# design 1

===== src/rtl/axi_stream_insert_header_v2.sv =====
// AXI-Stream header inserter: prepends 0..N header bytes to each packet and
// repacks the payload byte-contiguously, adding a tail-flush beat on overflow.
module axi_stream_insert_header_v2 #(
  parameter int DATA_WD      = 32,
  parameter int DATA_BYTE_WD = DATA_WD / 8,
  parameter int BYTE_CNT_WD  = $clog2(DATA_BYTE_WD)
) (
  input  logic                    clk,
  input  logic                    rst_n,
  input  logic                    valid_in,
  input  logic [DATA_WD-1:0]      data_in,
  input  logic [DATA_BYTE_WD-1:0] keep_in,
  input  logic                    last_in,
  output logic                    ready_in,
  output logic                    valid_out,
  output logic [DATA_WD-1:0]      data_out,
  output logic [DATA_BYTE_WD-1:0] keep_out,
  output logic                    last_out,
  input  logic                    ready_out,
  input  logic                    valid_insert,
  input  logic [DATA_WD-1:0]      header_insert,
  input  logic [DATA_BYTE_WD-1:0] keep_insert,
  input  logic [BYTE_CNT_WD:0]    byte_insert_cnt,
  output logic                    ready_insert,
  output logic                    err_hdr
);

  localparam int unsigned N  = DATA_BYTE_WD;
  localparam int unsigned CW = BYTE_CNT_WD + 1;
  localparam int unsigned SW = BYTE_CNT_WD + 2;

  typedef logic [N-1:0]       keep_t;
  typedef logic [DATA_WD-1:0] data_t;
  typedef logic [CW-1:0]      cnt_t;
  typedef logic [SW-1:0]      sum_t;

  typedef enum logic [1:0] {IDLE, STREAM, FLUSH} state_t;

  function automatic keep_t top_ones(input sum_t n);
    keep_t m;
    m = '0;
    for (int unsigned i = 0; i < N; i++)
      if (i < 32'(n)) m[N-1-i] = 1'b1;
    return m;
  endfunction

  function automatic keep_t low_ones(input cnt_t n);
    keep_t m;
    m = '0;
    for (int unsigned i = 0; i < N; i++)
      if (i < 32'(n)) m[i] = 1'b1;
    return m;
  endfunction

  function automatic data_t byte_mask(input keep_t k);
    data_t m;
    m = '0;
    for (int unsigned i = 0; i < N; i++)
      m[8*i +: 8] = {8{k[i]}};
    return m;
  endfunction

  function automatic sum_t lead_ones(input keep_t k);
    sum_t c;
    logic run;
    c   = '0;
    run = 1'b1;
    for (int unsigned i = 0; i < N; i++) begin
      if (run && k[N-1-i]) c = c + sum_t'(1);
      else                 run = 1'b0;
    end
    return c;
  endfunction

  // Top beat of {hi, lo} after dropping the N-h unused upper bytes of hi:
  // hi's low h bytes lead, followed by lo's top N-h bytes.
  function automatic data_t repack(input data_t hi, input data_t lo, input cnt_t h);
    logic [2*DATA_WD-1:0] cat;
    cat = {hi, lo} << (8 * (N - 32'(h)));
    return cat[2*DATA_WD-1 -: DATA_WD];
  endfunction

  state_t state_q, state_d;
  cnt_t   h_q, h_d;
  data_t  res_q, res_d;
  keep_t  fkeep_q, fkeep_d;
  logic   floaded_q, floaded_d;
  logic   vout_q, vout_d;
  data_t  dout_q, dout_d;
  keep_t  kout_q, kout_d;
  logic   lout_q, lout_d;
  logic   err_q, err_d;

  logic   upd, in_acc, hdr_acc, cnt_ovf;
  cnt_t   hdr_cnt;
  sum_t   k_cnt, hk_sum;
  keep_t  beat_keep;

  assign upd          = !vout_q || ready_out;
  assign ready_insert = (state_q == IDLE);
  assign ready_in     = (state_q == STREAM) && upd;
  assign in_acc       = valid_in && ready_in;
  assign hdr_acc      = valid_insert && ready_insert;
  assign cnt_ovf      = (32'(byte_insert_cnt) > N);
  assign hdr_cnt      = cnt_ovf ? cnt_t'(N) : byte_insert_cnt;
  assign k_cnt        = lead_ones(keep_in);
  assign hk_sum       = sum_t'(h_q) + k_cnt;

  always_comb begin
    state_d   = state_q;
    h_d       = h_q;
    res_d     = res_q;
    fkeep_d   = fkeep_q;
    floaded_d = floaded_q;
    vout_d    = vout_q;
    dout_d    = dout_q;
    kout_d    = kout_q;
    lout_d    = lout_q;
    err_d     = err_q;
    beat_keep = '1;
    case (state_q)
      IDLE: begin
        if (upd) vout_d = 1'b0;
        if (hdr_acc) begin
          h_d     = hdr_cnt;
          res_d   = header_insert & byte_mask(low_ones(hdr_cnt));
          state_d = STREAM;
          if (cnt_ovf || (keep_insert != low_ones(hdr_cnt))) err_d = 1'b1;
        end
      end
      STREAM: begin
        if (upd) vout_d = 1'b0;
        if (in_acc) begin
          if (last_in ? (keep_in != top_ones(k_cnt)) : (keep_in != '1)) err_d = 1'b1;
          lout_d = last_in;
          if (last_in) state_d = IDLE;
          if (h_q == '0) begin
            beat_keep = keep_in;
          end else if (last_in) begin
            if (hk_sum <= sum_t'(N)) begin
              beat_keep = top_ones(hk_sum);
            end else begin
              lout_d    = 1'b0;
              fkeep_d   = top_ones(hk_sum - sum_t'(N));
              floaded_d = 1'b0;
              state_d   = FLUSH;
            end
          end
          vout_d = 1'b1;
          kout_d = beat_keep;
          dout_d = repack(res_q, data_in, h_q) & byte_mask(beat_keep);
          res_d  = data_in & byte_mask(low_ones(h_q));
        end
      end
      FLUSH: begin
        // First opening loads the tail beat; the next one means it was taken.
        if (upd) begin
          if (!floaded_q) begin
            vout_d    = 1'b1;
            floaded_d = 1'b1;
            kout_d    = fkeep_q;
            lout_d    = 1'b1;
            dout_d    = repack(res_q, '0, h_q) & byte_mask(fkeep_q);
          end else begin
            vout_d  = 1'b0;
            state_d = IDLE;
          end
        end
      end
      default: state_d = IDLE;
    endcase
  end

  always_ff @(posedge clk or negedge rst_n) begin
    if (!rst_n) begin
      state_q   <= IDLE;
      h_q       <= '0;
      res_q     <= '0;
      fkeep_q   <= '0;
      floaded_q <= 1'b0;
      vout_q    <= 1'b0;
      dout_q    <= '0;
      kout_q    <= '0;
      lout_q    <= 1'b0;
      err_q     <= 1'b0;
    end else begin
      state_q   <= state_d;
      h_q       <= h_d;
      res_q     <= res_d;
      fkeep_q   <= fkeep_d;
      floaded_q <= floaded_d;
      vout_q    <= vout_d;
      dout_q    <= dout_d;
      kout_q    <= kout_d;
      lout_q    <= lout_d;
      err_q     <= err_d;
    end
  end

  assign valid_out = vout_q;
  assign data_out  = dout_q;
  assign keep_out  = kout_q;
  assign last_out  = lout_q;
  assign err_hdr   = err_q;

endmodule


===== config.mk =====
export PLATFORM = sky130hd
export DESIGN_NAME = axi_stream_insert_header_v2
export DESIGN_NICKNAME = d
export VERILOG_FILES = /design/src/rtl/axi_stream_insert_header_v2.sv
export SDC_FILE = /design/constraint.sdc
export NUM_CORES = 1
export LEC_CHECK = 0
export CAP_MARGIN = 20
export CORE_AREA = 3 3 141 157
export CTS_CLUSTER_SIZE = 28
export DETAILED_ROUTE_END_ITERATION = 7
export DIE_AREA = 0 0 144 160
export GPL_ROUTABILITY_DRIVEN = 0
export PLACE_DENSITY = 0.58
export SLEW_MARGIN = 20
export SYNTH_ARGS = -nofsm -noshare
export SYNTH_HDL_FRONTEND = slang
export SYNTH_SLANG_ARGS = --single-unit

===== constraint.sdc =====
create_clock -name clk -period 3.4 [get_ports clk]
set_input_delay 0.68 -clock clk [delete_from_list [all_inputs] [get_ports clk]]
set_output_delay 0.68 -clock clk [all_outputs]
set_load 0.01 [all_outputs]

# design 2

$ cat src/rtl/isqrt_pkg.sv
// isqrt_pkg: shared state encoding and width helpers for the sequential square root.
// Revision 1.0
`default_nettype none

package isqrt_pkg;

    typedef enum logic [1:0] {
        IDLE = 2'd0,
        CALC = 2'd1,
        DONE = 2'd2
    } state_t;

    function automatic int rad_w(input int n);
        return 2 * n;
    endfunction

    function automatic int rem_w(input int n);
        return n + 1;
    endfunction

    function automatic int acc_w(input int n);
        return n + 2;
    endfunction

    function automatic int cnt_w(input int n);
        return (n > 1) ? $clog2(n) : 1;
    endfunction

endpackage

`default_nettype wire

$ cat src/rtl/isqrt_step.sv
// isqrt_step: one combinational restoring square-root iteration (one root bit).
// Revision 1.0
`default_nettype none

module isqrt_step
    import isqrt_pkg::*;
#(
    parameter int N = 4
) (
    input  logic [acc_w(N)-1:0] rem_acc_i,
    input  logic [N-1:0]        root_acc_i,
    input  logic [1:0]          top2_i,
    output logic [acc_w(N)-1:0] rem_acc_nx_o,
    output logic [N-1:0]        root_acc_nx_o
);

    localparam int ACC_W = acc_w(N);

    // Shift kept two bits wider so the compare sees every input bit; the
    // remainder bound (<= 2*root) guarantees the kept result fits ACC_W.
    logic [ACC_W+1:0] w_shift;
    logic [ACC_W+1:0] w_trial;
    logic             w_ge;

    assign w_shift = {rem_acc_i, top2_i};
    assign w_trial = {2'b00, root_acc_i, 2'b01};
    assign w_ge    = (w_shift >= w_trial);

    assign rem_acc_nx_o  = w_ge ? ACC_W'(w_shift - w_trial) : w_shift[ACC_W-1:0];
    assign root_acc_nx_o = {root_acc_i[N-2:0], w_ge};

endmodule

`default_nettype wire

$ cat src/rtl/isqrt_seq.sv
// isqrt_seq: valid/ready sequential integer square root, one root bit per clock.
// Revision 1.0
`default_nettype none

module isqrt_seq
    import isqrt_pkg::*;
#(
    parameter int N = 4
) (
    input  logic                clk,
    input  logic                rst,
    input  logic                in_valid,
    output logic                in_ready,
    input  logic [2*N-1:0]      in_data,
    output logic                out_valid,
    input  logic                out_ready,
    output logic [N-1:0]        out_root,
    output logic [N:0]          out_rem,
    output logic                out_exact
);

    localparam int RAD_W = rad_w(N);
    localparam int REM_W = rem_w(N);
    localparam int ACC_W = acc_w(N);
    localparam int CNT_W = cnt_w(N);

    state_t             state_q, state_d;
    logic [RAD_W-1:0]   rad_q, rad_d;
    logic [ACC_W-1:0]   rem_q, rem_d;
    logic [N-1:0]       root_q, root_d;
    logic [CNT_W-1:0]   cnt_q, cnt_d;
    logic [N-1:0]       out_root_q, out_root_d;
    logic [REM_W-1:0]   out_rem_q, out_rem_d;
    logic               out_exact_q, out_exact_d;

    logic [ACC_W-1:0]   w_rem_nx;
    logic [N-1:0]       w_root_nx;
    logic               w_accept;
    logic               w_last;

    isqrt_step #(.N(N)) u_step (
        .rem_acc_i     (rem_q),
        .root_acc_i    (root_q),
        .top2_i        (rad_q[RAD_W-1 -: 2]),
        .rem_acc_nx_o  (w_rem_nx),
        .root_acc_nx_o (w_root_nx)
    );

    assign w_accept = in_valid && (state_q == IDLE);
    assign w_last   = (state_q == CALC) && (cnt_q == '0);

    always_ff @(posedge clk or posedge rst) begin
        if (rst) begin
            state_q <= IDLE;
        end else begin
            state_q <= state_d;
        end
    end

    always_comb begin
        state_d = state_q;
        case (state_q)
            IDLE:    if (in_valid)  state_d = CALC;
            CALC:    if (w_last)    state_d = DONE;
            DONE:    if (out_ready) state_d = IDLE;
            default:                state_d = IDLE;
        endcase
    end

    always_comb begin
        in_ready  = (state_q == IDLE);
        out_valid = (state_q == DONE);
    end

    always_comb begin
        rad_d       = rad_q;
        rem_d       = rem_q;
        root_d      = root_q;
        cnt_d       = cnt_q;
        out_root_d  = out_root_q;
        out_rem_d   = out_rem_q;
        out_exact_d = out_exact_q;
        if (w_accept) begin
            rad_d  = in_data;
            rem_d  = '0;
            root_d = '0;
            cnt_d  = CNT_W'(N - 1);
        end else if (state_q == CALC) begin
            rad_d  = {rad_q[RAD_W-3:0], 2'b00};
            rem_d  = w_rem_nx;
            root_d = w_root_nx;
            cnt_d  = cnt_q - 1'b1;
            // Results land in the output registers on the final iteration edge.
            if (w_last) begin
                out_root_d  = w_root_nx;
                out_rem_d   = w_rem_nx[REM_W-1:0];
                out_exact_d = (w_rem_nx == '0);
            end
        end
    end

    always_ff @(posedge clk or posedge rst) begin
        if (rst) begin
            rad_q       <= '0;
            rem_q       <= '0;
            root_q      <= '0;
            cnt_q       <= '0;
            out_root_q  <= '0;
            out_rem_q   <= '0;
            out_exact_q <= 1'b0;
        end else begin
            rad_q       <= rad_d;
            rem_q       <= rem_d;
            root_q      <= root_d;
            cnt_q       <= cnt_d;
            out_root_q  <= out_root_d;
            out_rem_q   <= out_rem_d;
            out_exact_q <= out_exact_d;
        end
    end

    assign out_root  = out_root_q;
    assign out_rem   = out_rem_q;
    assign out_exact = out_exact_q;

endmodule

`default_nettype wire

$ cat config.mk
export PLATFORM = sky130hd
export DESIGN_NAME = isqrt_seq
export DESIGN_NICKNAME = d
export VERILOG_FILES = /design/src/rtl/isqrt_pkg.sv /design/src/rtl/isqrt_step.sv /design/src/rtl/isqrt_seq.sv
export SDC_FILE = /design/constraint.sdc
export NUM_CORES = 1
export LEC_CHECK = 0
export CAP_MARGIN = 20
export CORE_AREA = 2 2 63 65
export CTS_CLUSTER_SIZE = 40
export DETAILED_ROUTE_END_ITERATION = 10
export DIE_AREA = 0 0 65 67
export PLACE_DENSITY = 0.68
export SYNTH_ARGS = -nofsm -noshare
export SYNTH_HDL_FRONTEND = slang
export SYNTH_SLANG_ARGS = --single-unit
$ cat constraint.sdc
create_clock -name clk -period 1.8 [get_ports clk]
set_input_delay 0.54 -clock clk [delete_from_list [all_inputs] [get_ports clk]]
set_output_delay 0.54 -clock clk [all_outputs]
set_load 0.03 [all_outputs]
Figure 1. M2 wires (design 1).
(3 px per um) Cells faint in the background.
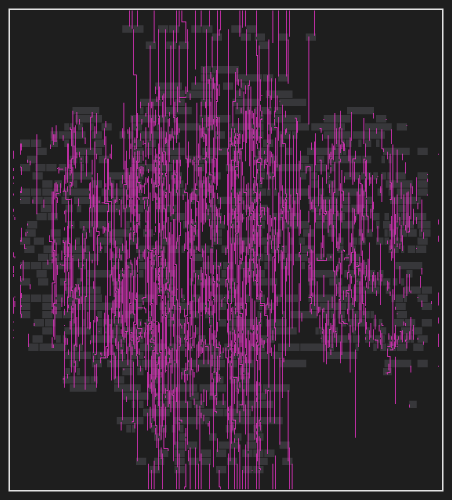
780 nets have wire on it. The layer holds 47% of the routed length. The layer carries 11100 um of wire. The wires run mostly vertical. The longest straight run is 60.2 um.
WL final: 23300 um
DR vias: 6308
GR Layer Usage met2: 0.326

==> job_summary.md, design 1 <==
## PnR job results

| Metric | Value |
|---|---|
| Startpoint Class | input pin |
| Post-route met1 wirelength | 9920 um |
| DIE AREA | 0.0230 mm^2 |
| Post-place instance area | 0.00766 mm^2 |
| Comb area | 0.00371 mm^2 |
| Area leader share | 0.339 |
| Final WS setup | 0.140 ns |
| Seq/Total Area, Yosys | 0.339 |
| Initial antenna violation count | 0 |
| FP Util | 0.290 |
| Tool warnings | 28 |
| Gate Count Post-Synth | 693 |
| Warnings from Yosys | 0 |
| Largest net degree at the start of global routing | 66 |
| CTS resizes | 1 |
| Slew Limit Fails | 0 |
| Fin Hold WS | 0.440 ns |
| Minimum clock period | 3.26 ns |
| Met1 Use GR | 0.267 |
| Clock root buffer | clkbuf_16 |
| Post-synth EDFFs | 0 |
| Number of sequential cells | 81 |
| Outcome | completed |
| Hpwl dp | 17500 um |
| Share of layout cells above drive strength 1 | 0.123 |
| Worst-path cell chain | clkdlybuf4s50_1, inv_2, a21oi_2, ha_1, o21a_1, inv_1, fa_2, xnor2_1, buf_4, a2111oi_4, buf_4, a2111oi_4, buf_4, o211a_1, a221o_1 |
[design 1: worst paths after layout]
kind	end	startpoint	slack, ns
worst max register to register	data_out[31]	h_q[0]	0.74
worst min-delay path	err_hdr	rst_n	0.44
worst max-delay path	data_out[25]	keep_in[1]	0.14
min in group clk	err_hdr	err_hdr	0.47
max in group asynchronous	data_out[15]	rst_n	2.25
worst min register to register	err_hdr	err_hdr	0.47
Figure 2. The metal 3 layer (design 2).
(8 px per um) Cells faint in the background.
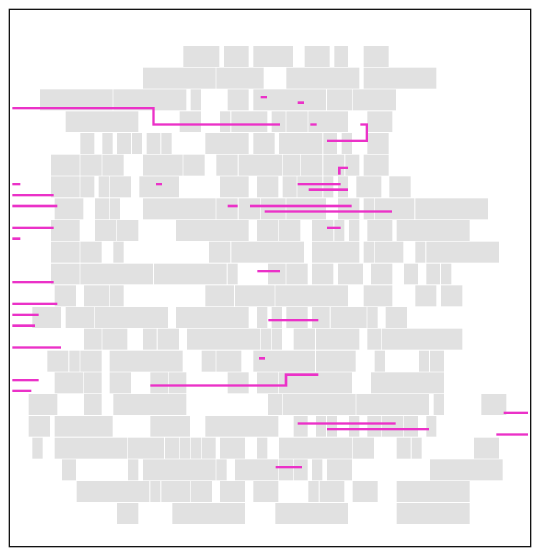
The layer carries 193 um of wire. The wires run mostly horizontal. The longest straight run is 17.5 um.
WL final: 4120 um
met3 Use GR: 0.0372
DR vias: 1430

==> job_summary.md, design 2 <==
## PnR job results

| Metric | Value |
|---|---|
| Seq cells post-synth | 32 |
| Fin Hold WS | 0.478 ns |
| Final WS setup | -0.0405 ns |
| Largest logic family | AND-OR/OR-AND gates |
| Xor/xnor share | 0.0261 |
| P&R area growth vs syn | 37.9% |
| Failing checks | setup timing |
| Die height | 67 um |
| Most frequent cells in the layout | 32 x dfrtp_1, 29 x buf_4, 24 x nand2_1 |
| GR Layer Usage met2 | 0.411 |
| Met3 wire length | 192 um |
| Crit path from | rem_q[3] |
| Share of layout cells above drive strength 1 | 0.292 |
| Worst Path Arrival | 2.01 ns |
| Outcome | finished, violations left |
| Tool warnings | 30 |
| Post-Layout Inst Area | 0.00231 mm^2 |
| Final setup fails | 4 |
| Yosys stat area | 0.00168 mm^2 |
| Max reg flops | 8 |
| Worst Skew | 0.00221 ns |
| Post-place instance area | 0.00211 mm^2 |
| Min-delay worst type | reg -> reg |
## design 2: layout make-up
cell class                 count  area [um^2]  area share
inverter                      12         45.0      0.0195
clock inverter                 1         7.51     0.00324
multi-input combinational    113          878       0.380
sequential                    32          801       0.346
tap                           48         60.1      0.0260
timing repair buffer          51          435       0.188
clock buffer                   7         86.3      0.0373
## design 2: timing repair
action | 4_1_cts | 5_1_grt
resized | 22 | 11
endpoints found under the hold margin | 0 | 0
setup endpoints to repair | 22 | 14
cloned | 1 | 0
setup buffers | 4 | 0
pin swaps | 4 | 3
hold buffers | 0 | 0

==> layout pictures side by side <==
Signal metal coverage by tile.
picture 1
(2 px per um) 29 x 32 tiles, from dark blue (low) to red (high), scaled to the fullest tile. Values are wire area over tile area, all layers added.
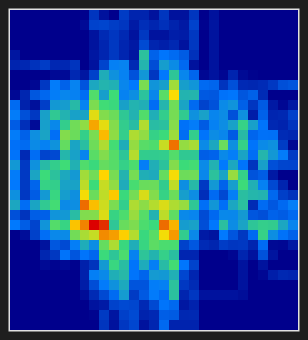
picture 2
(6 px per um) 13 x 13 tiles, from dark blue (low) to red (high), scaled to the fullest tile. Values are wire area over tile area, all layers added.
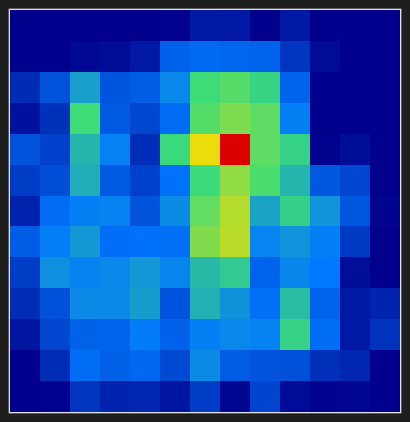
- largest die: picture 1
design 2: picture 2
design 1: picture 1


# design 3

Figure 3. Track usage over the die (design 3).
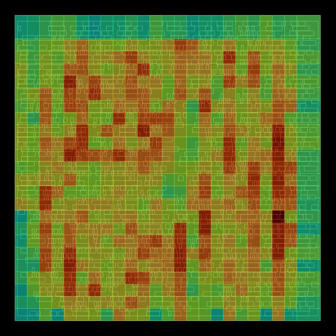

### config.mk
export PLATFORM = sky130hd
export DESIGN_NAME = wb_mem_bist
export DESIGN_NICKNAME = d
export VERILOG_FILES = /design/src/rtl/wb_mem_bist_pkg.sv /design/src/rtl/wb_mem_bist_lfsr.sv /design/src/rtl/wb_mem_bist.sv
export SDC_FILE = /design/constraint.sdc
export NUM_CORES = 1
export LEC_CHECK = 0
export CAP_MARGIN = 20
export CELL_PAD_IN_SITES_DETAIL_PLACEMENT = 1
export CELL_PAD_IN_SITES_GLOBAL_PLACEMENT = 1
export CORE_UTILIZATION = 38
export CTS_CLUSTER_SIZE = 20
export DETAILED_ROUTE_END_ITERATION = 8
export PLACE_DENSITY_LB_ADDON = 0.08
export SLEW_MARGIN = 20
export SYNTH_ARGS = -nofsm -noshare
export SYNTH_HDL_FRONTEND = slang
export SYNTH_SLANG_ARGS = --single-unit
### constraint.sdc
create_clock -name wb_clk_i -period 3.25 [get_ports wb_clk_i]
set_input_delay 0.8125 -clock wb_clk_i [delete_from_list [all_inputs] [get_ports wb_clk_i]]
set_output_delay 0.8125 -clock wb_clk_i [all_outputs]
set_load 0.05 [all_outputs]
### src/rtl/wb_mem_bist_pkg.sv
// rtl/wb_mem_bist_pkg.sv - shared types, fail codes and LFSR step for wb_mem_bist
package wb_mem_bist_pkg;

    typedef enum logic [2:0] {
        ST_IDLE   = 3'd0,
        ST_WR     = 3'd1,
        ST_WR_GAP = 3'd2,
        ST_RD     = 3'd3,
        ST_RD_GAP = 3'd4,
        ST_FIN    = 3'd5
    } state_e;

    localparam logic [1:0] FAIL_NONE     = 2'd0;
    localparam logic [1:0] FAIL_MISMATCH = 2'd1;
    localparam logic [1:0] FAIL_BUSERR   = 2'd2;
    localparam logic [1:0] FAIL_TIMEOUT  = 2'd3;

    localparam logic [31:0] DEFAULT_POLY = 32'h80200003;

    // Galois right-shift form: feedback applied when the bit shifted out is 1.
    function automatic logic [31:0] lfsr_next(input logic [31:0] x, input logic [31:0] poly);
        return (x >> 1) ^ (x[0] ? poly : 32'h0);
    endfunction

endpackage

### src/rtl/wb_mem_bist_lfsr.sv
// rtl/wb_mem_bist_lfsr.sv - Galois LFSR pattern source with seed load and step enable
module wb_mem_bist_lfsr
    import wb_mem_bist_pkg::*;
#(
    parameter logic [31:0] POLY = DEFAULT_POLY
) (
    input  logic        clk_i,
    input  logic        rst_ni,
    input  logic        load_i,
    input  logic [31:0] seed_i,
    input  logic        step_i,
    output logic [31:0] value_o
);

    logic [31:0] value_q, value_d;

    always_comb begin
        value_d = value_q;
        if (load_i) begin
            value_d = seed_i;
        end else if (step_i) begin
            value_d = lfsr_next(value_q, POLY);
        end
    end

    always_ff @(posedge clk_i or negedge rst_ni) begin
        if (!rst_ni) begin
            value_q <= '0;
        end else begin
            value_q <= value_d;
        end
    end

    assign value_o = value_q;

endmodule

### src/rtl/wb_mem_bist.sv
// rtl/wb_mem_bist.sv - Wishbone master that fills memory with an LFSR pattern and reads it back
// Optional per-transfer watchdog (fail code 3) enabled by defining WB_MEM_BIST_TIMEOUT_EN.
module wb_mem_bist
    import wb_mem_bist_pkg::*;
#(
    parameter int unsigned TO_CYCLES = 16,
    parameter logic [31:0] POLY      = DEFAULT_POLY
) (
    input  logic        wb_clk_i,
    input  logic        wb_rst_ni,
    input  logic        start_i,
    input  logic [31:0] base_adr_i,
    input  logic [15:0] words_i,
    input  logic [31:0] seed_i,
    output logic        busy_o,
    output logic        done_o,
    output logic        pass_o,
    output logic [1:0]  fail_code_o,
    output logic [31:0] fail_adr_o,
    output logic [31:0] fail_dat_o,
    output logic [31:0] wbm_adr_o,
    output logic [31:0] wbm_dat_o,
    input  logic [31:0] wbm_dat_i,
    output logic [3:0]  wbm_sel_o,
    output logic        wbm_we_o,
    output logic        wbm_cyc_o,
    output logic        wbm_stb_o,
    input  logic        wbm_ack_i,
    input  logic        wbm_err_i
);

    state_e      state_q, state_d;
    logic [31:0] adr_q, adr_d;
    logic [31:0] base_q, base_d;
    logic [31:0] seed_q, seed_d;
    logic [15:0] cnt_q, cnt_d;
    logic [15:0] words_q, words_d;
    logic [1:0]  code_q, code_d;
    logic [31:0] fail_adr_q, fail_adr_d;
    logic [31:0] fail_dat_q, fail_dat_d;
    logic        pass_q, pass_d;

    logic        lfsr_load;
    logic        lfsr_step;
    logic [31:0] lfsr_seed;
    logic [31:0] lfsr_val;
    logic        in_xfer;
    logic        to_hit;

    wb_mem_bist_lfsr #(
        .POLY (POLY)
    ) u_lfsr (
        .clk_i   (wb_clk_i),
        .rst_ni  (wb_rst_ni),
        .load_i  (lfsr_load),
        .seed_i  (lfsr_seed),
        .step_i  (lfsr_step),
        .value_o (lfsr_val)
    );

    assign in_xfer = (state_q == ST_WR) || (state_q == ST_RD);

`ifdef WB_MEM_BIST_TIMEOUT_EN
    localparam int unsigned TO_W = $clog2(TO_CYCLES + 1);

    logic [TO_W-1:0] to_cnt_q;

    // Counts clocks spent waiting inside one transfer; gaps and FIN clear it.
    always_ff @(posedge wb_clk_i or negedge wb_rst_ni) begin
        if (!wb_rst_ni) begin
            to_cnt_q <= '0;
        end else if (in_xfer && !wbm_ack_i && !wbm_err_i) begin
            to_cnt_q <= to_cnt_q + 1'b1;
        end else begin
            to_cnt_q <= '0;
        end
    end

    assign to_hit = (to_cnt_q == TO_W'(TO_CYCLES - 1));
`else
    localparam int unsigned unused_to_cycles = TO_CYCLES;

    assign to_hit = 1'b0;
`endif

    always_comb begin
        state_d    = state_q;
        adr_d      = adr_q;
        base_d     = base_q;
        seed_d     = seed_q;
        cnt_d      = cnt_q;
        words_d    = words_q;
        code_d     = code_q;
        fail_adr_d = fail_adr_q;
        fail_dat_d = fail_dat_q;
        pass_d     = pass_q;
        lfsr_load  = 1'b0;
        lfsr_step  = 1'b0;
        lfsr_seed  = seed_q;

        case (state_q)
            ST_IDLE: begin
                if (start_i) begin
                    base_d     = base_adr_i & ~32'h3;
                    words_d    = words_i;
                    seed_d     = (seed_i == 32'h0) ? 32'h1 : seed_i;
                    adr_d      = base_d;
                    cnt_d      = words_i;
                    lfsr_load  = 1'b1;
                    lfsr_seed  = seed_d;
                    code_d     = FAIL_NONE;
                    fail_adr_d = '0;
                    fail_dat_d = '0;
                    pass_d     = 1'b0;
                    state_d    = (words_i == 16'h0) ? ST_FIN : ST_WR;
                end
            end

            ST_WR: begin
                if (wbm_err_i) begin
                    code_d     = FAIL_BUSERR;
                    fail_adr_d = adr_q;
                    fail_dat_d = '0;
                    state_d    = ST_FIN;
                end else if (wbm_ack_i) begin
                    lfsr_step = 1'b1;
                    adr_d     = adr_q + 32'd4;
                    cnt_d     = cnt_q - 16'd1;
                    state_d   = ST_WR_GAP;
                end else if (to_hit) begin
                    code_d     = FAIL_TIMEOUT;
                    fail_adr_d = adr_q;
                    fail_dat_d = '0;
                    state_d    = ST_FIN;
                end
            end

            ST_WR_GAP: begin
                if (cnt_q == 16'h0) begin
                    adr_d     = base_q;
                    cnt_d     = words_q;
                    lfsr_load = 1'b1;
                    lfsr_seed = seed_q;
                    state_d   = ST_RD;
                end else begin
                    state_d = ST_WR;
                end
            end

            ST_RD: begin
                if (wbm_err_i) begin
                    code_d     = FAIL_BUSERR;
                    fail_adr_d = adr_q;
                    fail_dat_d = '0;
                    state_d    = ST_FIN;
                end else if (wbm_ack_i) begin
                    if (wbm_dat_i != lfsr_val) begin
                        code_d     = FAIL_MISMATCH;
                        fail_adr_d = adr_q;
                        fail_dat_d = wbm_dat_i;
                        state_d    = ST_FIN;
                    end else begin
                        lfsr_step = 1'b1;
                        adr_d     = adr_q + 32'd4;
                        cnt_d     = cnt_q - 16'd1;
                        state_d   = ST_RD_GAP;
                    end
                end else if (to_hit) begin
                    code_d     = FAIL_TIMEOUT;
                    fail_adr_d = adr_q;
                    fail_dat_d = '0;
                    state_d    = ST_FIN;
                end
            end

            ST_RD_GAP: begin
                state_d = (cnt_q == 16'h0) ? ST_FIN : ST_RD;
            end

            ST_FIN: begin
                state_d = ST_IDLE;
            end

            default: begin
                state_d = ST_IDLE;
            end
        endcase

        // The verdict becomes visible in the same clock as the done pulse.
        if ((state_d == ST_FIN) && (state_q != ST_FIN)) begin
            pass_d = (code_d == FAIL_NONE);
        end
    end

    always_ff @(posedge wb_clk_i or negedge wb_rst_ni) begin
        if (!wb_rst_ni) begin
            state_q    <= ST_IDLE;
            adr_q      <= '0;
            base_q     <= '0;
            seed_q     <= '0;
            cnt_q      <= '0;
            words_q    <= '0;
            code_q     <= FAIL_NONE;
            fail_adr_q <= '0;
            fail_dat_q <= '0;
            pass_q     <= 1'b0;
        end else begin
            state_q    <= state_d;
            adr_q      <= adr_d;
            base_q     <= base_d;
            seed_q     <= seed_d;
            cnt_q      <= cnt_d;
            words_q    <= words_d;
            code_q     <= code_d;
            fail_adr_q <= fail_adr_d;
            fail_dat_q <= fail_dat_d;
            pass_q     <= pass_d;
        end
    end

    assign wbm_cyc_o   = in_xfer;
    assign wbm_stb_o   = in_xfer;
    assign wbm_we_o    = (state_q == ST_WR);
    assign wbm_sel_o   = in_xfer ? 4'hF : 4'h0;
    assign wbm_adr_o   = in_xfer ? adr_q : 32'h0;
    assign wbm_dat_o   = (state_q == ST_WR) ? lfsr_val : 32'h0;

    assign busy_o      = (state_q != ST_IDLE);
    assign done_o      = (state_q == ST_FIN);
    assign pass_o      = pass_q;
    assign fail_code_o = code_q;
    assign fail_adr_o  = fail_adr_q;
    assign fail_dat_o  = fail_dat_q;

endmodule

# design 4

## src/rtl/pipelined_adder.sv

```systemverilog
// Pipelined WIDTH-bit add/subtract: one CHUNK-bit slice per stage, carry rippled stage to stage; latency STAGES cycles.
// Backpressure: a stage loads when it is empty or everything behind it can move, so in_ready falls only when the whole pipe is full and stalled.
module pipelined_adder #(
   parameter int WIDTH  = 32,
   parameter int STAGES = 4
) (
   input  logic             clk,
   input  logic             rst,
   input  logic             in_valid,
   output logic             in_ready,
   input  logic [WIDTH-1:0] A,
   input  logic [WIDTH-1:0] B,
   input  logic             Cin,
   input  logic             op,
   output logic             out_valid,
   input  logic             out_ready,
   output logic [WIDTH-1:0] Sum,
   output logic             Cout,
   output logic             Ovf
);
   localparam int CHUNK = WIDTH / STAGES;

   logic [STAGES-1:0] valid_q, valid_d, load;
   logic [STAGES-1:0] carry_q, carry_d, carry_in;
   logic [WIDTH-1:0]  a_q   [STAGES];
   logic [WIDTH-1:0]  a_d   [STAGES];
   logic [WIDTH-1:0]  b_q   [STAGES];
   logic [WIDTH-1:0]  b_d   [STAGES];
   logic [WIDTH-1:0]  sum_q [STAGES];
   logic [WIDTH-1:0]  sum_d [STAGES];
   logic [WIDTH-1:0]  a_in  [STAGES];
   logic [WIDTH-1:0]  b_in  [STAGES];
   logic [WIDTH-1:0]  sum_in[STAGES];
   logic [CHUNK:0]    part  [STAGES];
   logic              full_tail;

   // Stage k may load unless it and every stage after it are valid while the output stalls.
   always_comb begin
      load      = '0;
      full_tail = 1'b1;
      for (int k = STAGES - 1; k >= 0; k--) begin
         full_tail = full_tail & valid_q[k];
         load[k]   = out_ready | ~full_tail;
      end
   end

   always_comb begin
      a_in[0]     = A;
      b_in[0]     = op ? ~B : B;
      carry_in    = '0;
      carry_in[0] = Cin ^ op;
      sum_in[0]   = '0;
      for (int k = 1; k < STAGES; k++) begin
         a_in[k]     = a_q[k-1];
         b_in[k]     = b_q[k-1];
         carry_in[k] = carry_q[k-1];
         sum_in[k]   = sum_q[k-1];
      end

      valid_d    = valid_q;
      carry_d    = carry_q;
      valid_d[0] = load[0] ? in_valid : valid_q[0];
      for (int k = 1; k < STAGES; k++) begin
         valid_d[k] = load[k] ? valid_q[k-1] : valid_q[k];
      end

      for (int k = 0; k < STAGES; k++) begin
         part[k]  = {1'b0, a_in[k][k*CHUNK +: CHUNK]} + {1'b0, b_in[k][k*CHUNK +: CHUNK]}
                  + {{CHUNK{1'b0}}, carry_in[k]};
         a_d[k]   = a_q[k];
         b_d[k]   = b_q[k];
         sum_d[k] = sum_q[k];
         if (load[k]) begin
            a_d[k]                      = a_in[k];
            b_d[k]                      = b_in[k];
            sum_d[k]                    = sum_in[k];
            sum_d[k][k*CHUNK +: CHUNK]  = part[k][CHUNK-1:0];
            carry_d[k]                  = part[k][CHUNK];
         end
      end
   end

   always_ff @(posedge clk or posedge rst) begin
      if (rst) begin
         valid_q <= '0;
         carry_q <= '0;
         for (int k = 0; k < STAGES; k++) begin
            a_q[k]   <= '0;
            b_q[k]   <= '0;
            sum_q[k] <= '0;
         end
      end else begin
         valid_q <= valid_d;
         carry_q <= carry_d;
         for (int k = 0; k < STAGES; k++) begin
            a_q[k]   <= a_d[k];
            b_q[k]   <= b_d[k];
            sum_q[k] <= sum_d[k];
         end
      end
   end

   assign in_ready  = load[0];
   assign out_valid = valid_q[STAGES-1];
   assign Sum       = sum_q[STAGES-1];
   assign Cout      = carry_q[STAGES-1];
   // b_q carries the effective (possibly inverted) B, so overflow uses it directly.
   assign Ovf       = (a_q[STAGES-1][WIDTH-1] == b_q[STAGES-1][WIDTH-1]) &&
                      (sum_q[STAGES-1][WIDTH-1] != a_q[STAGES-1][WIDTH-1]);
endmodule

```

## config.mk

```make
export PLATFORM = sky130hd
export DESIGN_NAME = pipelined_adder
export DESIGN_NICKNAME = d
export VERILOG_FILES = /design/src/rtl/pipelined_adder.sv
export SDC_FILE = /design/constraint.sdc
export NUM_CORES = 1
export LEC_CHECK = 0
export CAP_MARGIN = 30
export CORE_AREA = 4 4 107 159
export CTS_CLUSTER_DIAMETER = 200
export DETAILED_ROUTE_END_ITERATION = 16
export DIE_AREA = 0 0 111 163
export PLACE_DENSITY_LB_ADDON = 0.05
export REMOVE_ABC_BUFFERS = 1
export SETUP_SLACK_MARGIN = 0.1
export SYNTH_ARGS = -nofsm -noshare
export SYNTH_HDL_FRONTEND = slang
export SYNTH_SLANG_ARGS = --single-unit
```

## constraint.sdc

```tcl
create_clock -name clk -period 8 [get_ports clk]
set_input_delay 2.4 -clock clk [delete_from_list [all_inputs] [get_ports clk]]
set_output_delay 2.4 -clock clk [all_outputs]
set_load 0.05 [all_outputs]
```

Figure 4. Signal metal coverage by tile (design 3).
(2 px per um) 34 x 34 tiles, from dark blue (low) to red (high), scaled to the fullest tile. Values are wire area over tile area, all layers added.
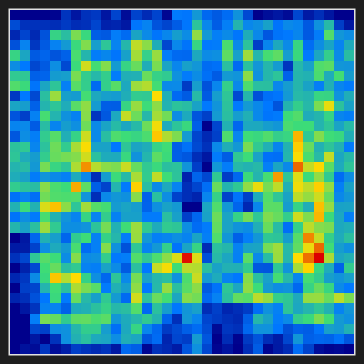
The mean over all tiles is 0.20. The densest ninth of the die: east. 2.9% of the tiles are nearly empty. The fullest tile reaches 0.58.
WL final: 38000 um
All-Layer GR Usage: 0.261

Notes on Figure 3 above:
final core occ: 0.558
met1 Use GR: 0.340
Avg WL per Cell: 20.6 um

==> job_summary.md, design 3 <==
## PnR job results

| Metric | Value |
|---|---|
| Detail-routed via count per cell | 5.50 |
| Clock buf count | 40 |
| Clock root buffer | clkbuf_16 |
| Hpwl dp | 27100 um |
| Slew HR | 0.432 |
| RSZ-0062 raised after global routing | no |
| Fillers | 3164 |
| Outcome | completed |
| Post-synthesis cell area | 0.0110 mm^2 |
| Placed insts | 1800 |
| CP Capture Type | flip-flop |
| N_taps | 378 |
| Top cells by area | dfrtp_1 51%, nand2_1 11%, and3_1 3.4%, o21ai_0 3.3%, a22o_1 3.0% |
| Die height | 172 um |
| Worst-path cell chain | clkdlybuf4s50_1, xor2_1, buf_4, nor4_1, buf_4, nand4_1, buf_4, o211ai_2, a31o_2, buf_12, mux2_2 |
| MaxCap Viol Count | 0 |
| Sequential power | 4.85 mW |
[design 3: through the flow]
step	TNS [ns]	cell area (um^2)
floorplan	0	11000
CTS	0	15700
finish	0	15700
global route	0	15700
global placement	-2.83	14800
detailed placement	-10.13	14800
[design 3: metal layers]
metal	global-route usage	wire length, um
met5	0	0
met4	0.0723	991
met3	0.0439	2220
met2	0.445	18400
met1	0.340	16400
Figure 5. Ports around the boundary (design 4).
(3 px per um) Pins as bars across the die edge, other pins in gray.
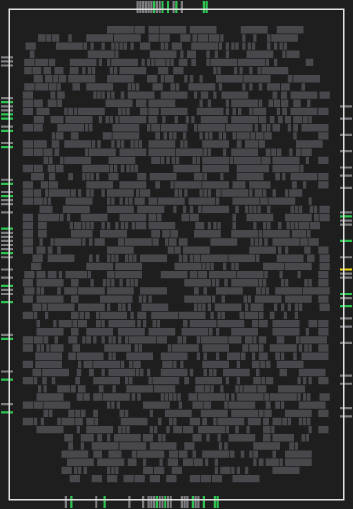
Yellow is out_valid, pins 1, direction output, edge east. Green is A, pins 32, direction input, edge 14 west, 8 south, 6 north, 4 east.
All pins by edge: 40 west, 26 east, 24 south, 16 north.
PortBufs: 105
die width: 111 um
die height: 163 um

Figure 6. Track usage over the die (design 4).
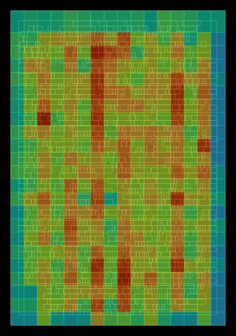
met3 Use GR: 0.0420
final core occ: 0.650

==> job_summary.md, design 4 <==
## PnR job results

| Metric | Value |
|---|---|
| Clock buf count | 19 |
| Hold Crit Depth | 2 |
| Largest logic family | simple AND/OR/NAND/NOR gates |
| Seq/Total Area, Yosys | 0.552 |
| Tool warnings | 25 |
| Gate power share | 0.324 |
| Crit path from | out_ready |
| Max stage delay on crit path | 0.53 ns |
| Largest cell class by area | flip-flops and latches |
| TritonCTS buffer count | 17 |
| Hold path start | a_in[58] |
| Antenna Cells | 0 |
| NetSw | 1.15 mW |
| Outcome | completed |
| CTS Hold Bufs | 0 |
-- design 4: cells in the mapped netlist, types with 12 or more instances --
library cell / count / area share
o21ai_1: 22 / 0.013
clkbuf_1: 20 / 0.0089
o21ai_0: 40 / 0.024
inv_1: 13 / 0.0058
nand2_1: 419 / 0.19
a211oi_1: 15 / 0.013
xnor2_1: 25 / 0.026
nor2_1: 26 / 0.012
xor2_1: 19 / 0.020
a21oi_1: 17 / 0.010
dfrtp_1: 186 / 0.55
ha_1: 28 / 0.042
buf_2: 12 / 0.0071

# design 5

Figure 7. Ports around the boundary (design 5).
(4 px per um) Pins as bars across the die edge, other pins in gray.
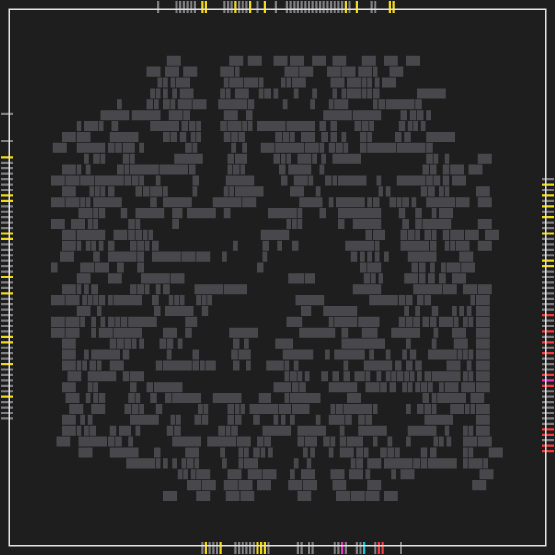

`src/rtl/csr_seq_pkg.sv`:
```
// Shared types for the CSR access sequencer: Zicsr operation encoding and FSM states.
package csr_seq_pkg;

  typedef enum logic [1:0] {
    CSR_OP_RSVD = 2'd0,
    CSR_OP_RW   = 2'd1,
    CSR_OP_RS   = 2'd2,
    CSR_OP_RC   = 2'd3
  } csr_op_t;

  typedef enum logic [1:0] {
    IDLE  = 2'd0,
    CHECK = 2'd1,
    WRITE = 2'd2,
    RESP  = 2'd3
  } csr_seq_state_t;

endpackage

```
`src/rtl/csr_access_check.sv`:
```
// Decodes whether a CSR address is implemented and, for the write flavour,
// whether it is writable (addr[11:10] == 2'b11 marks the read-only space).
module csr_access_check #(
  parameter int ADDR_WIDTH       = 12,
  parameter bit WRITE_PREMISSION = 1'b0
) (
  input  logic [ADDR_WIDTH-1:0] addr,
  output logic                  ok
);

  logic [11:0] a12;
  logic        known;

  assign a12 = addr[11:0];

  always_comb begin
    known = 1'b0;
    case (a12)
      12'h300, 12'h301, 12'h304, 12'h305,
      12'h340, 12'h341, 12'h342, 12'h343, 12'h344,
      12'hF11, 12'hF12, 12'hF13, 12'hF14: known = 1'b1;
      default:                            known = 1'b0;
    endcase
  end

  assign ok = WRITE_PREMISSION ? (known && (a12[11:10] != 2'b11)) : known;

endmodule

```
`src/rtl/csr_access_sequencer.sv`:
```
// Executes one Zicsr instruction at a time: permission check, old-value read,
// read-modify-write, then result return, with flush abort from any busy state.
`ifndef CSR_ADDR_WIDTH
`define CSR_ADDR_WIDTH 12
`endif

module csr_access_sequencer
  import csr_seq_pkg::*;
#(
  parameter int DATA_WIDTH = 32,
  parameter int ADDR_WIDTH = `CSR_ADDR_WIDTH
) (
  input  logic                  clk,
  input  logic                  rst_n,
  input  logic                  req_valid,
  output logic                  req_ready,
  input  logic [1:0]            req_op,
  input  logic [ADDR_WIDTH-1:0] req_addr,
  input  logic [DATA_WIDTH-1:0] req_src,
  input  logic                  req_wr_en,
  input  logic                  flush,
  output logic [ADDR_WIDTH-1:0] csrf_raddr,
  input  logic [DATA_WIDTH-1:0] csrf_rdata,
  output logic                  csrf_we,
  output logic [ADDR_WIDTH-1:0] csrf_waddr,
  output logic [DATA_WIDTH-1:0] csrf_wdata,
  output logic                  resp_valid,
  input  logic                  resp_ready,
  output logic [DATA_WIDTH-1:0] resp_rdata,
  output logic                  resp_illegal
);

  csr_seq_state_t        state_q, state_d;
  csr_op_t               op_q;
  logic [ADDR_WIDTH-1:0] addr_q;
  logic [DATA_WIDTH-1:0] src_q;
  logic [DATA_WIDTH-1:0] old_q;
  logic                  wr_en_q;
  logic                  illegal_q;
  logic                  rd_ok, wr_ok;
  logic                  accept;
  logic                  illegal;

  function automatic logic [DATA_WIDTH-1:0] rmw_data(input csr_op_t op,
                                                     input logic [DATA_WIDTH-1:0] old,
                                                     input logic [DATA_WIDTH-1:0] src);
    case (op)
      CSR_OP_RW: return src;
      CSR_OP_RS: return old | src;
      CSR_OP_RC: return old & ~src;
      default:   return '0;
    endcase
  endfunction

  csr_access_check #(.ADDR_WIDTH(ADDR_WIDTH), .WRITE_PREMISSION(1'b0)) u_rd_check (
    .addr (addr_q),
    .ok   (rd_ok)
  );

  csr_access_check #(.ADDR_WIDTH(ADDR_WIDTH), .WRITE_PREMISSION(1'b1)) u_wr_check (
    .addr (addr_q),
    .ok   (wr_ok)
  );

  // The CSR file read port always follows the latched address; it is sampled in CHECK.
  assign csrf_raddr = addr_q;

  always_comb begin
    state_d      = state_q;
    req_ready    = 1'b0;
    accept       = 1'b0;
    csrf_we      = 1'b0;
    csrf_waddr   = '0;
    csrf_wdata   = '0;
    resp_valid   = 1'b0;
    resp_rdata   = '0;
    resp_illegal = 1'b0;
    illegal      = !rd_ok || (wr_en_q && !wr_ok) || (op_q == CSR_OP_RSVD);

    case (state_q)
      IDLE: begin
        req_ready = !flush;
        accept    = req_valid && !flush;
        if (accept) state_d = CHECK;
      end
      CHECK: begin
        state_d = illegal ? RESP : WRITE;
      end
      WRITE: begin
        csrf_we    = wr_en_q && !flush;
        csrf_waddr = addr_q;
        csrf_wdata = rmw_data(op_q, old_q, src_q);
        state_d    = RESP;
      end
      RESP: begin
        resp_valid   = 1'b1;
        resp_illegal = illegal_q;
        resp_rdata   = illegal_q ? '0 : old_q;
        if (resp_ready) state_d = IDLE;
      end
      default: state_d = IDLE;
    endcase

    // Flush overrides every other transition, including a pending response handshake.
    if (flush) state_d = IDLE;
  end

  always_ff @(posedge clk) begin
    if (!rst_n) begin
      state_q   <= IDLE;
      op_q      <= CSR_OP_RSVD;
      addr_q    <= '0;
      src_q     <= '0;
      wr_en_q   <= 1'b0;
      old_q     <= '0;
      illegal_q <= 1'b0;
    end else begin
      state_q <= state_d;
      if (accept) begin
        op_q    <= csr_op_t'(req_op);
        addr_q  <= req_addr;
        src_q   <= req_src;
        wr_en_q <= req_wr_en;
      end
      if (state_q == CHECK) begin
        old_q     <= csrf_rdata;
        illegal_q <= illegal;
      end
    end
  end

endmodule

```
`config.mk`:
```
export PLATFORM = sky130hd
export DESIGN_NAME = csr_access_sequencer
export DESIGN_NICKNAME = d
export VERILOG_FILES = /design/src/rtl/csr_seq_pkg.sv /design/src/rtl/csr_access_check.sv /design/src/rtl/csr_access_sequencer.sv
export SDC_FILE = /design/constraint.sdc
export NUM_CORES = 1
export LEC_CHECK = 0
export ABC_AREA = 1
export CELL_PAD_IN_SITES_DETAIL_PLACEMENT = 0
export CELL_PAD_IN_SITES_GLOBAL_PLACEMENT = 1
export CORE_MARGIN = 10
export CORE_UTILIZATION = 31
export CTS_BUF_LIST = sky130_fd_sc_hd__clkbuf_2
export DETAILED_ROUTE_END_ITERATION = 10
export PLACE_DENSITY = 0.83
export SLEW_MARGIN = 20
export SYNTH_ARGS = -nofsm -noshare
export SYNTH_HDL_FRONTEND = slang
export SYNTH_SLANG_ARGS = --single-unit
```
`constraint.sdc`:
```
create_clock -name clk -period 2.6 [get_ports clk]
set_input_delay 0.26 -clock clk [delete_from_list [all_inputs] [get_ports clk]]
set_output_delay 0.26 -clock clk [all_outputs]
set_load 0.005 [all_outputs]
```
# design 6

### config.mk
export PLATFORM = sky130hd
export DESIGN_NAME = playfield_rows
export DESIGN_NICKNAME = d
export VERILOG_FILES = /design/src/rtl/playfield_rows.sv
export SDC_FILE = /design/constraint.sdc
export NUM_CORES = 1
export LEC_CHECK = 0
export CORE_ASPECT_RATIO = 0.6
export CORE_MARGIN = 3
export CORE_UTILIZATION = 40
export CTS_CLUSTER_SIZE = 24
export DETAILED_ROUTE_END_ITERATION = 12
export PLACE_DENSITY = 0.57
export SYNTH_ARGS = -nofsm -noshare
export SYNTH_HDL_FRONTEND = slang
export SYNTH_SLANG_ARGS = --single-unit
### constraint.sdc
create_clock -name clk_i -period 4 [get_ports clk_i]
set_input_delay 1.2 -clock clk_i [delete_from_list [all_inputs] [get_ports clk_i]]
set_output_delay 1.2 -clock clk_i [all_outputs]
set_load 0.02 [all_outputs]
### src/rtl/playfield_rows.sv
// Row-stack playfield: OR-merges cells into rows and removes full rows, shifting the stack down.
// Optional PLAYFIELD_TOTAL_LINES_EN adds a saturating 16-bit running total of cleared rows.
module playfield_rows #(
  parameter int COLS = 10,
  parameter int ROWS = 20,
  localparam int IDX_W = $clog2(ROWS),
  localparam int CNT_W = $clog2(ROWS + 1)
) (
  input  logic             clk_i,
  input  logic             reset_i,
  input  logic             wr_en_i,
  input  logic [IDX_W-1:0] wr_row_i,
  input  logic [COLS-1:0]  wr_data_i,
  input  logic             start_i,
  input  logic [IDX_W-1:0] rd_row_i,
  output logic [COLS-1:0]  rd_data_o,
  output logic             busy_o,
  output logic             done_o,
  output logic [CNT_W-1:0] lines_cleared_o,
  output logic             collide_o,
`ifdef PLAYFIELD_TOTAL_LINES_EN
  output logic [15:0]      total_lines_o,
`endif
  output logic [1:0]       debug_state_o
);

  typedef enum logic [1:0] {S_IDLE, S_SCAN, S_COLLAPSE, S_FINISH} state_t;

  // Handshake: wr_en_i/start_i are single-cycle requests sampled on the rising
  // edge; they are accepted only while busy_o is low, otherwise dropped.
  state_t           state_q, state_d;
  logic [IDX_W-1:0] idx_q, idx_d;
  logic [CNT_W-1:0] count_q, count_d;
  logic [CNT_W-1:0] lines_q, lines_d;
  logic             collide_q, collide_d;
  logic [COLS-1:0]  rows_q [ROWS];
  logic [COLS-1:0]  rows_d [ROWS];
  logic             merge_ok;
  logic             row_full;

`ifdef PLAYFIELD_TOTAL_LINES_EN
  logic [15:0] total_q, total_d;
  logic [16:0] total_sum;
`endif

  assign merge_ok = (state_q == S_IDLE) && wr_en_i && (int'(wr_row_i) < ROWS);
  assign row_full = (rows_q[idx_q] == {COLS{1'b1}});

  always_comb begin
    state_d   = state_q;
    idx_d     = idx_q;
    count_d   = count_q;
    lines_d   = lines_q;
    collide_d = 1'b0;
    rows_d    = rows_q;
`ifdef PLAYFIELD_TOTAL_LINES_EN
    total_d   = total_q;
    total_sum = {1'b0, total_q} + 17'(count_q);
`endif
    case (state_q)
      S_IDLE: begin
        if (merge_ok) begin
          rows_d[wr_row_i] = rows_q[wr_row_i] | wr_data_i;
          collide_d        = |(rows_q[wr_row_i] & wr_data_i);
        end
        if (start_i) begin
          state_d = S_SCAN;
          idx_d   = IDX_W'(ROWS - 1);
          count_d = '0;
        end
      end
      S_SCAN: begin
        if (row_full) begin
          state_d = S_COLLAPSE;
        end else if (idx_q == '0) begin
          state_d = S_FINISH;
        end else begin
          idx_d = idx_q - 1'b1;
        end
      end
      S_COLLAPSE: begin
        // Everything above the full row drops by one; row i is re-scanned next.
        for (int k = 1; k < ROWS; k++) begin
          if (k <= int'(idx_q)) rows_d[k] = rows_q[k-1];
        end
        rows_d[0] = '0;
        count_d   = count_q + 1'b1;
        state_d   = S_SCAN;
      end
      S_FINISH: begin
        lines_d = count_q;
        state_d = S_IDLE;
`ifdef PLAYFIELD_TOTAL_LINES_EN
        total_d = total_sum[16] ? 16'hFFFF : total_sum[15:0];
`endif
      end
      default: state_d = S_IDLE;
    endcase
  end

  always_ff @(posedge clk_i) begin
    if (reset_i) begin
      state_q   <= S_IDLE;
      idx_q     <= '0;
      count_q   <= '0;
      lines_q   <= '0;
      collide_q <= 1'b0;
      for (int k = 0; k < ROWS; k++) rows_q[k] <= '0;
`ifdef PLAYFIELD_TOTAL_LINES_EN
      total_q   <= '0;
`endif
    end else begin
      state_q   <= state_d;
      idx_q     <= idx_d;
      count_q   <= count_d;
      lines_q   <= lines_d;
      collide_q <= collide_d;
      for (int k = 0; k < ROWS; k++) rows_q[k] <= rows_d[k];
`ifdef PLAYFIELD_TOTAL_LINES_EN
      total_q   <= total_d;
`endif
    end
  end

  assign rd_data_o       = rows_q[rd_row_i];
  assign busy_o          = (state_q != S_IDLE);
  assign done_o          = (state_q == S_FINISH);
  assign lines_cleared_o = lines_q;
  assign collide_o       = collide_q;
  assign debug_state_o   = state_q;
`ifdef PLAYFIELD_TOTAL_LINES_EN
  assign total_lines_o   = total_q;
`endif

endmodule


## Gallery

M2 wires.
panel A
(2 px per um) Cells faint in the background.
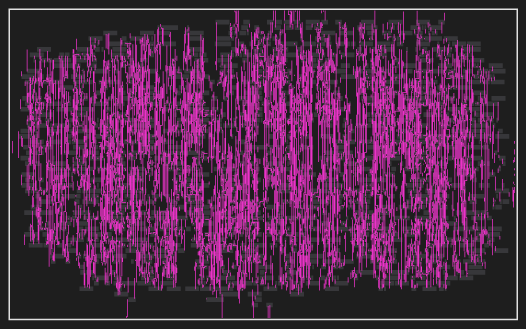
panel B
(4 px per um) Cells faint in the background.
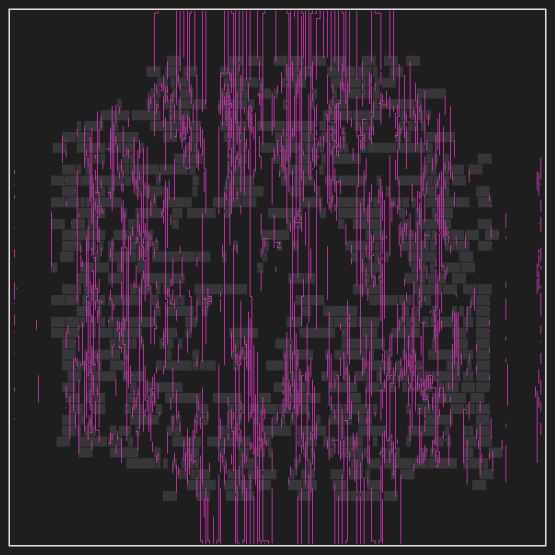
Design 5 is panel B.
Design 6 is panel A.
The one with the largest die is panel A.

Figure 8. The metal 3 layer (design 5).
(4 px per um) Cells faint in the background.
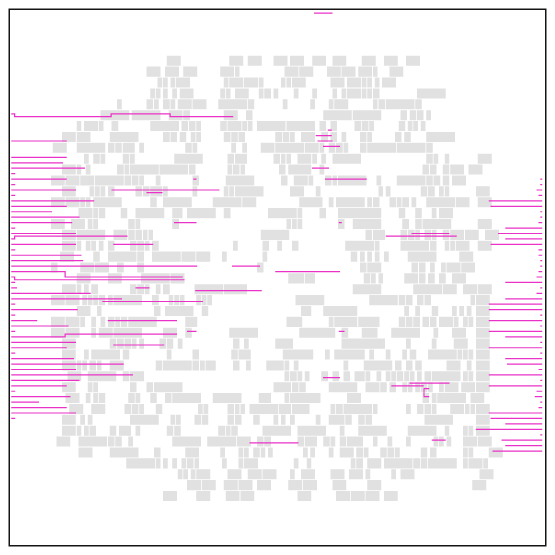
The longest straight run is 46.2 um. The layer holds 8.7% of the routed length.
WL final: 15300 um
DR vias: 4433

Notes on Figure 7 above:
Cyan is csrf_we, pins 1, direction output, edge south. Yellow is csrf_wdata, pins 32, direction output, edge 11 west, 9 north, 7 east, 5 south. Magenta is req_op, pins 2, direction input, edge 1 east, 1 south. Red is csrf_raddr, pins 12, direction output, edge 10 east, 2 south.
die width: 134 um
PortBufs: 175
die height: 134 um

==> job_summary.md, design 5 <==
## PnR job results

| Metric | Value |
|---|---|
| Largest logic family | simple AND/OR/NAND/NOR gates |
| CTS tree | done |
| Reg2Reg Capture Point | src_q[29] |
| CP Capture Type | output pin |
| Cell Type Count | 16 |
| Switching Fraction | 0.286 |
| Outcome | completed |
| CTS Hold Bufs | 0 |
| Initial antenna violation count | 0 |
| Yosys adder share | 0.0156 |
| Period utilization | 0.934 |
| Gate power share | 0.178 |
| Warnings from Yosys | 0 |
| Proportion of power drawn by the clock network | 0.288 |
| Total Power | 2.67 mW |
| Yosys stat area | 0.00401 mm^2 |
| Crit Path Category | reg -> out |
| Startpoint Class | flip-flop |
| Hpwl dp | 10500 um |
| Buffers and inverters on the worst path | 2 |
| Post-synth EDFFs | 0 |
==> design 5: area by class of cell <==
| type | count | area [um^2] |
|---|---|---|
| Clock buffer | 10 | 50.0 |
| Clock inverter | 5 | 80.1 |
| Fill cell | 1323 | 6540 |
| Inverter | 66 | 248 |
| Multi-Input combinational cell | 417 | 1980 |
| Sequential cell | 82 | 1650 |
| Tap cell | 172 | 215 |
| Timing Repair Buffer | 185 | 1870 |
==> design 5: repair_timing <==
item	4_1_cts	5_1_grt
endpoints found under the setup margin	32	55
cloned	2	1
resized	5	17
pin swaps	0	1
Figure 9. Signal metal coverage by tile (design 6).
(2 px per um) 25 x 15 tiles, from dark blue (low) to red (high), scaled to the fullest tile. Values are wire area over tile area, all layers added.
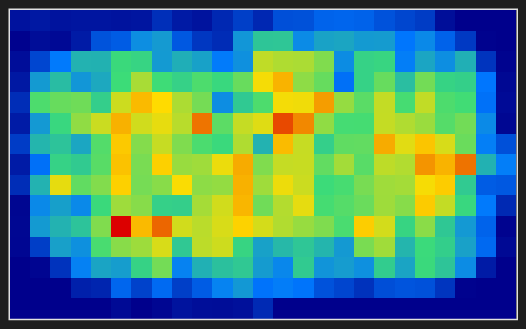
39% of the tiles are over half the peak. The densest ninth of the die: center. The mean over all tiles is 0.29. 12% of the tiles are nearly empty.
DR vias: 14842
All-Layer GR Usage: 0.329
Avg WL per Cell: 30.7 um
WL final: 65700 um

==> job_summary.md, design 6 <==
## PnR job results

| Metric | Value |
|---|---|
| Proportion of power drawn by the clock network | 0.377 |
| Max reg flops | 200 |
| Fillers | 3346 |
| Xor/xnor share | 0 |
| Minimum clock period | 3.94 ns |
| Met3 wire length | 9520 um |
| Largest register by flop count | rows_q |
| Final hold viol count | 0 |
| Final WS setup | 0.0572 ns |
| Startpoint Class | input pin |
| Std-Cell Rows | 53 |
| Post-synthesis cell area | 0.0147 mm^2 |
| Outcome | completed |
| DIE AREA | 0.0391 mm^2 |
| Core ar. | 0.0355 mm^2 |
| CTS tree | done |
-- design 6: worst max-delay path: cells and delay by family --
| family | cells | cell delay, ns |
|---|---|---|
| mux | 2 | 0.75 |
| buf+inv | 3 | 0.47 |
| compound gates | 2 | 0.24 |
| simple gates | 1 | 0.07 |
-- design 6: area by class of cell --
class                   count  area share
repair buffers            225       0.128
clock inverters            13     0.00728
well taps                 467      0.0333
inverters                  29     0.00621
multi-input cells        1160       0.540
clock buffers              28      0.0356
flip-flops and latches    218       0.249

# design 7

Figure 10. M2 wires (design 7).
(4 px per um) Cells faint in the background.
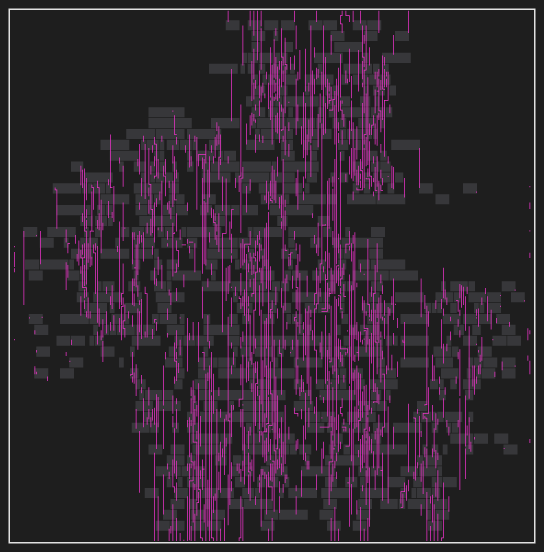

## src/rtl/fan_pkg.sv

```systemverilog
// rtl/fan_pkg.sv - shared state encoding, gear constants and default durations for the fan scheduler
package fan_pkg;

    typedef enum logic [2:0] {
        ST_OFF       = 3'd0,
        ST_GEAR1     = 3'd1,
        ST_GEAR2     = 3'd2,
        ST_HURRICANE = 3'd3,
        ST_CLEAN     = 3'd4
    } fan_state_t;

    typedef enum logic [2:0] {
        REQ_NONE   = 3'd0,
        REQ_FIRST  = 3'd1,
        REQ_SECOND = 3'd2,
        REQ_THIRD  = 3'd3,
        REQ_CLEAN  = 3'd4
    } fan_req_t;

    localparam logic [1:0] GEAR_OFF = 2'd0;
    localparam logic [1:0] GEAR_1   = 2'd1;
    localparam logic [1:0] GEAR_2   = 2'd2;
    localparam logic [1:0] GEAR_3   = 2'd3;

    localparam int DEFAULT_CLK_HZ      = 100_000_000;
    localparam int DEFAULT_HURRICANE_S = 60;
    localparam int DEFAULT_CLEAN_S     = 180;

    // Only the highest-priority pulse is considered; whether it may act is decided per state.
    function automatic fan_req_t top_request(input logic first, input logic second,
                                             input logic third, input logic clean);
        if (first)  return REQ_FIRST;
        if (second) return REQ_SECOND;
        if (third)  return REQ_THIRD;
        if (clean)  return REQ_CLEAN;
        return REQ_NONE;
    endfunction

endpackage

```

## src/rtl/tick_gen.sv

```systemverilog
// rtl/tick_gen.sv - one-second prescaler with restart, tick high while prescaler = CLK_HZ-1
module tick_gen #(
    parameter int CLK_HZ = 100_000_000
) (
    input  logic clk,
    input  logic rst,
    input  logic restart,
    output logic tick
);

    localparam int             W    = (CLK_HZ > 1) ? $clog2(CLK_HZ) : 1;
    localparam logic [W-1:0]   LAST = W'(CLK_HZ - 1);

    logic [W-1:0] r_prescaler;

    always_ff @(posedge clk) begin
        if (rst || restart) begin
            r_prescaler <= '0;
        end else if (r_prescaler == LAST) begin
            r_prescaler <= '0;
        end else begin
            r_prescaler <= r_prescaler + 1'b1;
        end
    end

    assign tick = (r_prescaler == LAST);

endmodule

```

## src/rtl/fan_mode_scheduler.sv

```systemverilog
// rtl/fan_mode_scheduler.sv - range-hood gear FSM with timed hurricane/clean runs and run-time reminder
module fan_mode_scheduler
    import fan_pkg::*;
#(
    parameter int CLK_HZ      = DEFAULT_CLK_HZ,
    parameter int HURRICANE_S = DEFAULT_HURRICANE_S,
    parameter int CLEAN_S     = DEFAULT_CLEAN_S
) (
    input  logic        clk,
    input  logic        rst,
    input  logic        power_on,
    input  logic        req_first,
    input  logic        req_second,
    input  logic        req_third,
    input  logic        req_clean,
    input  logic [31:0] work_time_limit,
    output logic [1:0]  gear,
    output logic        clean_active,
    output logic [7:0]  countdown,
    output logic [31:0] work_time,
    output logic        reminder,
    output logic        hurricane_used
);

    localparam logic [7:0] HUR_LOAD   = 8'(HURRICANE_S);
    localparam logic [7:0] CLEAN_LOAD = 8'(CLEAN_S);

    fan_state_t  r_state, w_state_next;
    logic [7:0]  r_countdown, w_countdown_next;
    logic [31:0] r_work_time, w_work_time_next;
    logic        r_hurricane_used, w_hurricane_used_next;
    logic        r_reminder;
    logic        w_restart;
    logic        w_tick;
    fan_req_t    w_req;

    tick_gen #(.CLK_HZ(CLK_HZ)) u_tick_gen (
        .clk     (clk),
        .rst     (rst),
        .restart (w_restart),
        .tick    (w_tick)
    );

    assign w_req = top_request(req_first, req_second, req_third, req_clean);

    always_comb begin
        w_state_next          = r_state;
        w_countdown_next      = r_countdown;
        w_work_time_next      = r_work_time;
        w_hurricane_used_next = r_hurricane_used;
        w_restart             = 1'b0;

        if (!power_on) begin
            w_state_next          = ST_OFF;
            w_countdown_next      = 8'd0;
            w_hurricane_used_next = 1'b0;
            w_restart             = 1'b1;
        end else begin
            if (w_tick && (r_state inside {ST_GEAR1, ST_GEAR2, ST_HURRICANE})
                       && (r_work_time != 32'hFFFF_FFFF)) begin
                w_work_time_next = r_work_time + 32'd1;
            end

            case (r_state)
                ST_OFF: begin
                    case (w_req)
                        REQ_FIRST:  w_state_next = ST_GEAR1;
                        REQ_SECOND: w_state_next = ST_GEAR2;
                        REQ_THIRD: begin
                            if (!r_hurricane_used) begin
                                w_state_next          = ST_HURRICANE;
                                w_countdown_next      = HUR_LOAD;
                                w_hurricane_used_next = 1'b1;
                                w_restart             = 1'b1;
                            end
                        end
                        REQ_CLEAN: begin
                            w_state_next     = ST_CLEAN;
                            w_countdown_next = CLEAN_LOAD;
                            w_restart        = 1'b1;
                        end
                        default: ;
                    endcase
                end
                ST_GEAR1: if (w_req == REQ_SECOND) w_state_next = ST_GEAR2;
                ST_GEAR2: if (w_req == REQ_FIRST)  w_state_next = ST_GEAR1;
                ST_HURRICANE: begin
                    if (w_tick) begin
                        if (r_countdown == 8'd1) begin
                            w_state_next     = ST_GEAR2;
                            w_countdown_next = 8'd0;
                        end else begin
                            w_countdown_next = r_countdown - 8'd1;
                        end
                    end
                end
                ST_CLEAN: begin
                    // A completed clean resets the filter run-time account.
                    if (w_tick) begin
                        if (r_countdown == 8'd1) begin
                            w_state_next     = ST_OFF;
                            w_countdown_next = 8'd0;
                            w_work_time_next = 32'd0;
                        end else begin
                            w_countdown_next = r_countdown - 8'd1;
                        end
                    end
                end
                default: w_state_next = ST_OFF;
            endcase
        end
    end

    always_ff @(posedge clk) begin
        if (rst) begin
            r_state          <= ST_OFF;
            r_countdown      <= 8'd0;
            r_work_time      <= 32'd0;
            r_hurricane_used <= 1'b0;
            r_reminder       <= 1'b0;
        end else begin
            r_state          <= w_state_next;
            r_countdown      <= w_countdown_next;
            r_work_time      <= w_work_time_next;
            r_hurricane_used <= w_hurricane_used_next;
            r_reminder       <= (work_time_limit != 32'd0) && (r_work_time >= work_time_limit);
        end
    end

    always_comb begin
        gear = GEAR_OFF;
        case (r_state)
            ST_GEAR1:     gear = GEAR_1;
            ST_GEAR2:     gear = GEAR_2;
            ST_HURRICANE: gear = GEAR_3;
            default:      gear = GEAR_OFF;
        endcase
    end

    assign clean_active   = (r_state == ST_CLEAN);
    assign countdown      = r_countdown;
    assign work_time      = r_work_time;
    assign reminder       = r_reminder;
    assign hurricane_used = r_hurricane_used;

endmodule
```

## config.mk

```make
export PLATFORM = sky130hd
export DESIGN_NAME = fan_mode_scheduler
export DESIGN_NICKNAME = d
export VERILOG_FILES = /design/src/rtl/fan_pkg.sv /design/src/rtl/tick_gen.sv /design/src/rtl/fan_mode_scheduler.sv
export SDC_FILE = /design/constraint.sdc
export NUM_CORES = 1
export LEC_CHECK = 0
export ABC_AREA = 0
export CAP_MARGIN = 20
export CORE_AREA = 2 2 129 131
export DETAILED_ROUTE_END_ITERATION = 8
export DIE_AREA = 0 0 131 133
export SETUP_SLACK_MARGIN = 0.4
export SLEW_MARGIN = 20
export SYNTH_ARGS = -nofsm -noshare
export SYNTH_HDL_FRONTEND = slang
export SYNTH_SLANG_ARGS = --single-unit
```

## constraint.sdc

```tcl
create_clock -name clk -period 3.32 [get_ports clk]
set_input_delay 0.664 -clock clk [delete_from_list [all_inputs] [get_ports clk]]
set_output_delay 0.664 -clock clk [all_outputs]
set_load 0.05 [all_outputs]
```

# design 8

File: src/rtl/key_arb_pkg.sv
// Shared types and constants for the key source arbiter: state encoding,
// source codes, field widths and the zero-duration rule.
package key_arb_pkg;

    localparam int KEY_W = 4;
    localparam int DUR_W = 7;

    localparam logic SRC_LIVE = 1'b0;
    localparam logic SRC_SONG = 1'b1;

    typedef enum logic [1:0] {
        IDLE = 2'd0,
        LIVE = 2'd1,
        SONG = 2'd2,
        GAP  = 2'd3
    } state_e;

    // A zero-length autoplay note still sounds for one duration unit.
    function automatic logic [DUR_W-1:0] dur_eff(input logic [DUR_W-1:0] dur);
        return (dur == '0) ? DUR_W'(1) : dur;
    endfunction

endpackage

File: src/rtl/key_arb_timer.sv
// Loadable, non-wrapping down-counter. done is high once the count is at or
// below one, so the cycle that samples done is the last cycle of the interval.
module key_arb_timer #(
    parameter int W = 8
) (
    input  logic         clk,
    input  logic         rst,
    input  logic         load,
    input  logic [W-1:0] load_val,
    output logic         done
);

    logic [W-1:0] cnt_q;
    logic [W-1:0] cnt_d;

    always_comb begin
        // NOTE: default first, so no path through this block can infer a latch.
        cnt_d = cnt_q;
        if (load) begin
            cnt_d = load_val;
        end else if (cnt_q != '0) begin
            cnt_d = cnt_q - W'(1);
        end
    end

    always_ff @(posedge clk) begin
        // NOTE: state is updated with <= so every flop samples pre-edge values.
        if (rst) begin
            cnt_q <= '0;
        end else begin
            cnt_q <= cnt_d;
        end
    end

    assign done = (cnt_q <= W'(1));

endmodule

File: src/rtl/key_source_arbiter.sv
// Arbitrates the tone generator between live keyboard and autoplay song.
// Optional follow-along hit counter is built only when KEY_ARB_HIT_EN is defined.
module key_source_arbiter
    import key_arb_pkg::*;
#(
    parameter int TICK_CYC = 2500000,
    parameter int GAP_CYC  = 5000000
) (
    input  logic             clk,
    input  logic             rst,
    input  logic             live_on,
    input  logic [KEY_W-1:0] live_key,
    input  logic             song_on,
    input  logic [KEY_W-1:0] song_key,
    input  logic [DUR_W-1:0] song_dur,
    input  logic             mode_auto,
    input  logic             pause,
    output logic             key_on,
    output logic [KEY_W-1:0] key,
    output logic             src,
    output logic             song_hold,
    output logic [7:0]       hit_cnt
);

    localparam int DUR_CNT_W = $clog2(127 * TICK_CYC + 1);
    localparam int GAP_CNT_W = $clog2(GAP_CYC + 1);

    state_e           state_q, state_d;
    logic             key_on_q, key_on_d;
    logic [KEY_W-1:0] key_q, key_d;
    logic             src_q, src_d;
    logic             song_hold_q, song_hold_d;
    logic             song_armed_q, song_armed_d;

    logic song_rise;
    logic live_entry;
    logic song_entry;
    logic gap_load;
    logic gap_done;
    logic dur_done;

    logic [DUR_CNT_W-1:0] dur_load_val;
    logic [GAP_CNT_W-1:0] gap_load_val;

    assign dur_load_val = DUR_CNT_W'(dur_eff(song_dur)) * DUR_CNT_W'(TICK_CYC);
    assign gap_load_val = GAP_CNT_W'(GAP_CYC);

    // song_armed means "song_on was low last cycle"; clearing it in reset keeps
    // a song_on held high through reset from counting as a rising edge.
    assign song_armed_d = ~song_on;
    assign song_rise    = song_on & song_armed_q;

    key_arb_timer #(.W(DUR_CNT_W)) u_dur_timer (
        .clk      (clk),
        .rst      (rst),
        .load     (song_entry),
        .load_val (dur_load_val),
        .done     (dur_done)
    );

    key_arb_timer #(.W(GAP_CNT_W)) u_gap_timer (
        .clk      (clk),
        .rst      (rst),
        .load     (gap_load),
        .load_val (gap_load_val),
        .done     (gap_done)
    );

    always_comb begin
        state_d    = state_q;
        key_on_d   = key_on_q;
        key_d      = key_q;
        src_d      = src_q;
        live_entry = 1'b0;
        song_entry = 1'b0;
        gap_load   = 1'b0;

        unique case (state_q)
            IDLE: begin
                if (live_on) begin
                    live_entry = 1'b1;
                end else if (song_rise && mode_auto && !pause) begin
                    song_entry = 1'b1;
                end
            end
            LIVE: begin
                if (!live_on) begin
                    state_d  = GAP;
                    key_on_d = 1'b0;
                    gap_load = 1'b1;
                end else begin
                    key_d = live_key;
                end
            end
            GAP: begin
                if (live_on) begin
                    live_entry = 1'b1;
                end else if (gap_done) begin
                    state_d = IDLE;
                end
            end
            SONG: begin
                if (live_on) begin
                    live_entry = 1'b1;
                end else if (dur_done || !song_on || pause || !mode_auto) begin
                    state_d  = IDLE;
                    key_on_d = 1'b0;
                end
            end
            default: state_d = IDLE;
        endcase

        if (live_entry) begin
            state_d  = LIVE;
            key_on_d = 1'b1;
            key_d    = live_key;
            src_d    = SRC_LIVE;
        end
        if (song_entry) begin
            state_d  = SONG;
            key_on_d = 1'b1;
            key_d    = song_key;
            src_d    = SRC_SONG;
        end

        song_hold_d = (state_d == LIVE) || (state_d == GAP);
    end

    always_ff @(posedge clk) begin
        if (rst) begin
            state_q      <= IDLE;
            key_on_q     <= 1'b0;
            key_q        <= '0;
            src_q        <= SRC_LIVE;
            song_hold_q  <= 1'b0;
            song_armed_q <= 1'b0;
        end else begin
            state_q      <= state_d;
            key_on_q     <= key_on_d;
            key_q        <= key_d;
            src_q        <= src_d;
            song_hold_q  <= song_hold_d;
            song_armed_q <= song_armed_d;
        end
    end

    assign key_on    = key_on_q;
    assign key       = key_q;
    assign src       = src_q;
    assign song_hold = song_hold_q;

`ifdef KEY_ARB_HIT_EN
    logic [KEY_W-1:0] last_song_key_q, last_song_key_d;
    logic [7:0]       hit_cnt_q, hit_cnt_d;

    always_comb begin
        last_song_key_d = song_entry ? song_key : last_song_key_q;
        hit_cnt_d       = hit_cnt_q;
        if (live_entry && (live_key == last_song_key_q) && (hit_cnt_q != 8'hFF)) begin
            hit_cnt_d = hit_cnt_q + 8'd1;
        end
    end

    always_ff @(posedge clk) begin
        if (rst) begin
            last_song_key_q <= '0;
            hit_cnt_q       <= '0;
        end else begin
            last_song_key_q <= last_song_key_d;
            hit_cnt_q       <= hit_cnt_d;
        end
    end

    assign hit_cnt = hit_cnt_q;
`else
    assign hit_cnt = '0;
`endif

endmodule

File: config.mk
export PLATFORM = sky130hd
export DESIGN_NAME = key_source_arbiter
export DESIGN_NICKNAME = d
export VERILOG_FILES = /design/src/rtl/key_arb_pkg.sv /design/src/rtl/key_arb_timer.sv /design/src/rtl/key_source_arbiter.sv
export SDC_FILE = /design/constraint.sdc
export NUM_CORES = 1
export LEC_CHECK = 0
export ABC_AREA = 1
export ABC_CLOCK_PERIOD_IN_PS = 5560
export CAP_MARGIN = 20
export CORE_ASPECT_RATIO = 1.5
export CORE_MARGIN = 2
export CORE_UTILIZATION = 60
export DETAILED_ROUTE_END_ITERATION = 8
export GPL_ROUTABILITY_DRIVEN = 0
export PLACE_DENSITY = 0.9
export SYNTH_ARGS = -nofsm -noshare
export SYNTH_HDL_FRONTEND = slang
export SYNTH_HIERARCHICAL = 1
export SYNTH_SLANG_ARGS = --single-unit
File: constraint.sdc
create_clock -name clk -period 5.56 [get_ports clk]
set_input_delay 1.112 -clock clk [delete_from_list [all_inputs] [get_ports clk]]
set_output_delay 1.112 -clock clk [all_outputs]
set_load 0.03 [all_outputs]
Figure 11. Track usage over the die (design 8).
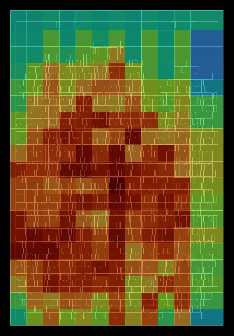
All-Layer GR Usage: 0.332
GR Layer Usage met2: 0.605
grt peak-use layer: met2
final core occ: 0.695
Avg WL per Cell: 14.7 um

==> job_summary.md, design 8 <==
## PnR job results

| Metric | Value |
|---|---|
| Worst-path clk slew | 0.05 ns |
| Syn Area/Cell | 6.22 um^2 |
| Cell depth of the worst flop-to-flop path | 12 |
| Crit Path Max Fanout | 6 |
| Min-delay worst type | reg -> reg |
| Initial DRC Count | 526 |
| Area leader share | 0.185 |
| Max stage delay on crit path | 0.57 ns |
| Placed insts | 1248 |
| Largest register by flop count | u_dur_timer/cnt_q |
| Slew HR | 0.303 |
| # Cells Yosys | 1061 |
| IO Pins | 36 |
| Worst Path Arrival | 5.33 ns |
| Cell with the most instances after synthesis | nand2_1 |
| Share of layout cells above drive strength 1 | 0.0911 |
| DR top layer | met4 |
| Detail-routed via count per cell | 5.50 |
| Outcome | completed |
| PortBufs | 27 |
| Commonest Layout Cell | nand2_1 |
| Primary FF master, synth | dfxtp_1 |
| Crit path from | song_dur[3] |
| WL final | 18600 um |
| CP Capture Type | flip-flop |
| Die width | 89.7 um |
| Top cells by area | dfxtp_1 18%, nand2_1 16%, ha_1 12%, nor2_1 9.9%, inv_1 8.5% |
| # DRC | 0 |
-- design 8: report_power, final --
group	leakage, nW	total (mW)	internal [mW]	switching (mW)
Sequential	0.501	0.790	0.606	0.184
Clock	0.158	0.578	0.381	0.197
Combinational	3.26	2.84	0.934	1.91
-- design 8: layout make-up --
| class | count | area, um^2 |
|---|---|---|
| Timing Repair Buffer | 35 | 330 |
| Tap cell | 144 | 180 |
| Multi-Input combinational cell | 853 | 4780 |
| Fill cell | 900 | 3250 |
| Inverter | 155 | 582 |
| Clock inverter | 4 | 45.0 |
| Sequential cell | 61 | 1220 |
| Clock buffer | 12 | 267 |
Figure 12. Track usage over the die (design 7).
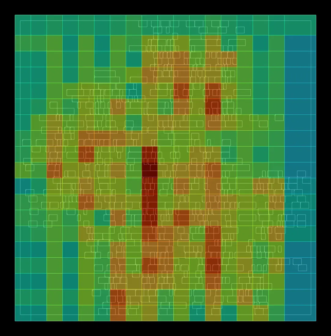
grt peak-use layer: met2
All-Layer GR Usage: 0.154
GR Layer Usage met2: 0.242

Notes on Figure 10 above:
The layer carries 5930 um of wire. The longest straight run is 46.2 um. 625 nets have wire on it. The wires run mostly vertical. The layer holds 45% of the routed length.
WL final: 13100 um
DR vias: 4568

==> job_summary.md, design 7 <==
## PnR job results

| Metric | Value |
|---|---|
| Outcome | completed |
| Primary FF master, synth | dfxtp_1 |
| Worst-path cell chain | ha_1, nand3_1, or4_4, nor2_4, a31oi_1, a21o_1, a22o_1 |
| Flop2flop setup slack | 0.57 ns |
| #MultiIn Comb | 459 |
| Die height | 133 um |
| Post-synthesis cell area | 0.00471 mm^2 |
| Clock root buffer | clkbuf_16 |
| Warnings from Yosys | 0 |
| Layout clock area frac | 0.0525 |
| CP Capture Type | flip-flop |
| Seq cells post-synth | 72 |
| Worst VDD drop | 0.203 mV |
| Syn Area/Cell | 7.96 um^2 |
| Xor/xnor share | 0.0688 |
| Met3 wire length | 645 um |
| Seq/Total Area, Yosys | 0.306 |
| Post-synth EDFFs | 0 |
| Largest logic family | simple AND/OR/NAND/NOR gates |
| Syn nets | 667 |
-- design 7: power breakdown --
part	internal (mW)	switching [mW]
Sequential	0.870	0.00972
Combinational	0.0917	0.112
Clock	0.694	0.365
-- design 7: through the flow --
stage          total power [mW]  instances  hold slack [ns]  setup slack, ns  instance area [um^2]
2_1_floorplan              1.01        592            0.426            0.693                  4710
3_3_place_gp               1.10        887            0.446            0.451                  5810
3_5_place_dp               1.10        887            0.453            0.451                  5810
4_1_cts                    2.16        902            0.468            0.618                  6130
5_1_grt                    2.22        902            0.478            0.424                  6130
6_report                   2.14        902            0.463            0.574                  6130

# design 9

Figure 13. M2 wires (design 9).
(2 px per um) Cells faint in the background.
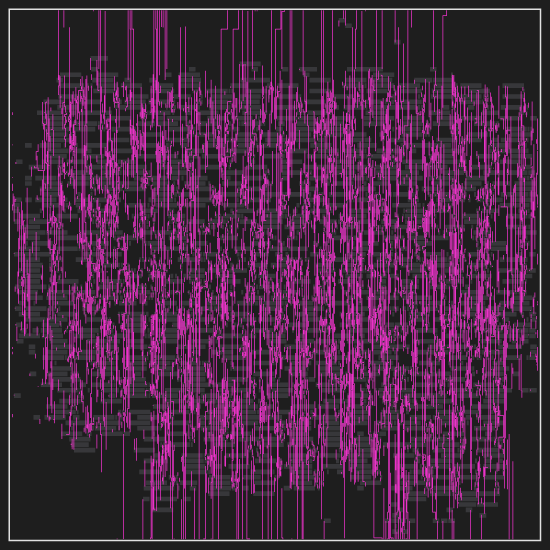

[config.mk]
export PLATFORM = sky130hd
export DESIGN_NAME = clps_tx_serializer
export DESIGN_NICKNAME = d
export VERILOG_FILES = /design/src/rtl/clps_tx_serializer.sv
export SDC_FILE = /design/constraint.sdc
export NUM_CORES = 1
export LEC_CHECK = 0
export ABC_AREA = 1
export ABC_CLOCK_PERIOD_IN_PS = 12300
export CAP_MARGIN = 40
export CORE_UTILIZATION = 40
export CTS_BUF_LIST = sky130_fd_sc_hd__clkbuf_16
export CTS_CLUSTER_SIZE = 12
export DETAILED_ROUTE_END_ITERATION = 7
export GPL_ROUTABILITY_DRIVEN = 0
export SYNTH_ARGS = -nofsm -noshare
export SYNTH_HDL_FRONTEND = slang
export SYNTH_SLANG_ARGS = --single-unit
[constraint.sdc]
create_clock -name ClkBitRate -period 12.3 [get_ports ClkBitRate]
set_clock_uncertainty 0.2 [all_clocks]
set_input_delay 3.075 -clock ClkBitRate [delete_from_list [all_inputs] [get_ports ClkBitRate]]
set_output_delay 3.075 -clock ClkBitRate [all_outputs]
set_load 0.02 [all_outputs]
[src/rtl/clps_tx_serializer.sv]
// Multi-lane CLPS transmit serializer: shared word FIFO, MSB-first per-lane shifters,
// complementary outputs and pre-emphasis strobes. Define CLPS_TX_PRBS_EN for PRBS7 test mode.
module clps_tx_serializer #(
    parameter int unsigned       NLANES     = 4,
    parameter int unsigned       WORD_W     = 32,
    parameter int unsigned       FIFO_DEPTH = 4,
    parameter logic [WORD_W-1:0] IDLE_WORD  = 32'hEAAAAAAA
) (
    input  logic                     ClkBitRate,
    input  logic                     rst_b,
    input  logic [NLANES*WORD_W-1:0] DataIn,
    input  logic                     DataValid,
    output logic                     DataReady,
    input  logic                     TxEn,
    input  logic [NLANES-1:0]        InvertData,
    input  logic [1:0]               PEmode,
    input  logic                     PrbsSel,
    output logic [NLANES-1:0]        outp,
    output logic [NLANES-1:0]        outm,
    output logic [NLANES-1:0]        PEpulse,
    output logic                     WordStrobe,
    output logic                     Underflow
);

    localparam int unsigned DataW  = NLANES * WORD_W;
    localparam int unsigned PtrW   = $clog2(FIFO_DEPTH);
    localparam int unsigned CountW = PtrW + 1;
    localparam int unsigned CntW   = $clog2(WORD_W);
    localparam logic [CntW-1:0] LastBit = CntW'(WORD_W - 1);

    typedef enum logic [1:0] {StOff, StLoad, StRun} state_e;

    state_e              state_q, state_d;
    logic [CntW-1:0]     bitcnt_q, bitcnt_d;
    logic [DataW-1:0]    sr_q, sr_d;
    logic [NLANES-1:0]   outp_q, outp_d;
    logic [NLANES-1:0]   pe_q, pe_d;
    logic [NLANES-1:0]   prev_q, prev_d;
    logic [NLANES-1:0]   trans_q, trans_d;
    logic                word_strobe_q, word_strobe_d;
    logic                underflow_q, underflow_d;

    logic [DataW-1:0]    mem_q [FIFO_DEPTH];
    logic [PtrW-1:0]     wptr_q, wptr_d, rptr_q, rptr_d;
    logic [CountW-1:0]   count_q, count_d;
    logic                ready_q, ready_d;
    logic                wr_en, rd_en, reload, fifo_empty, prbs_on;
    logic [DataW-1:0]    fifo_head;
    logic [NLANES-1:0]   lane_bit, lane_trans;

`ifdef CLPS_TX_PRBS_EN
    logic [6:0] lfsr_q [NLANES];
    logic [6:0] lfsr_d [NLANES];

    assign prbs_on = PrbsSel;

    // x^7 + x^6 + 1, free-running only while serializing
    always_comb begin
        for (int k = 0; k < NLANES; k++) begin
            lfsr_d[k] = lfsr_q[k];
            if (state_q == StRun) begin
                lfsr_d[k] = {lfsr_q[k][5:0], lfsr_q[k][6] ^ lfsr_q[k][5]};
            end
        end
    end

    always_ff @(posedge ClkBitRate or negedge rst_b) begin
        if (!rst_b) begin
            for (int k = 0; k < NLANES; k++) begin
                lfsr_q[k] <= 7'(127 + k);
            end
        end else begin
            for (int k = 0; k < NLANES; k++) begin
                lfsr_q[k] <= lfsr_d[k];
            end
        end
    end
`else
    logic unused_prbs_sel;

    assign prbs_on         = 1'b0;
    assign unused_prbs_sel = PrbsSel;
`endif

    assign wr_en      = DataValid && ready_q;
    assign fifo_empty = (count_q == '0);
    assign fifo_head  = mem_q[rptr_q];

    always_comb begin
        for (int k = 0; k < NLANES; k++) begin
            lane_bit[k] = sr_q[k*WORD_W + WORD_W - 1];
`ifdef CLPS_TX_PRBS_EN
            if (PrbsSel) begin
                lane_bit[k] = lfsr_q[k][6];
            end
`endif
        end
        lane_trans = lane_bit ^ prev_q;
    end

    always_comb begin
        state_d       = state_q;
        bitcnt_d      = bitcnt_q;
        sr_d          = sr_q;
        outp_d        = '0;
        pe_d          = '0;
        prev_d        = prev_q;
        trans_d       = trans_q;
        word_strobe_d = 1'b0;
        underflow_d   = underflow_q;
        reload        = 1'b0;
        rd_en         = 1'b0;

        unique case (state_q)
            StOff: begin
                bitcnt_d    = '0;
                prev_d      = '0;
                trans_d     = '0;
                underflow_d = 1'b0;
                if (TxEn) begin
                    state_d = StLoad;
                end
            end
            StLoad: begin
                reload   = 1'b1;
                state_d  = StRun;
                bitcnt_d = LastBit;
                prev_d   = '0;
                trans_d  = '0;
            end
            StRun: begin
                for (int k = 0; k < NLANES; k++) begin
                    outp_d[k]                = lane_bit[k] ^ InvertData[k];
                    sr_d[k*WORD_W +: WORD_W] = {sr_q[k*WORD_W +: WORD_W-1], 1'b0};
                end
                prev_d  = lane_bit;
                trans_d = lane_trans;
                case (PEmode)
                    2'b00:   pe_d = '0;
                    // also strobe the bit after a transition when it repeats the new level
                    2'b10:   pe_d = lane_trans | (trans_q & ~lane_trans);
                    default: pe_d = lane_trans;
                endcase
                word_strobe_d = (bitcnt_q == LastBit) && !prbs_on;
                bitcnt_d      = bitcnt_q - CntW'(1);
                if (bitcnt_q == '0) begin
                    reload   = 1'b1;
                    bitcnt_d = LastBit;
                    if (fifo_empty && !prbs_on) begin
                        underflow_d = 1'b1;
                    end
                end
            end
            default: state_d = StOff;
        endcase

        if (reload) begin
            if (!fifo_empty && !prbs_on) begin
                sr_d  = fifo_head;
                rd_en = 1'b1;
            end else begin
                sr_d = {NLANES{IDLE_WORD}};
            end
        end

        // Abort from any state; queued words stay in the FIFO.
        if (!TxEn) begin
            state_d       = StOff;
            bitcnt_d      = '0;
            outp_d        = '0;
            pe_d          = '0;
            prev_d        = '0;
            trans_d       = '0;
            word_strobe_d = 1'b0;
            underflow_d   = 1'b0;
            rd_en         = 1'b0;
        end
    end

    always_comb begin
        wptr_d  = wptr_q + PtrW'(wr_en);
        rptr_d  = rptr_q + PtrW'(rd_en);
        count_d = count_q + CountW'(wr_en) - CountW'(rd_en);
        ready_d = (count_d != CountW'(FIFO_DEPTH));
    end

    always_ff @(posedge ClkBitRate) begin
        if (wr_en) begin
            mem_q[wptr_q] <= DataIn;
        end
    end

    always_ff @(posedge ClkBitRate or negedge rst_b) begin
        if (!rst_b) begin
            state_q       <= StOff;
            bitcnt_q      <= '0;
            sr_q          <= '0;
            outp_q        <= '0;
            pe_q          <= '0;
            prev_q        <= '0;
            trans_q       <= '0;
            word_strobe_q <= 1'b0;
            underflow_q   <= 1'b0;
            wptr_q        <= '0;
            rptr_q        <= '0;
            count_q       <= '0;
            ready_q       <= 1'b1;
        end else begin
            state_q       <= state_d;
            bitcnt_q      <= bitcnt_d;
            sr_q          <= sr_d;
            outp_q        <= outp_d;
            pe_q          <= pe_d;
            prev_q        <= prev_d;
            trans_q       <= trans_d;
            word_strobe_q <= word_strobe_d;
            underflow_q   <= underflow_d;
            wptr_q        <= wptr_d;
            rptr_q        <= rptr_d;
            count_q       <= count_d;
            ready_q       <= ready_d;
        end
    end

    assign outp       = outp_q;
    assign outm       = ~outp_q;
    assign PEpulse    = pe_q;
    assign WordStrobe = word_strobe_q;
    assign Underflow  = underflow_q;
    assign DataReady  = ready_q;

endmodule
# design 10

File: src/rtl/avmm_initiator_ctrl.sv
// Single-outstanding bridge from a valid/ready command port to pulse-style AVMM, with completion timeout.
// Latency: accept at N, strobe at N+2, response valid one cycle after the completion (N+4 for a 1-cycle target).
// Backpressure: cmd_ready only in IDLE; waitrq delays the strobe (bounded by timeout); response held until rsp_ready.
module avmm_initiator_ctrl #(
    parameter int unsigned TIMEOUT_CYCLES = 255,
    parameter int unsigned ERR_CNT_W      = 16
) (
    input  logic                 clk,
    input  logic                 rst_n,
    input  logic                 cmd_valid,
    output logic                 cmd_ready,
    input  logic                 cmd_write,
    input  logic [31:0]          cmd_addr,
    input  logic [31:0]          cmd_wdata,
    input  logic [3:0]           cmd_byteen,
    output logic                 rsp_valid,
    input  logic                 rsp_ready,
    output logic [31:0]          rsp_rdata,
    output logic [1:0]           rsp_status,
    output logic [ERR_CNT_W-1:0] err_cnt,
    output logic [31:0]          avmm_addr,
    output logic                 avmm_read,
    output logic                 avmm_write,
    output logic [31:0]          avmm_wdata,
    output logic [3:0]           avmm_byteen,
    input  logic                 avmm_waitrq,
    input  logic                 avmm_rdvalid,
    input  logic                 avmm_wrvalid,
    input  logic [1:0]           avmm_response,
    input  logic [31:0]          avmm_rdata
);

    typedef enum logic [2:0] {
        S_IDLE      = 3'd0,
        S_WAIT_BUSY = 3'd1,
        S_CMD       = 3'd2,
        S_WAIT_RSP  = 3'd3,
        S_RSP       = 3'd4
    } state_t;

    localparam logic [1:0]  ST_OK    = 2'b00;
    localparam logic [1:0]  ST_TERR  = 2'b01;
    localparam logic [1:0]  ST_TMO   = 2'b10;
    // Counter value on the last cycle allowed in a waiting state.
    localparam logic [15:0] TMO_LAST = 16'(TIMEOUT_CYCLES - 1);

    state_t                r_state;
    state_t                w_state_nxt;
    logic [15:0]           r_tmo_cnt,     w_tmo_cnt_nxt;
    logic                  r_is_write,    w_is_write_nxt;
    logic                  r_cmd_ready,   w_cmd_ready_nxt;
    logic                  r_rsp_valid,   w_rsp_valid_nxt;
    logic [31:0]           r_rsp_rdata,   w_rsp_rdata_nxt;
    logic [1:0]            r_rsp_status,  w_rsp_status_nxt;
    logic [ERR_CNT_W-1:0]  r_err_cnt,     w_err_cnt_nxt;
    logic [31:0]           r_avmm_addr,   w_avmm_addr_nxt;
    logic                  r_avmm_read,   w_avmm_read_nxt;
    logic                  r_avmm_write,  w_avmm_write_nxt;
    logic [31:0]           r_avmm_wdata,  w_avmm_wdata_nxt;
    logic [3:0]            r_avmm_byteen, w_avmm_byteen_nxt;

    logic w_done;
    logic w_tmo_hit;

    // Only a completion of the latched direction counts, and only while waiting for it.
    assign w_done    = (r_state == S_WAIT_RSP) && (r_is_write ? avmm_wrvalid : avmm_rdvalid);
    assign w_tmo_hit = (r_tmo_cnt == TMO_LAST);

    // State register.
    always_ff @(posedge clk or negedge rst_n) begin
        if (!rst_n) begin
            r_state <= S_IDLE;
        end else begin
            r_state <= w_state_nxt;
        end
    end

    // Next-state decode; a completion has priority over the timeout on the same cycle.
    always_comb begin
        w_state_nxt = r_state;
        unique case (r_state)
            S_IDLE:      if (cmd_valid) w_state_nxt = S_WAIT_BUSY;
            S_WAIT_BUSY: begin
                if (!avmm_waitrq)   w_state_nxt = S_CMD;
                else if (w_tmo_hit) w_state_nxt = S_RSP;
            end
            S_CMD:       w_state_nxt = S_WAIT_RSP;
            S_WAIT_RSP:  begin
                if (w_done)         w_state_nxt = S_RSP;
                else if (w_tmo_hit) w_state_nxt = S_RSP;
            end
            S_RSP:       if (rsp_ready) w_state_nxt = S_IDLE;
            default:     w_state_nxt = S_IDLE;
        endcase
    end

    // Next values of every registered output; the strobe defaults low so it lasts one cycle.
    always_comb begin
        w_tmo_cnt_nxt     = r_tmo_cnt;
        w_is_write_nxt    = r_is_write;
        w_rsp_valid_nxt   = r_rsp_valid;
        w_rsp_rdata_nxt   = r_rsp_rdata;
        w_rsp_status_nxt  = r_rsp_status;
        w_avmm_addr_nxt   = r_avmm_addr;
        w_avmm_wdata_nxt  = r_avmm_wdata;
        w_avmm_byteen_nxt = r_avmm_byteen;
        w_avmm_read_nxt   = 1'b0;
        w_avmm_write_nxt  = 1'b0;
        w_cmd_ready_nxt   = (w_state_nxt == S_IDLE);
        w_err_cnt_nxt     = r_err_cnt;

        unique case (r_state)
            S_IDLE: begin
                if (cmd_valid) begin
                    w_avmm_addr_nxt   = cmd_addr;
                    w_avmm_wdata_nxt  = cmd_wdata;
                    w_avmm_byteen_nxt = cmd_byteen;
                    w_is_write_nxt    = cmd_write;
                    w_tmo_cnt_nxt     = 16'd0;
                end
            end
            S_WAIT_BUSY: begin
                if (!avmm_waitrq) begin
                    w_avmm_read_nxt  = !r_is_write;
                    w_avmm_write_nxt = r_is_write;
                end else if (w_tmo_hit) begin
                    w_rsp_valid_nxt  = 1'b1;
                    w_rsp_rdata_nxt  = 32'd0;
                    w_rsp_status_nxt = ST_TMO;
                end else begin
                    w_tmo_cnt_nxt = r_tmo_cnt + 16'd1;
                end
            end
            S_CMD: begin
                // Targets raise waitrq off the strobe itself, so it is not looked at here.
                w_tmo_cnt_nxt = 16'd0;
            end
            S_WAIT_RSP: begin
                if (w_done) begin
                    w_rsp_valid_nxt  = 1'b1;
                    w_rsp_rdata_nxt  = r_is_write ? 32'd0 : avmm_rdata;
                    w_rsp_status_nxt = (avmm_response != 2'b00) ? ST_TERR : ST_OK;
                end else if (w_tmo_hit) begin
                    w_rsp_valid_nxt  = 1'b1;
                    w_rsp_rdata_nxt  = 32'd0;
                    w_rsp_status_nxt = ST_TMO;
                end else begin
                    w_tmo_cnt_nxt = r_tmo_cnt + 16'd1;
                end
            end
            S_RSP: begin
                if (rsp_ready) w_rsp_valid_nxt = 1'b0;
            end
            default: ;
        endcase

        // Count each non-OK response once, on entry to RSP, saturating at all-ones.
        if ((r_state != S_RSP) && (w_state_nxt == S_RSP) &&
            (w_rsp_status_nxt != ST_OK) && (r_err_cnt != '1)) begin
            w_err_cnt_nxt = r_err_cnt + ERR_CNT_W'(1);
        end
    end

    // Output and datapath registers.
    always_ff @(posedge clk or negedge rst_n) begin
        if (!rst_n) begin
            r_tmo_cnt     <= 16'd0;
            r_is_write    <= 1'b0;
            r_cmd_ready   <= 1'b1;
            r_rsp_valid   <= 1'b0;
            r_rsp_rdata   <= 32'd0;
            r_rsp_status  <= ST_OK;
            r_err_cnt     <= '0;
            r_avmm_addr   <= 32'd0;
            r_avmm_read   <= 1'b0;
            r_avmm_write  <= 1'b0;
            r_avmm_wdata  <= 32'd0;
            r_avmm_byteen <= 4'd0;
        end else begin
            r_tmo_cnt     <= w_tmo_cnt_nxt;
            r_is_write    <= w_is_write_nxt;
            r_cmd_ready   <= w_cmd_ready_nxt;
            r_rsp_valid   <= w_rsp_valid_nxt;
            r_rsp_rdata   <= w_rsp_rdata_nxt;
            r_rsp_status  <= w_rsp_status_nxt;
            r_err_cnt     <= w_err_cnt_nxt;
            r_avmm_addr   <= w_avmm_addr_nxt;
            r_avmm_read   <= w_avmm_read_nxt;
            r_avmm_write  <= w_avmm_write_nxt;
            r_avmm_wdata  <= w_avmm_wdata_nxt;
            r_avmm_byteen <= w_avmm_byteen_nxt;
        end
    end

    assign cmd_ready   = r_cmd_ready;
    assign rsp_valid   = r_rsp_valid;
    assign rsp_rdata   = r_rsp_rdata;
    assign rsp_status  = r_rsp_status;
    assign err_cnt     = r_err_cnt;
    assign avmm_addr   = r_avmm_addr;
    assign avmm_read   = r_avmm_read;
    assign avmm_write  = r_avmm_write;
    assign avmm_wdata  = r_avmm_wdata;
    assign avmm_byteen = r_avmm_byteen;

endmodule
File: config.mk
export PLATFORM = sky130hd
export DESIGN_NAME = avmm_initiator_ctrl
export DESIGN_NICKNAME = d
export VERILOG_FILES = /design/src/rtl/avmm_initiator_ctrl.sv
export SDC_FILE = /design/constraint.sdc
export NUM_CORES = 1
export LEC_CHECK = 0
export CAP_MARGIN = 25
export CORE_UTILIZATION = 50
export CTS_BUF_LIST = sky130_fd_sc_hd__clkbuf_4
export CTS_CLUSTER_SIZE = 24
export DETAILED_ROUTE_END_ITERATION = 12
export DONT_BUFFER_PORTS = 1
export PLACE_DENSITY = 0.77
export SETUP_SLACK_MARGIN = 0.02
export SYNTH_ARGS = -nofsm -noshare
export SYNTH_HDL_FRONTEND = slang
export SYNTH_SLANG_ARGS = --single-unit
File: constraint.sdc
create_clock -name clk -period 2.1 [get_ports clk]
set_input_delay 0.525 -clock clk [delete_from_list [all_inputs] [get_ports clk]]
set_output_delay 0.525 -clock clk [all_outputs]
set_load 0.03 [all_outputs]
# design 11

--- config.mk ---
export PLATFORM = sky130hd
export DESIGN_NAME = decoder_rrns
export DESIGN_NICKNAME = d
export VERILOG_FILES = /design/src/rtl/decoder_rrns.sv
export SDC_FILE = /design/constraint.sdc
export NUM_CORES = 2
export LEC_CHECK = 0
export CORE_MARGIN = 10
export CORE_UTILIZATION = 65
export DETAILED_ROUTE_END_ITERATION = 6
export GPL_ROUTABILITY_DRIVEN = 1
export PLACE_DENSITY_LB_ADDON = 0.25
export SLEW_MARGIN = 20
export SYNTH_ARGS = -nofsm -noshare
export SYNTH_HDL_FRONTEND = slang
export SYNTH_SLANG_ARGS = --single-unit
--- constraint.sdc ---
create_clock -name clk -period 325.9 [get_ports clk]
set_clock_uncertainty 0.2 [all_clocks]
set_input_delay 65.18 -clock clk [delete_from_list [all_inputs] [get_ports clk]]
set_output_delay 65.18 -clock clk [all_outputs]
set_load 0.01 [all_outputs]
--- src/rtl/decoder_rrns.sv ---
// Multi-cycle maximum-likelihood RRNS decoder for the 9-channel residue code
// (moduli 64,63,65,67,71,73,79,83,89): tries every 3-channel MRC candidate and keeps the best scorer.
module decoder_rrns #(
    parameter int MAX_ERR = 3
) (
    input  logic        clk,
    input  logic        rst_n,
    input  logic        start,
    input  logic [5:0]  rem_64,
    input  logic [5:0]  rem_63,
    input  logic [6:0]  rem_65,
    input  logic [6:0]  rem_67,
    input  logic [6:0]  rem_71,
    input  logic [6:0]  rem_73,
    input  logic [6:0]  rem_79,
    input  logic [6:0]  rem_83,
    input  logic [6:0]  rem_89,
    output logic        busy,
    output logic [15:0] data_out,
    output logic [3:0]  err_count,
    output logic        uncorrectable,
    output logic        done
);

    typedef enum logic [2:0] {
        S_IDLE, S_LOAD, S_MRC1, S_MRC2, S_SCORE, S_UPDATE, S_FINISH
    } state_t;

    localparam logic [3:0] MIN_MATCH = 4'(9 - MAX_ERR);

    function automatic logic [6:0] m_of(input logic [3:0] c);
        case (c)
            4'd0:    m_of = 7'd64;
            4'd1:    m_of = 7'd63;
            4'd2:    m_of = 7'd65;
            4'd3:    m_of = 7'd67;
            4'd4:    m_of = 7'd71;
            4'd5:    m_of = 7'd73;
            4'd6:    m_of = 7'd79;
            4'd7:    m_of = 7'd83;
            default: m_of = 7'd89;
        endcase
    endfunction

    // Each arm reduces by a constant, so the runtime channel select is only a mux.
    function automatic logic [6:0] mod_m(input logic [19:0] x, input logic [3:0] c);
        case (c)
            4'd0:    mod_m = 7'(x % 20'd64);
            4'd1:    mod_m = 7'(x % 20'd63);
            4'd2:    mod_m = 7'(x % 20'd65);
            4'd3:    mod_m = 7'(x % 20'd67);
            4'd4:    mod_m = 7'(x % 20'd71);
            4'd5:    mod_m = 7'(x % 20'd73);
            4'd6:    mod_m = 7'(x % 20'd79);
            4'd7:    mod_m = 7'(x % 20'd83);
            default: mod_m = 7'(x % 20'd89);
        endcase
    endfunction

    function automatic int inv_mod(input int a, input int m);
        int t, nt, r, nr, q, tmp;
        t = 0; nt = 1; r = m; nr = a % m;
        while (nr != 0) begin
            q = r / nr;
            tmp = t - q * nt; t = nt; nt = tmp;
            tmp = r - q * nr; r = nr; nr = tmp;
        end
        if (t < 0) t = t + m;
        return t;
    endfunction

    // INV[a*9+b] = inverse of m_a modulo m_b; built at elaboration.
    function automatic logic [80:0][6:0] gen_inv();
        logic [80:0][6:0] t;
        t = '0;
        for (int a = 0; a < 9; a++)
            for (int b = 0; b < 9; b++)
                if (a != b)
                    t[a*9+b] = 7'(inv_mod(int'(m_of(4'(a))), int'(m_of(4'(b)))));
        return t;
    endfunction

    localparam logic [80:0][6:0] INV = gen_inv();

    state_t            r_state, w_state_nxt;
    logic [8:0][6:0]   r_res;
    logic [8:0]        r_valid;
    logic [3:0]        r_i, r_j, r_k;
    logic [6:0]        r_a1, r_a2;
    logic              r_skip;
    logic [19:0]       r_x;
    logic [3:0]        r_match;
    logic [3:0]        r_best_score;
    logic [15:0]       r_best_val;
    logic              r_found;

    logic [6:0]  w_ij, w_ik, w_jk;
    logic [6:0]  w_m_i, w_m_j, w_m_k;
    logic [6:0]  w_d1, w_a1, w_t, w_d2, w_inv2, w_a2;
    logic [19:0] w_x;
    logic [3:0]  w_match;
    logic        w_elig;

    assign w_ij  = 7'(r_i) * 7'd9 + 7'(r_j);
    assign w_ik  = 7'(r_i) * 7'd9 + 7'(r_k);
    assign w_jk  = 7'(r_j) * 7'd9 + 7'(r_k);
    assign w_m_i = m_of(r_i);
    assign w_m_j = m_of(r_j);
    assign w_m_k = m_of(r_k);

    // MRC digit 1: subtraction biased by m_j so it never goes negative.
    assign w_d1 = mod_m(20'(r_res[r_j]) + 20'(w_m_j) - 20'(mod_m(20'(r_res[r_i]), r_j)), r_j);
    assign w_a1 = mod_m(20'(w_d1) * 20'(INV[w_ij]), r_j);

    // MRC digit 2: inv(m_i*m_j) mod m_k is the product of the two pairwise inverses.
    assign w_t    = mod_m(20'(r_res[r_i]) + 20'(w_m_i) * 20'(r_a1), r_k);
    assign w_d2   = mod_m(20'(r_res[r_k]) + 20'(w_m_k) - 20'(w_t), r_k);
    assign w_inv2 = mod_m(20'(INV[w_ik]) * 20'(INV[w_jk]), r_k);
    assign w_a2   = mod_m(20'(w_d2) * 20'(w_inv2), r_k);

    assign w_x = 20'(r_res[r_i]) + 20'(w_m_i) * 20'(r_a1)
               + 20'(w_m_i) * 20'(w_m_j) * 20'(r_a2);

    always_comb begin
        w_match = '0;
        for (int c = 0; c < 9; c++)
            if (r_valid[c] && (mod_m(w_x, 4'(c)) == r_res[c]))
                w_match = w_match + 4'd1;
    end

    assign w_elig = !r_skip && (r_x <= 20'd65535) && (r_match > r_best_score);

    always_ff @(posedge clk or negedge rst_n) begin
        if (!rst_n) r_state <= S_IDLE;
        else        r_state <= w_state_nxt;
    end

    always_comb begin
        w_state_nxt = r_state;
        case (r_state)
            S_IDLE:   if (start) w_state_nxt = S_LOAD;
            S_LOAD:   w_state_nxt = S_MRC1;
            S_MRC1:   w_state_nxt = S_MRC2;
            S_MRC2:   w_state_nxt = S_SCORE;
            S_SCORE:  w_state_nxt = S_UPDATE;
            S_UPDATE: w_state_nxt = (r_i == 4'd6) ? S_FINISH : S_MRC1;
            S_FINISH: w_state_nxt = S_IDLE;
            default:  w_state_nxt = S_IDLE;
        endcase
    end

    always_ff @(posedge clk or negedge rst_n) begin
        if (!rst_n) begin
            r_res         <= '0;
            r_valid       <= '0;
            r_i           <= '0;
            r_j           <= '0;
            r_k           <= '0;
            r_a1          <= '0;
            r_a2          <= '0;
            r_skip        <= 1'b0;
            r_x           <= '0;
            r_match       <= '0;
            r_best_score  <= '0;
            r_best_val    <= '0;
            r_found       <= 1'b0;
            busy          <= 1'b0;
            done          <= 1'b0;
            data_out      <= '0;
            err_count     <= '0;
            uncorrectable <= 1'b0;
        end else begin
            done <= 1'b0;
            case (r_state)
                S_IDLE: if (start) begin
                    r_res        <= {rem_89, rem_83, rem_79, rem_73, rem_71, rem_67, rem_65,
                                     1'b0, rem_63, 1'b0, rem_64};
                    r_best_score <= '0;
                    r_best_val   <= '0;
                    r_found      <= 1'b0;
                    r_i          <= 4'd0;
                    r_j          <= 4'd1;
                    r_k          <= 4'd2;
                    busy         <= 1'b1;
                end
                S_LOAD:
                    for (int c = 0; c < 9; c++)
                        r_valid[c] <= (r_res[c] < m_of(4'(c)));
                S_MRC1: begin
                    r_a1   <= w_a1;
                    r_skip <= !(r_valid[r_i] && r_valid[r_j] && r_valid[r_k]);
                end
                S_MRC2:  r_a2 <= w_a2;
                S_SCORE: begin
                    r_x     <= w_x;
                    r_match <= w_match;
                end
                S_UPDATE: begin
                    if (w_elig) begin
                        r_best_val   <= r_x[15:0];
                        r_best_score <= r_match;
                        r_found      <= 1'b1;
                    end
                    if (r_k != 4'd8) begin
                        r_k <= r_k + 4'd1;
                    end else if (r_j != 4'd7) begin
                        r_j <= r_j + 4'd1;
                        r_k <= r_j + 4'd2;
                    end else begin
                        r_i <= r_i + 4'd1;
                        r_j <= r_i + 4'd2;
                        r_k <= r_i + 4'd3;
                    end
                end
                S_FINISH: begin
                    done          <= 1'b1;
                    busy          <= 1'b0;
                    data_out      <= r_found ? r_best_val : 16'd0;
                    err_count     <= r_found ? (4'd9 - r_best_score) : 4'd9;
                    uncorrectable <= !r_found || (r_best_score < MIN_MATCH);
                end
                default: ;
            endcase
        end
    end

endmodule

Figure 14. Track usage over the die (design 10).
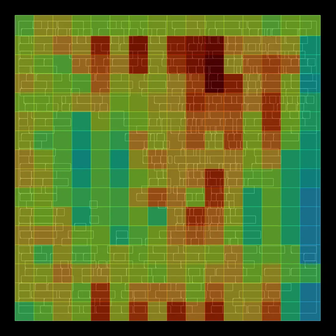
GR Layer Usage met2: 0.347
grt peak-use layer: met2
met1 Use GR: 0.258
met3 Use GR: 0.0700
Avg WL per Cell: 20.8 um

Figure 15. The metal 3 layer (design 10).
(4 px per um) Cells faint in the background.
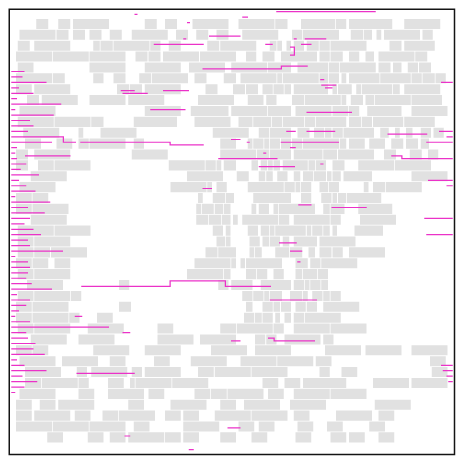
The wires run mostly horizontal. The layer carries 701 um of wire. The layer holds 5.4% of the routed length. 96 nets have wire on it. The longest straight run is 24.6 um.
WL final: 13000 um
DR vias: 3773

==> job_summary.md, design 10 <==
## PnR job results

| Metric | Value |
|---|---|
| #MultiIn Comb | 258 |
| Min-delay worst type | in -> async |
| # Cells Yosys | 430 |
| Final setup fails | 15 |
| Post-CTS Setup Inserts | 2 |
| Failing checks | hold timing, setup timing |
| DRT Pass-1 Iters | 4 |
| CP Capture Type | flip-flop |
| Fin Hold WS | -0.338 ns |
| Cell Type Count | 47 |
| Htree depth | 4 |
| Layout clock area frac | 0.0428 |
| Comb area | 0.00244 mm^2 |
| Outcome | finished, violations left |
| Final hold viol count | 142 |
| Warnings from Yosys | 0 |
| Syn nets | 543 |
| Slew HR | 0.730 |
| Final core occ | 0.601 |
| TritonCTS buffer count | 17 |
| Final WS setup | -0.0381 ns |
| Routability cong. | 0.834 |
| Worst-path cell chain | inv_1, ha_2, and4b_1, nand4_4, o31a_4, buf_4, a22o_1 |
## design 10: registers in the layout (all words and copies together) (netlist names), 2 cells and up
name / cells
avmm_byteen: 4
err_cnt: 16
rsp_rdata: 32
rsp_status: 2
avmm_addr: 32
r_tmo_cnt: 16
avmm_wdata: 32
r_state: 3
## design 10: logic make-up (layout without fill, tap and decap cells)
logic type      count (synthesis)  in the layout  synth area share
xor+xnor                       20             20            0.0295
buf+inv                        30             85            0.0232
compound gates                 65             65            0.0873
simple gates                   97             97             0.116
flops                         142            142             0.599
fa+ha+maj                       3              3           0.00633
mux                            73             73             0.139
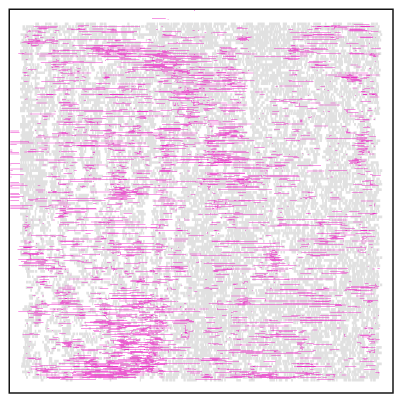
Figure 16: design 11, the metal 3 layer.
(1 px per um) Cells faint in the background.
The layer carries 27.3 mm of wire. 1553 nets have wire on it.
WL final: 293000 um
DR vias: 95262
met3 Use GR: 0.0725

Figure 17. M2 wires (design 11).
(1 px per um) Cells faint in the background.
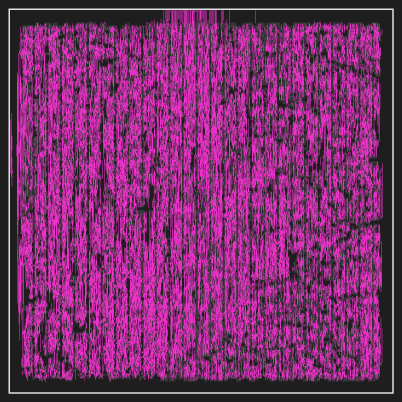
The layer carries 135 mm of wire. The wires run mostly vertical. 11279 nets have wire on it.
GR Layer Usage met2: 0.635

==> job_summary.md, design 11 <==
## PnR job results

| Metric | Value |
|---|---|
| Cell Type Count | 159 |
| Yosys stat area | 0.0853 mm^2 |
| Crit path from | r_i[3] |
| DR top layer | met5 |
| CTS resizes | 0 |
| Logic share of the area | 0.873 |
| CP Capture Type | flip-flop |
| Bufs w/o clock | 231 |
| # DRC | 2 |
| Buffers and inverters on the worst path | 24 |
| Setup TNS Final | 0 ns |
| Gate Count Post-Synth | 12042 |
| Tool warnings | 80 |
| Outcome | finished, violations left |
| Antenna Cells | 2 |
| Failing checks | DRC |
[design 11: metrics by stage]
stage	hold WS (ns)	cells	cell area (um^2)	setup WS, ns
6_report	0.283	13580	88400	214.25
3_5_place_dp	0.271	13546	87700	216.32
5_1_grt	0.304	13579	88400	204.61
3_3_place_gp	0.261	13546	87700	220.78
2_1_floorplan	0.249	12046	85400	223.51
4_1_cts	0.286	13578	88300	215.83
Figure 18. The metal 3 layer (design 9).
(2 px per um) Cells faint in the background.
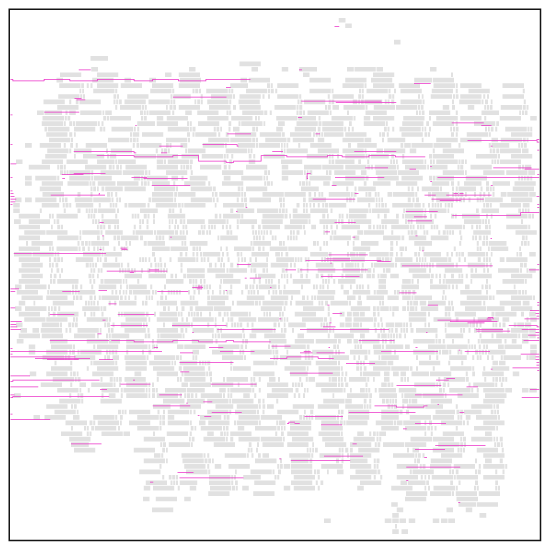
142 nets have wire on it. The longest straight run is 75.4 um. The wires run mostly horizontal. The layer carries 2830 um of wire.
met3 Use GR: 0.0334
DR vias: 18516

About Figure 13:
The wires run mostly vertical. The layer carries 35.9 mm of wire. The longest straight run is 102 um. 2235 nets have wire on it. The layer holds 54% of the routed length.
WL final: 67000 um
GR Layer Usage met2: 0.350

==> job_summary.md, design 9 <==
## PnR job results

| Metric | Value |
|---|---|
| Largest area contributor in the netlist | edfxtp_1 |
| Top cells by area | edfxtp_1 56%, dfrtp_1 14%, nand2_1 14%, nand3_1 5.9%, nor2_1 2.5% |
| Comb area | 0.00719 mm^2 |
| Outcome | completed |
| Worst-path clk slew | 0.06 ns |
| Final core occ | 0.471 |
| Commonest Layout Cell | nand2_1 |
| Top post-synthesis cells by count | 1060 x nand2_1, 512 x edfxtp_1, 328 x nand3_1 |
| Warnings from Yosys | 0 |
| Bufs w/o clock | 191 |
| Cell Type Count | 32 |
| Initial DRC Count | 1267 |
| CP endpoint | DataReady |
| P&R area growth vs syn | 16.7% |
| Fillers | 6129 |
-- design 9: registers in the layout, summed over array words and instances (netlist names) --
register,flops
bitcnt_q,5
outp,4
PEpulse,4
prev_q,4
mem_q,512
trans_q,4
state_q,2
WordStrobe,1
Underflow,1
sr_q,128
wptr_q,2
rptr_q,2
count_q,3
DataReady,1

==> layout pictures side by side <==
Signal metal coverage by tile.
shot_01.png
(3 px per um) 22 x 22 tiles, from dark blue (low) to red (high), scaled to the fullest tile. Values are wire area over tile area, all layers added.
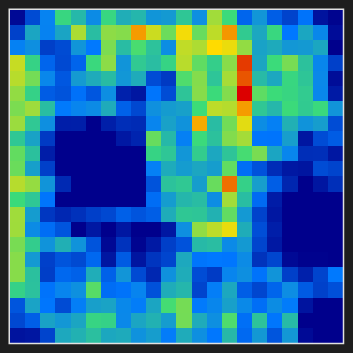
shot_02.png
(1.5 px per um) 26 x 26 tiles, from dark blue (low) to red (high), scaled to the fullest tile. Values are wire area over tile area, all layers added.
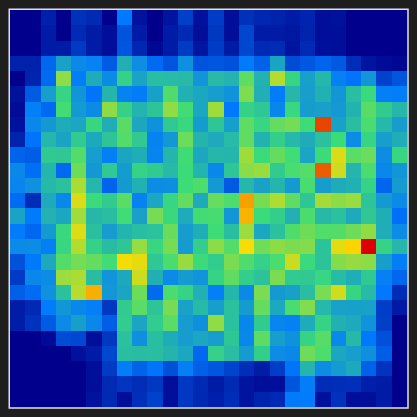
shot_03.png
(1 px per um) 38 x 38 tiles, from dark blue (low) to red (high), scaled to the fullest tile. Values are wire area over tile area, all layers added.
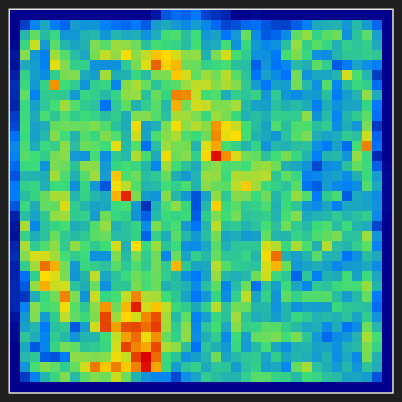
Of these, largest die: shot_03.png
Of these, smallest die: shot_01.png
| picture | from |
|---|---|
| shot_02.png | design 9 |
| shot_03.png | design 11 |
| shot_01.png | design 10 |



## Gallery

Signal metal coverage by tile.
(a)
(2 px per um) 22 x 33 tiles, from dark blue (low) to red (high), scaled to the fullest tile. Values are wire area over tile area, all layers added.
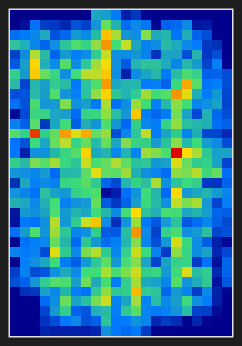
(b)
(3 px per um) 18 x 26 tiles, from dark blue (low) to red (high), scaled to the fullest tile. Values are wire area over tile area, all layers added.
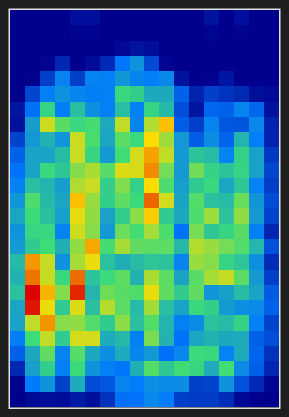
(c)
(3 px per um) 26 x 27 tiles, from dark blue (low) to red (high), scaled to the fullest tile. Values are wire area over tile area, all layers added.
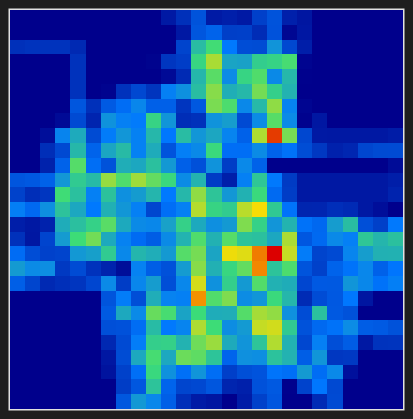
(d)
(3 px per um) 27 x 27 tiles, from dark blue (low) to red (high), scaled to the fullest tile. Values are wire area over tile area, all layers added.
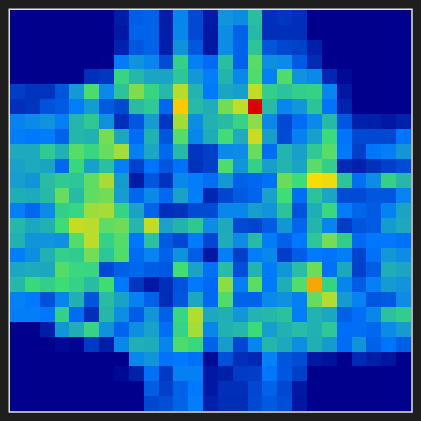
The one with the smallest die is (b).
| from | picture |
|---|---|
| design 4 | (a) |
| design 8 | (b) |
| design 5 | (d) |
| design 7 | (c) |


==> screenshots <==
The metal 3 layer.
image #1
(3 px per um) Cells faint in the background.
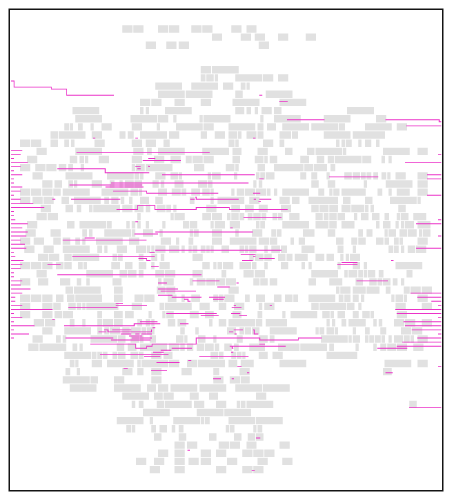
image #2
(2 px per um) Cells faint in the background.
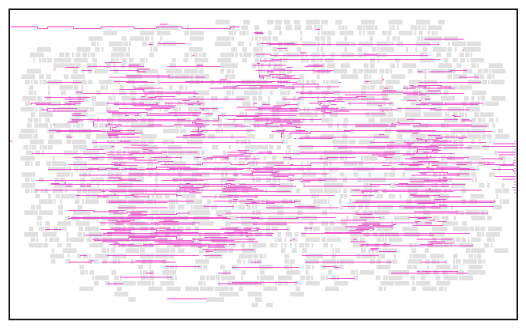
image #3
(3 px per um) Cells faint in the background.
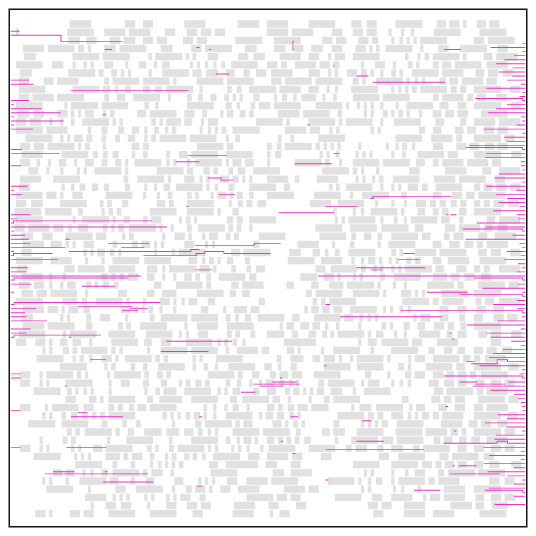
image #4
(4 px per um) Cells faint in the background.
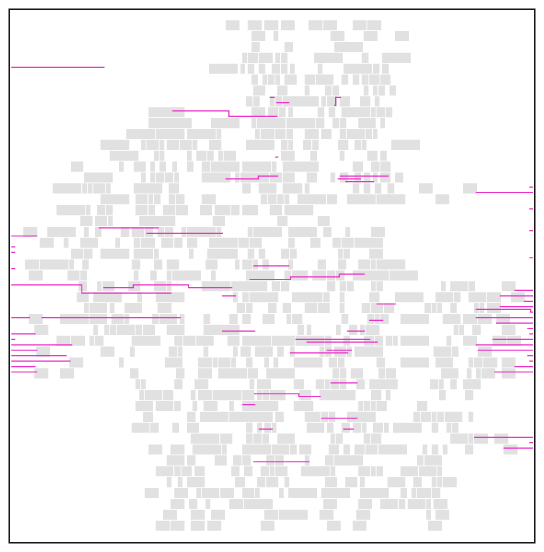
image #5
(4 px per um) Cells faint in the background.
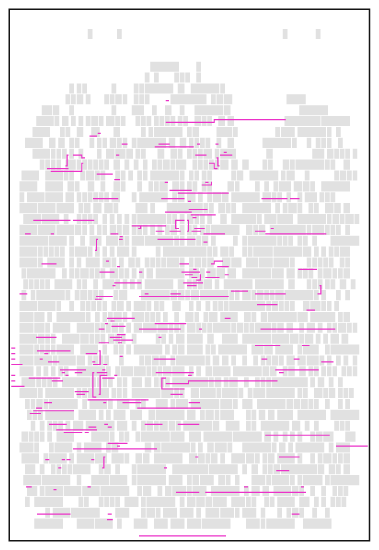
image #6
(3 px per um) Cells faint in the background.
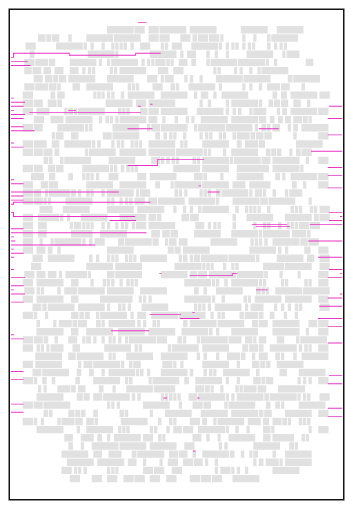
design 8: image #5
design 7: image #4
design 6: image #2
design 4: image #6
design 3: image #3
design 1: image #1

Key to image #1:
The layer carries 1450 um of wire. 143 nets have wire on it. The longest straight run is 47.8 um.

Power figures rest on the tool's default switching activity, not on a simulated workload.
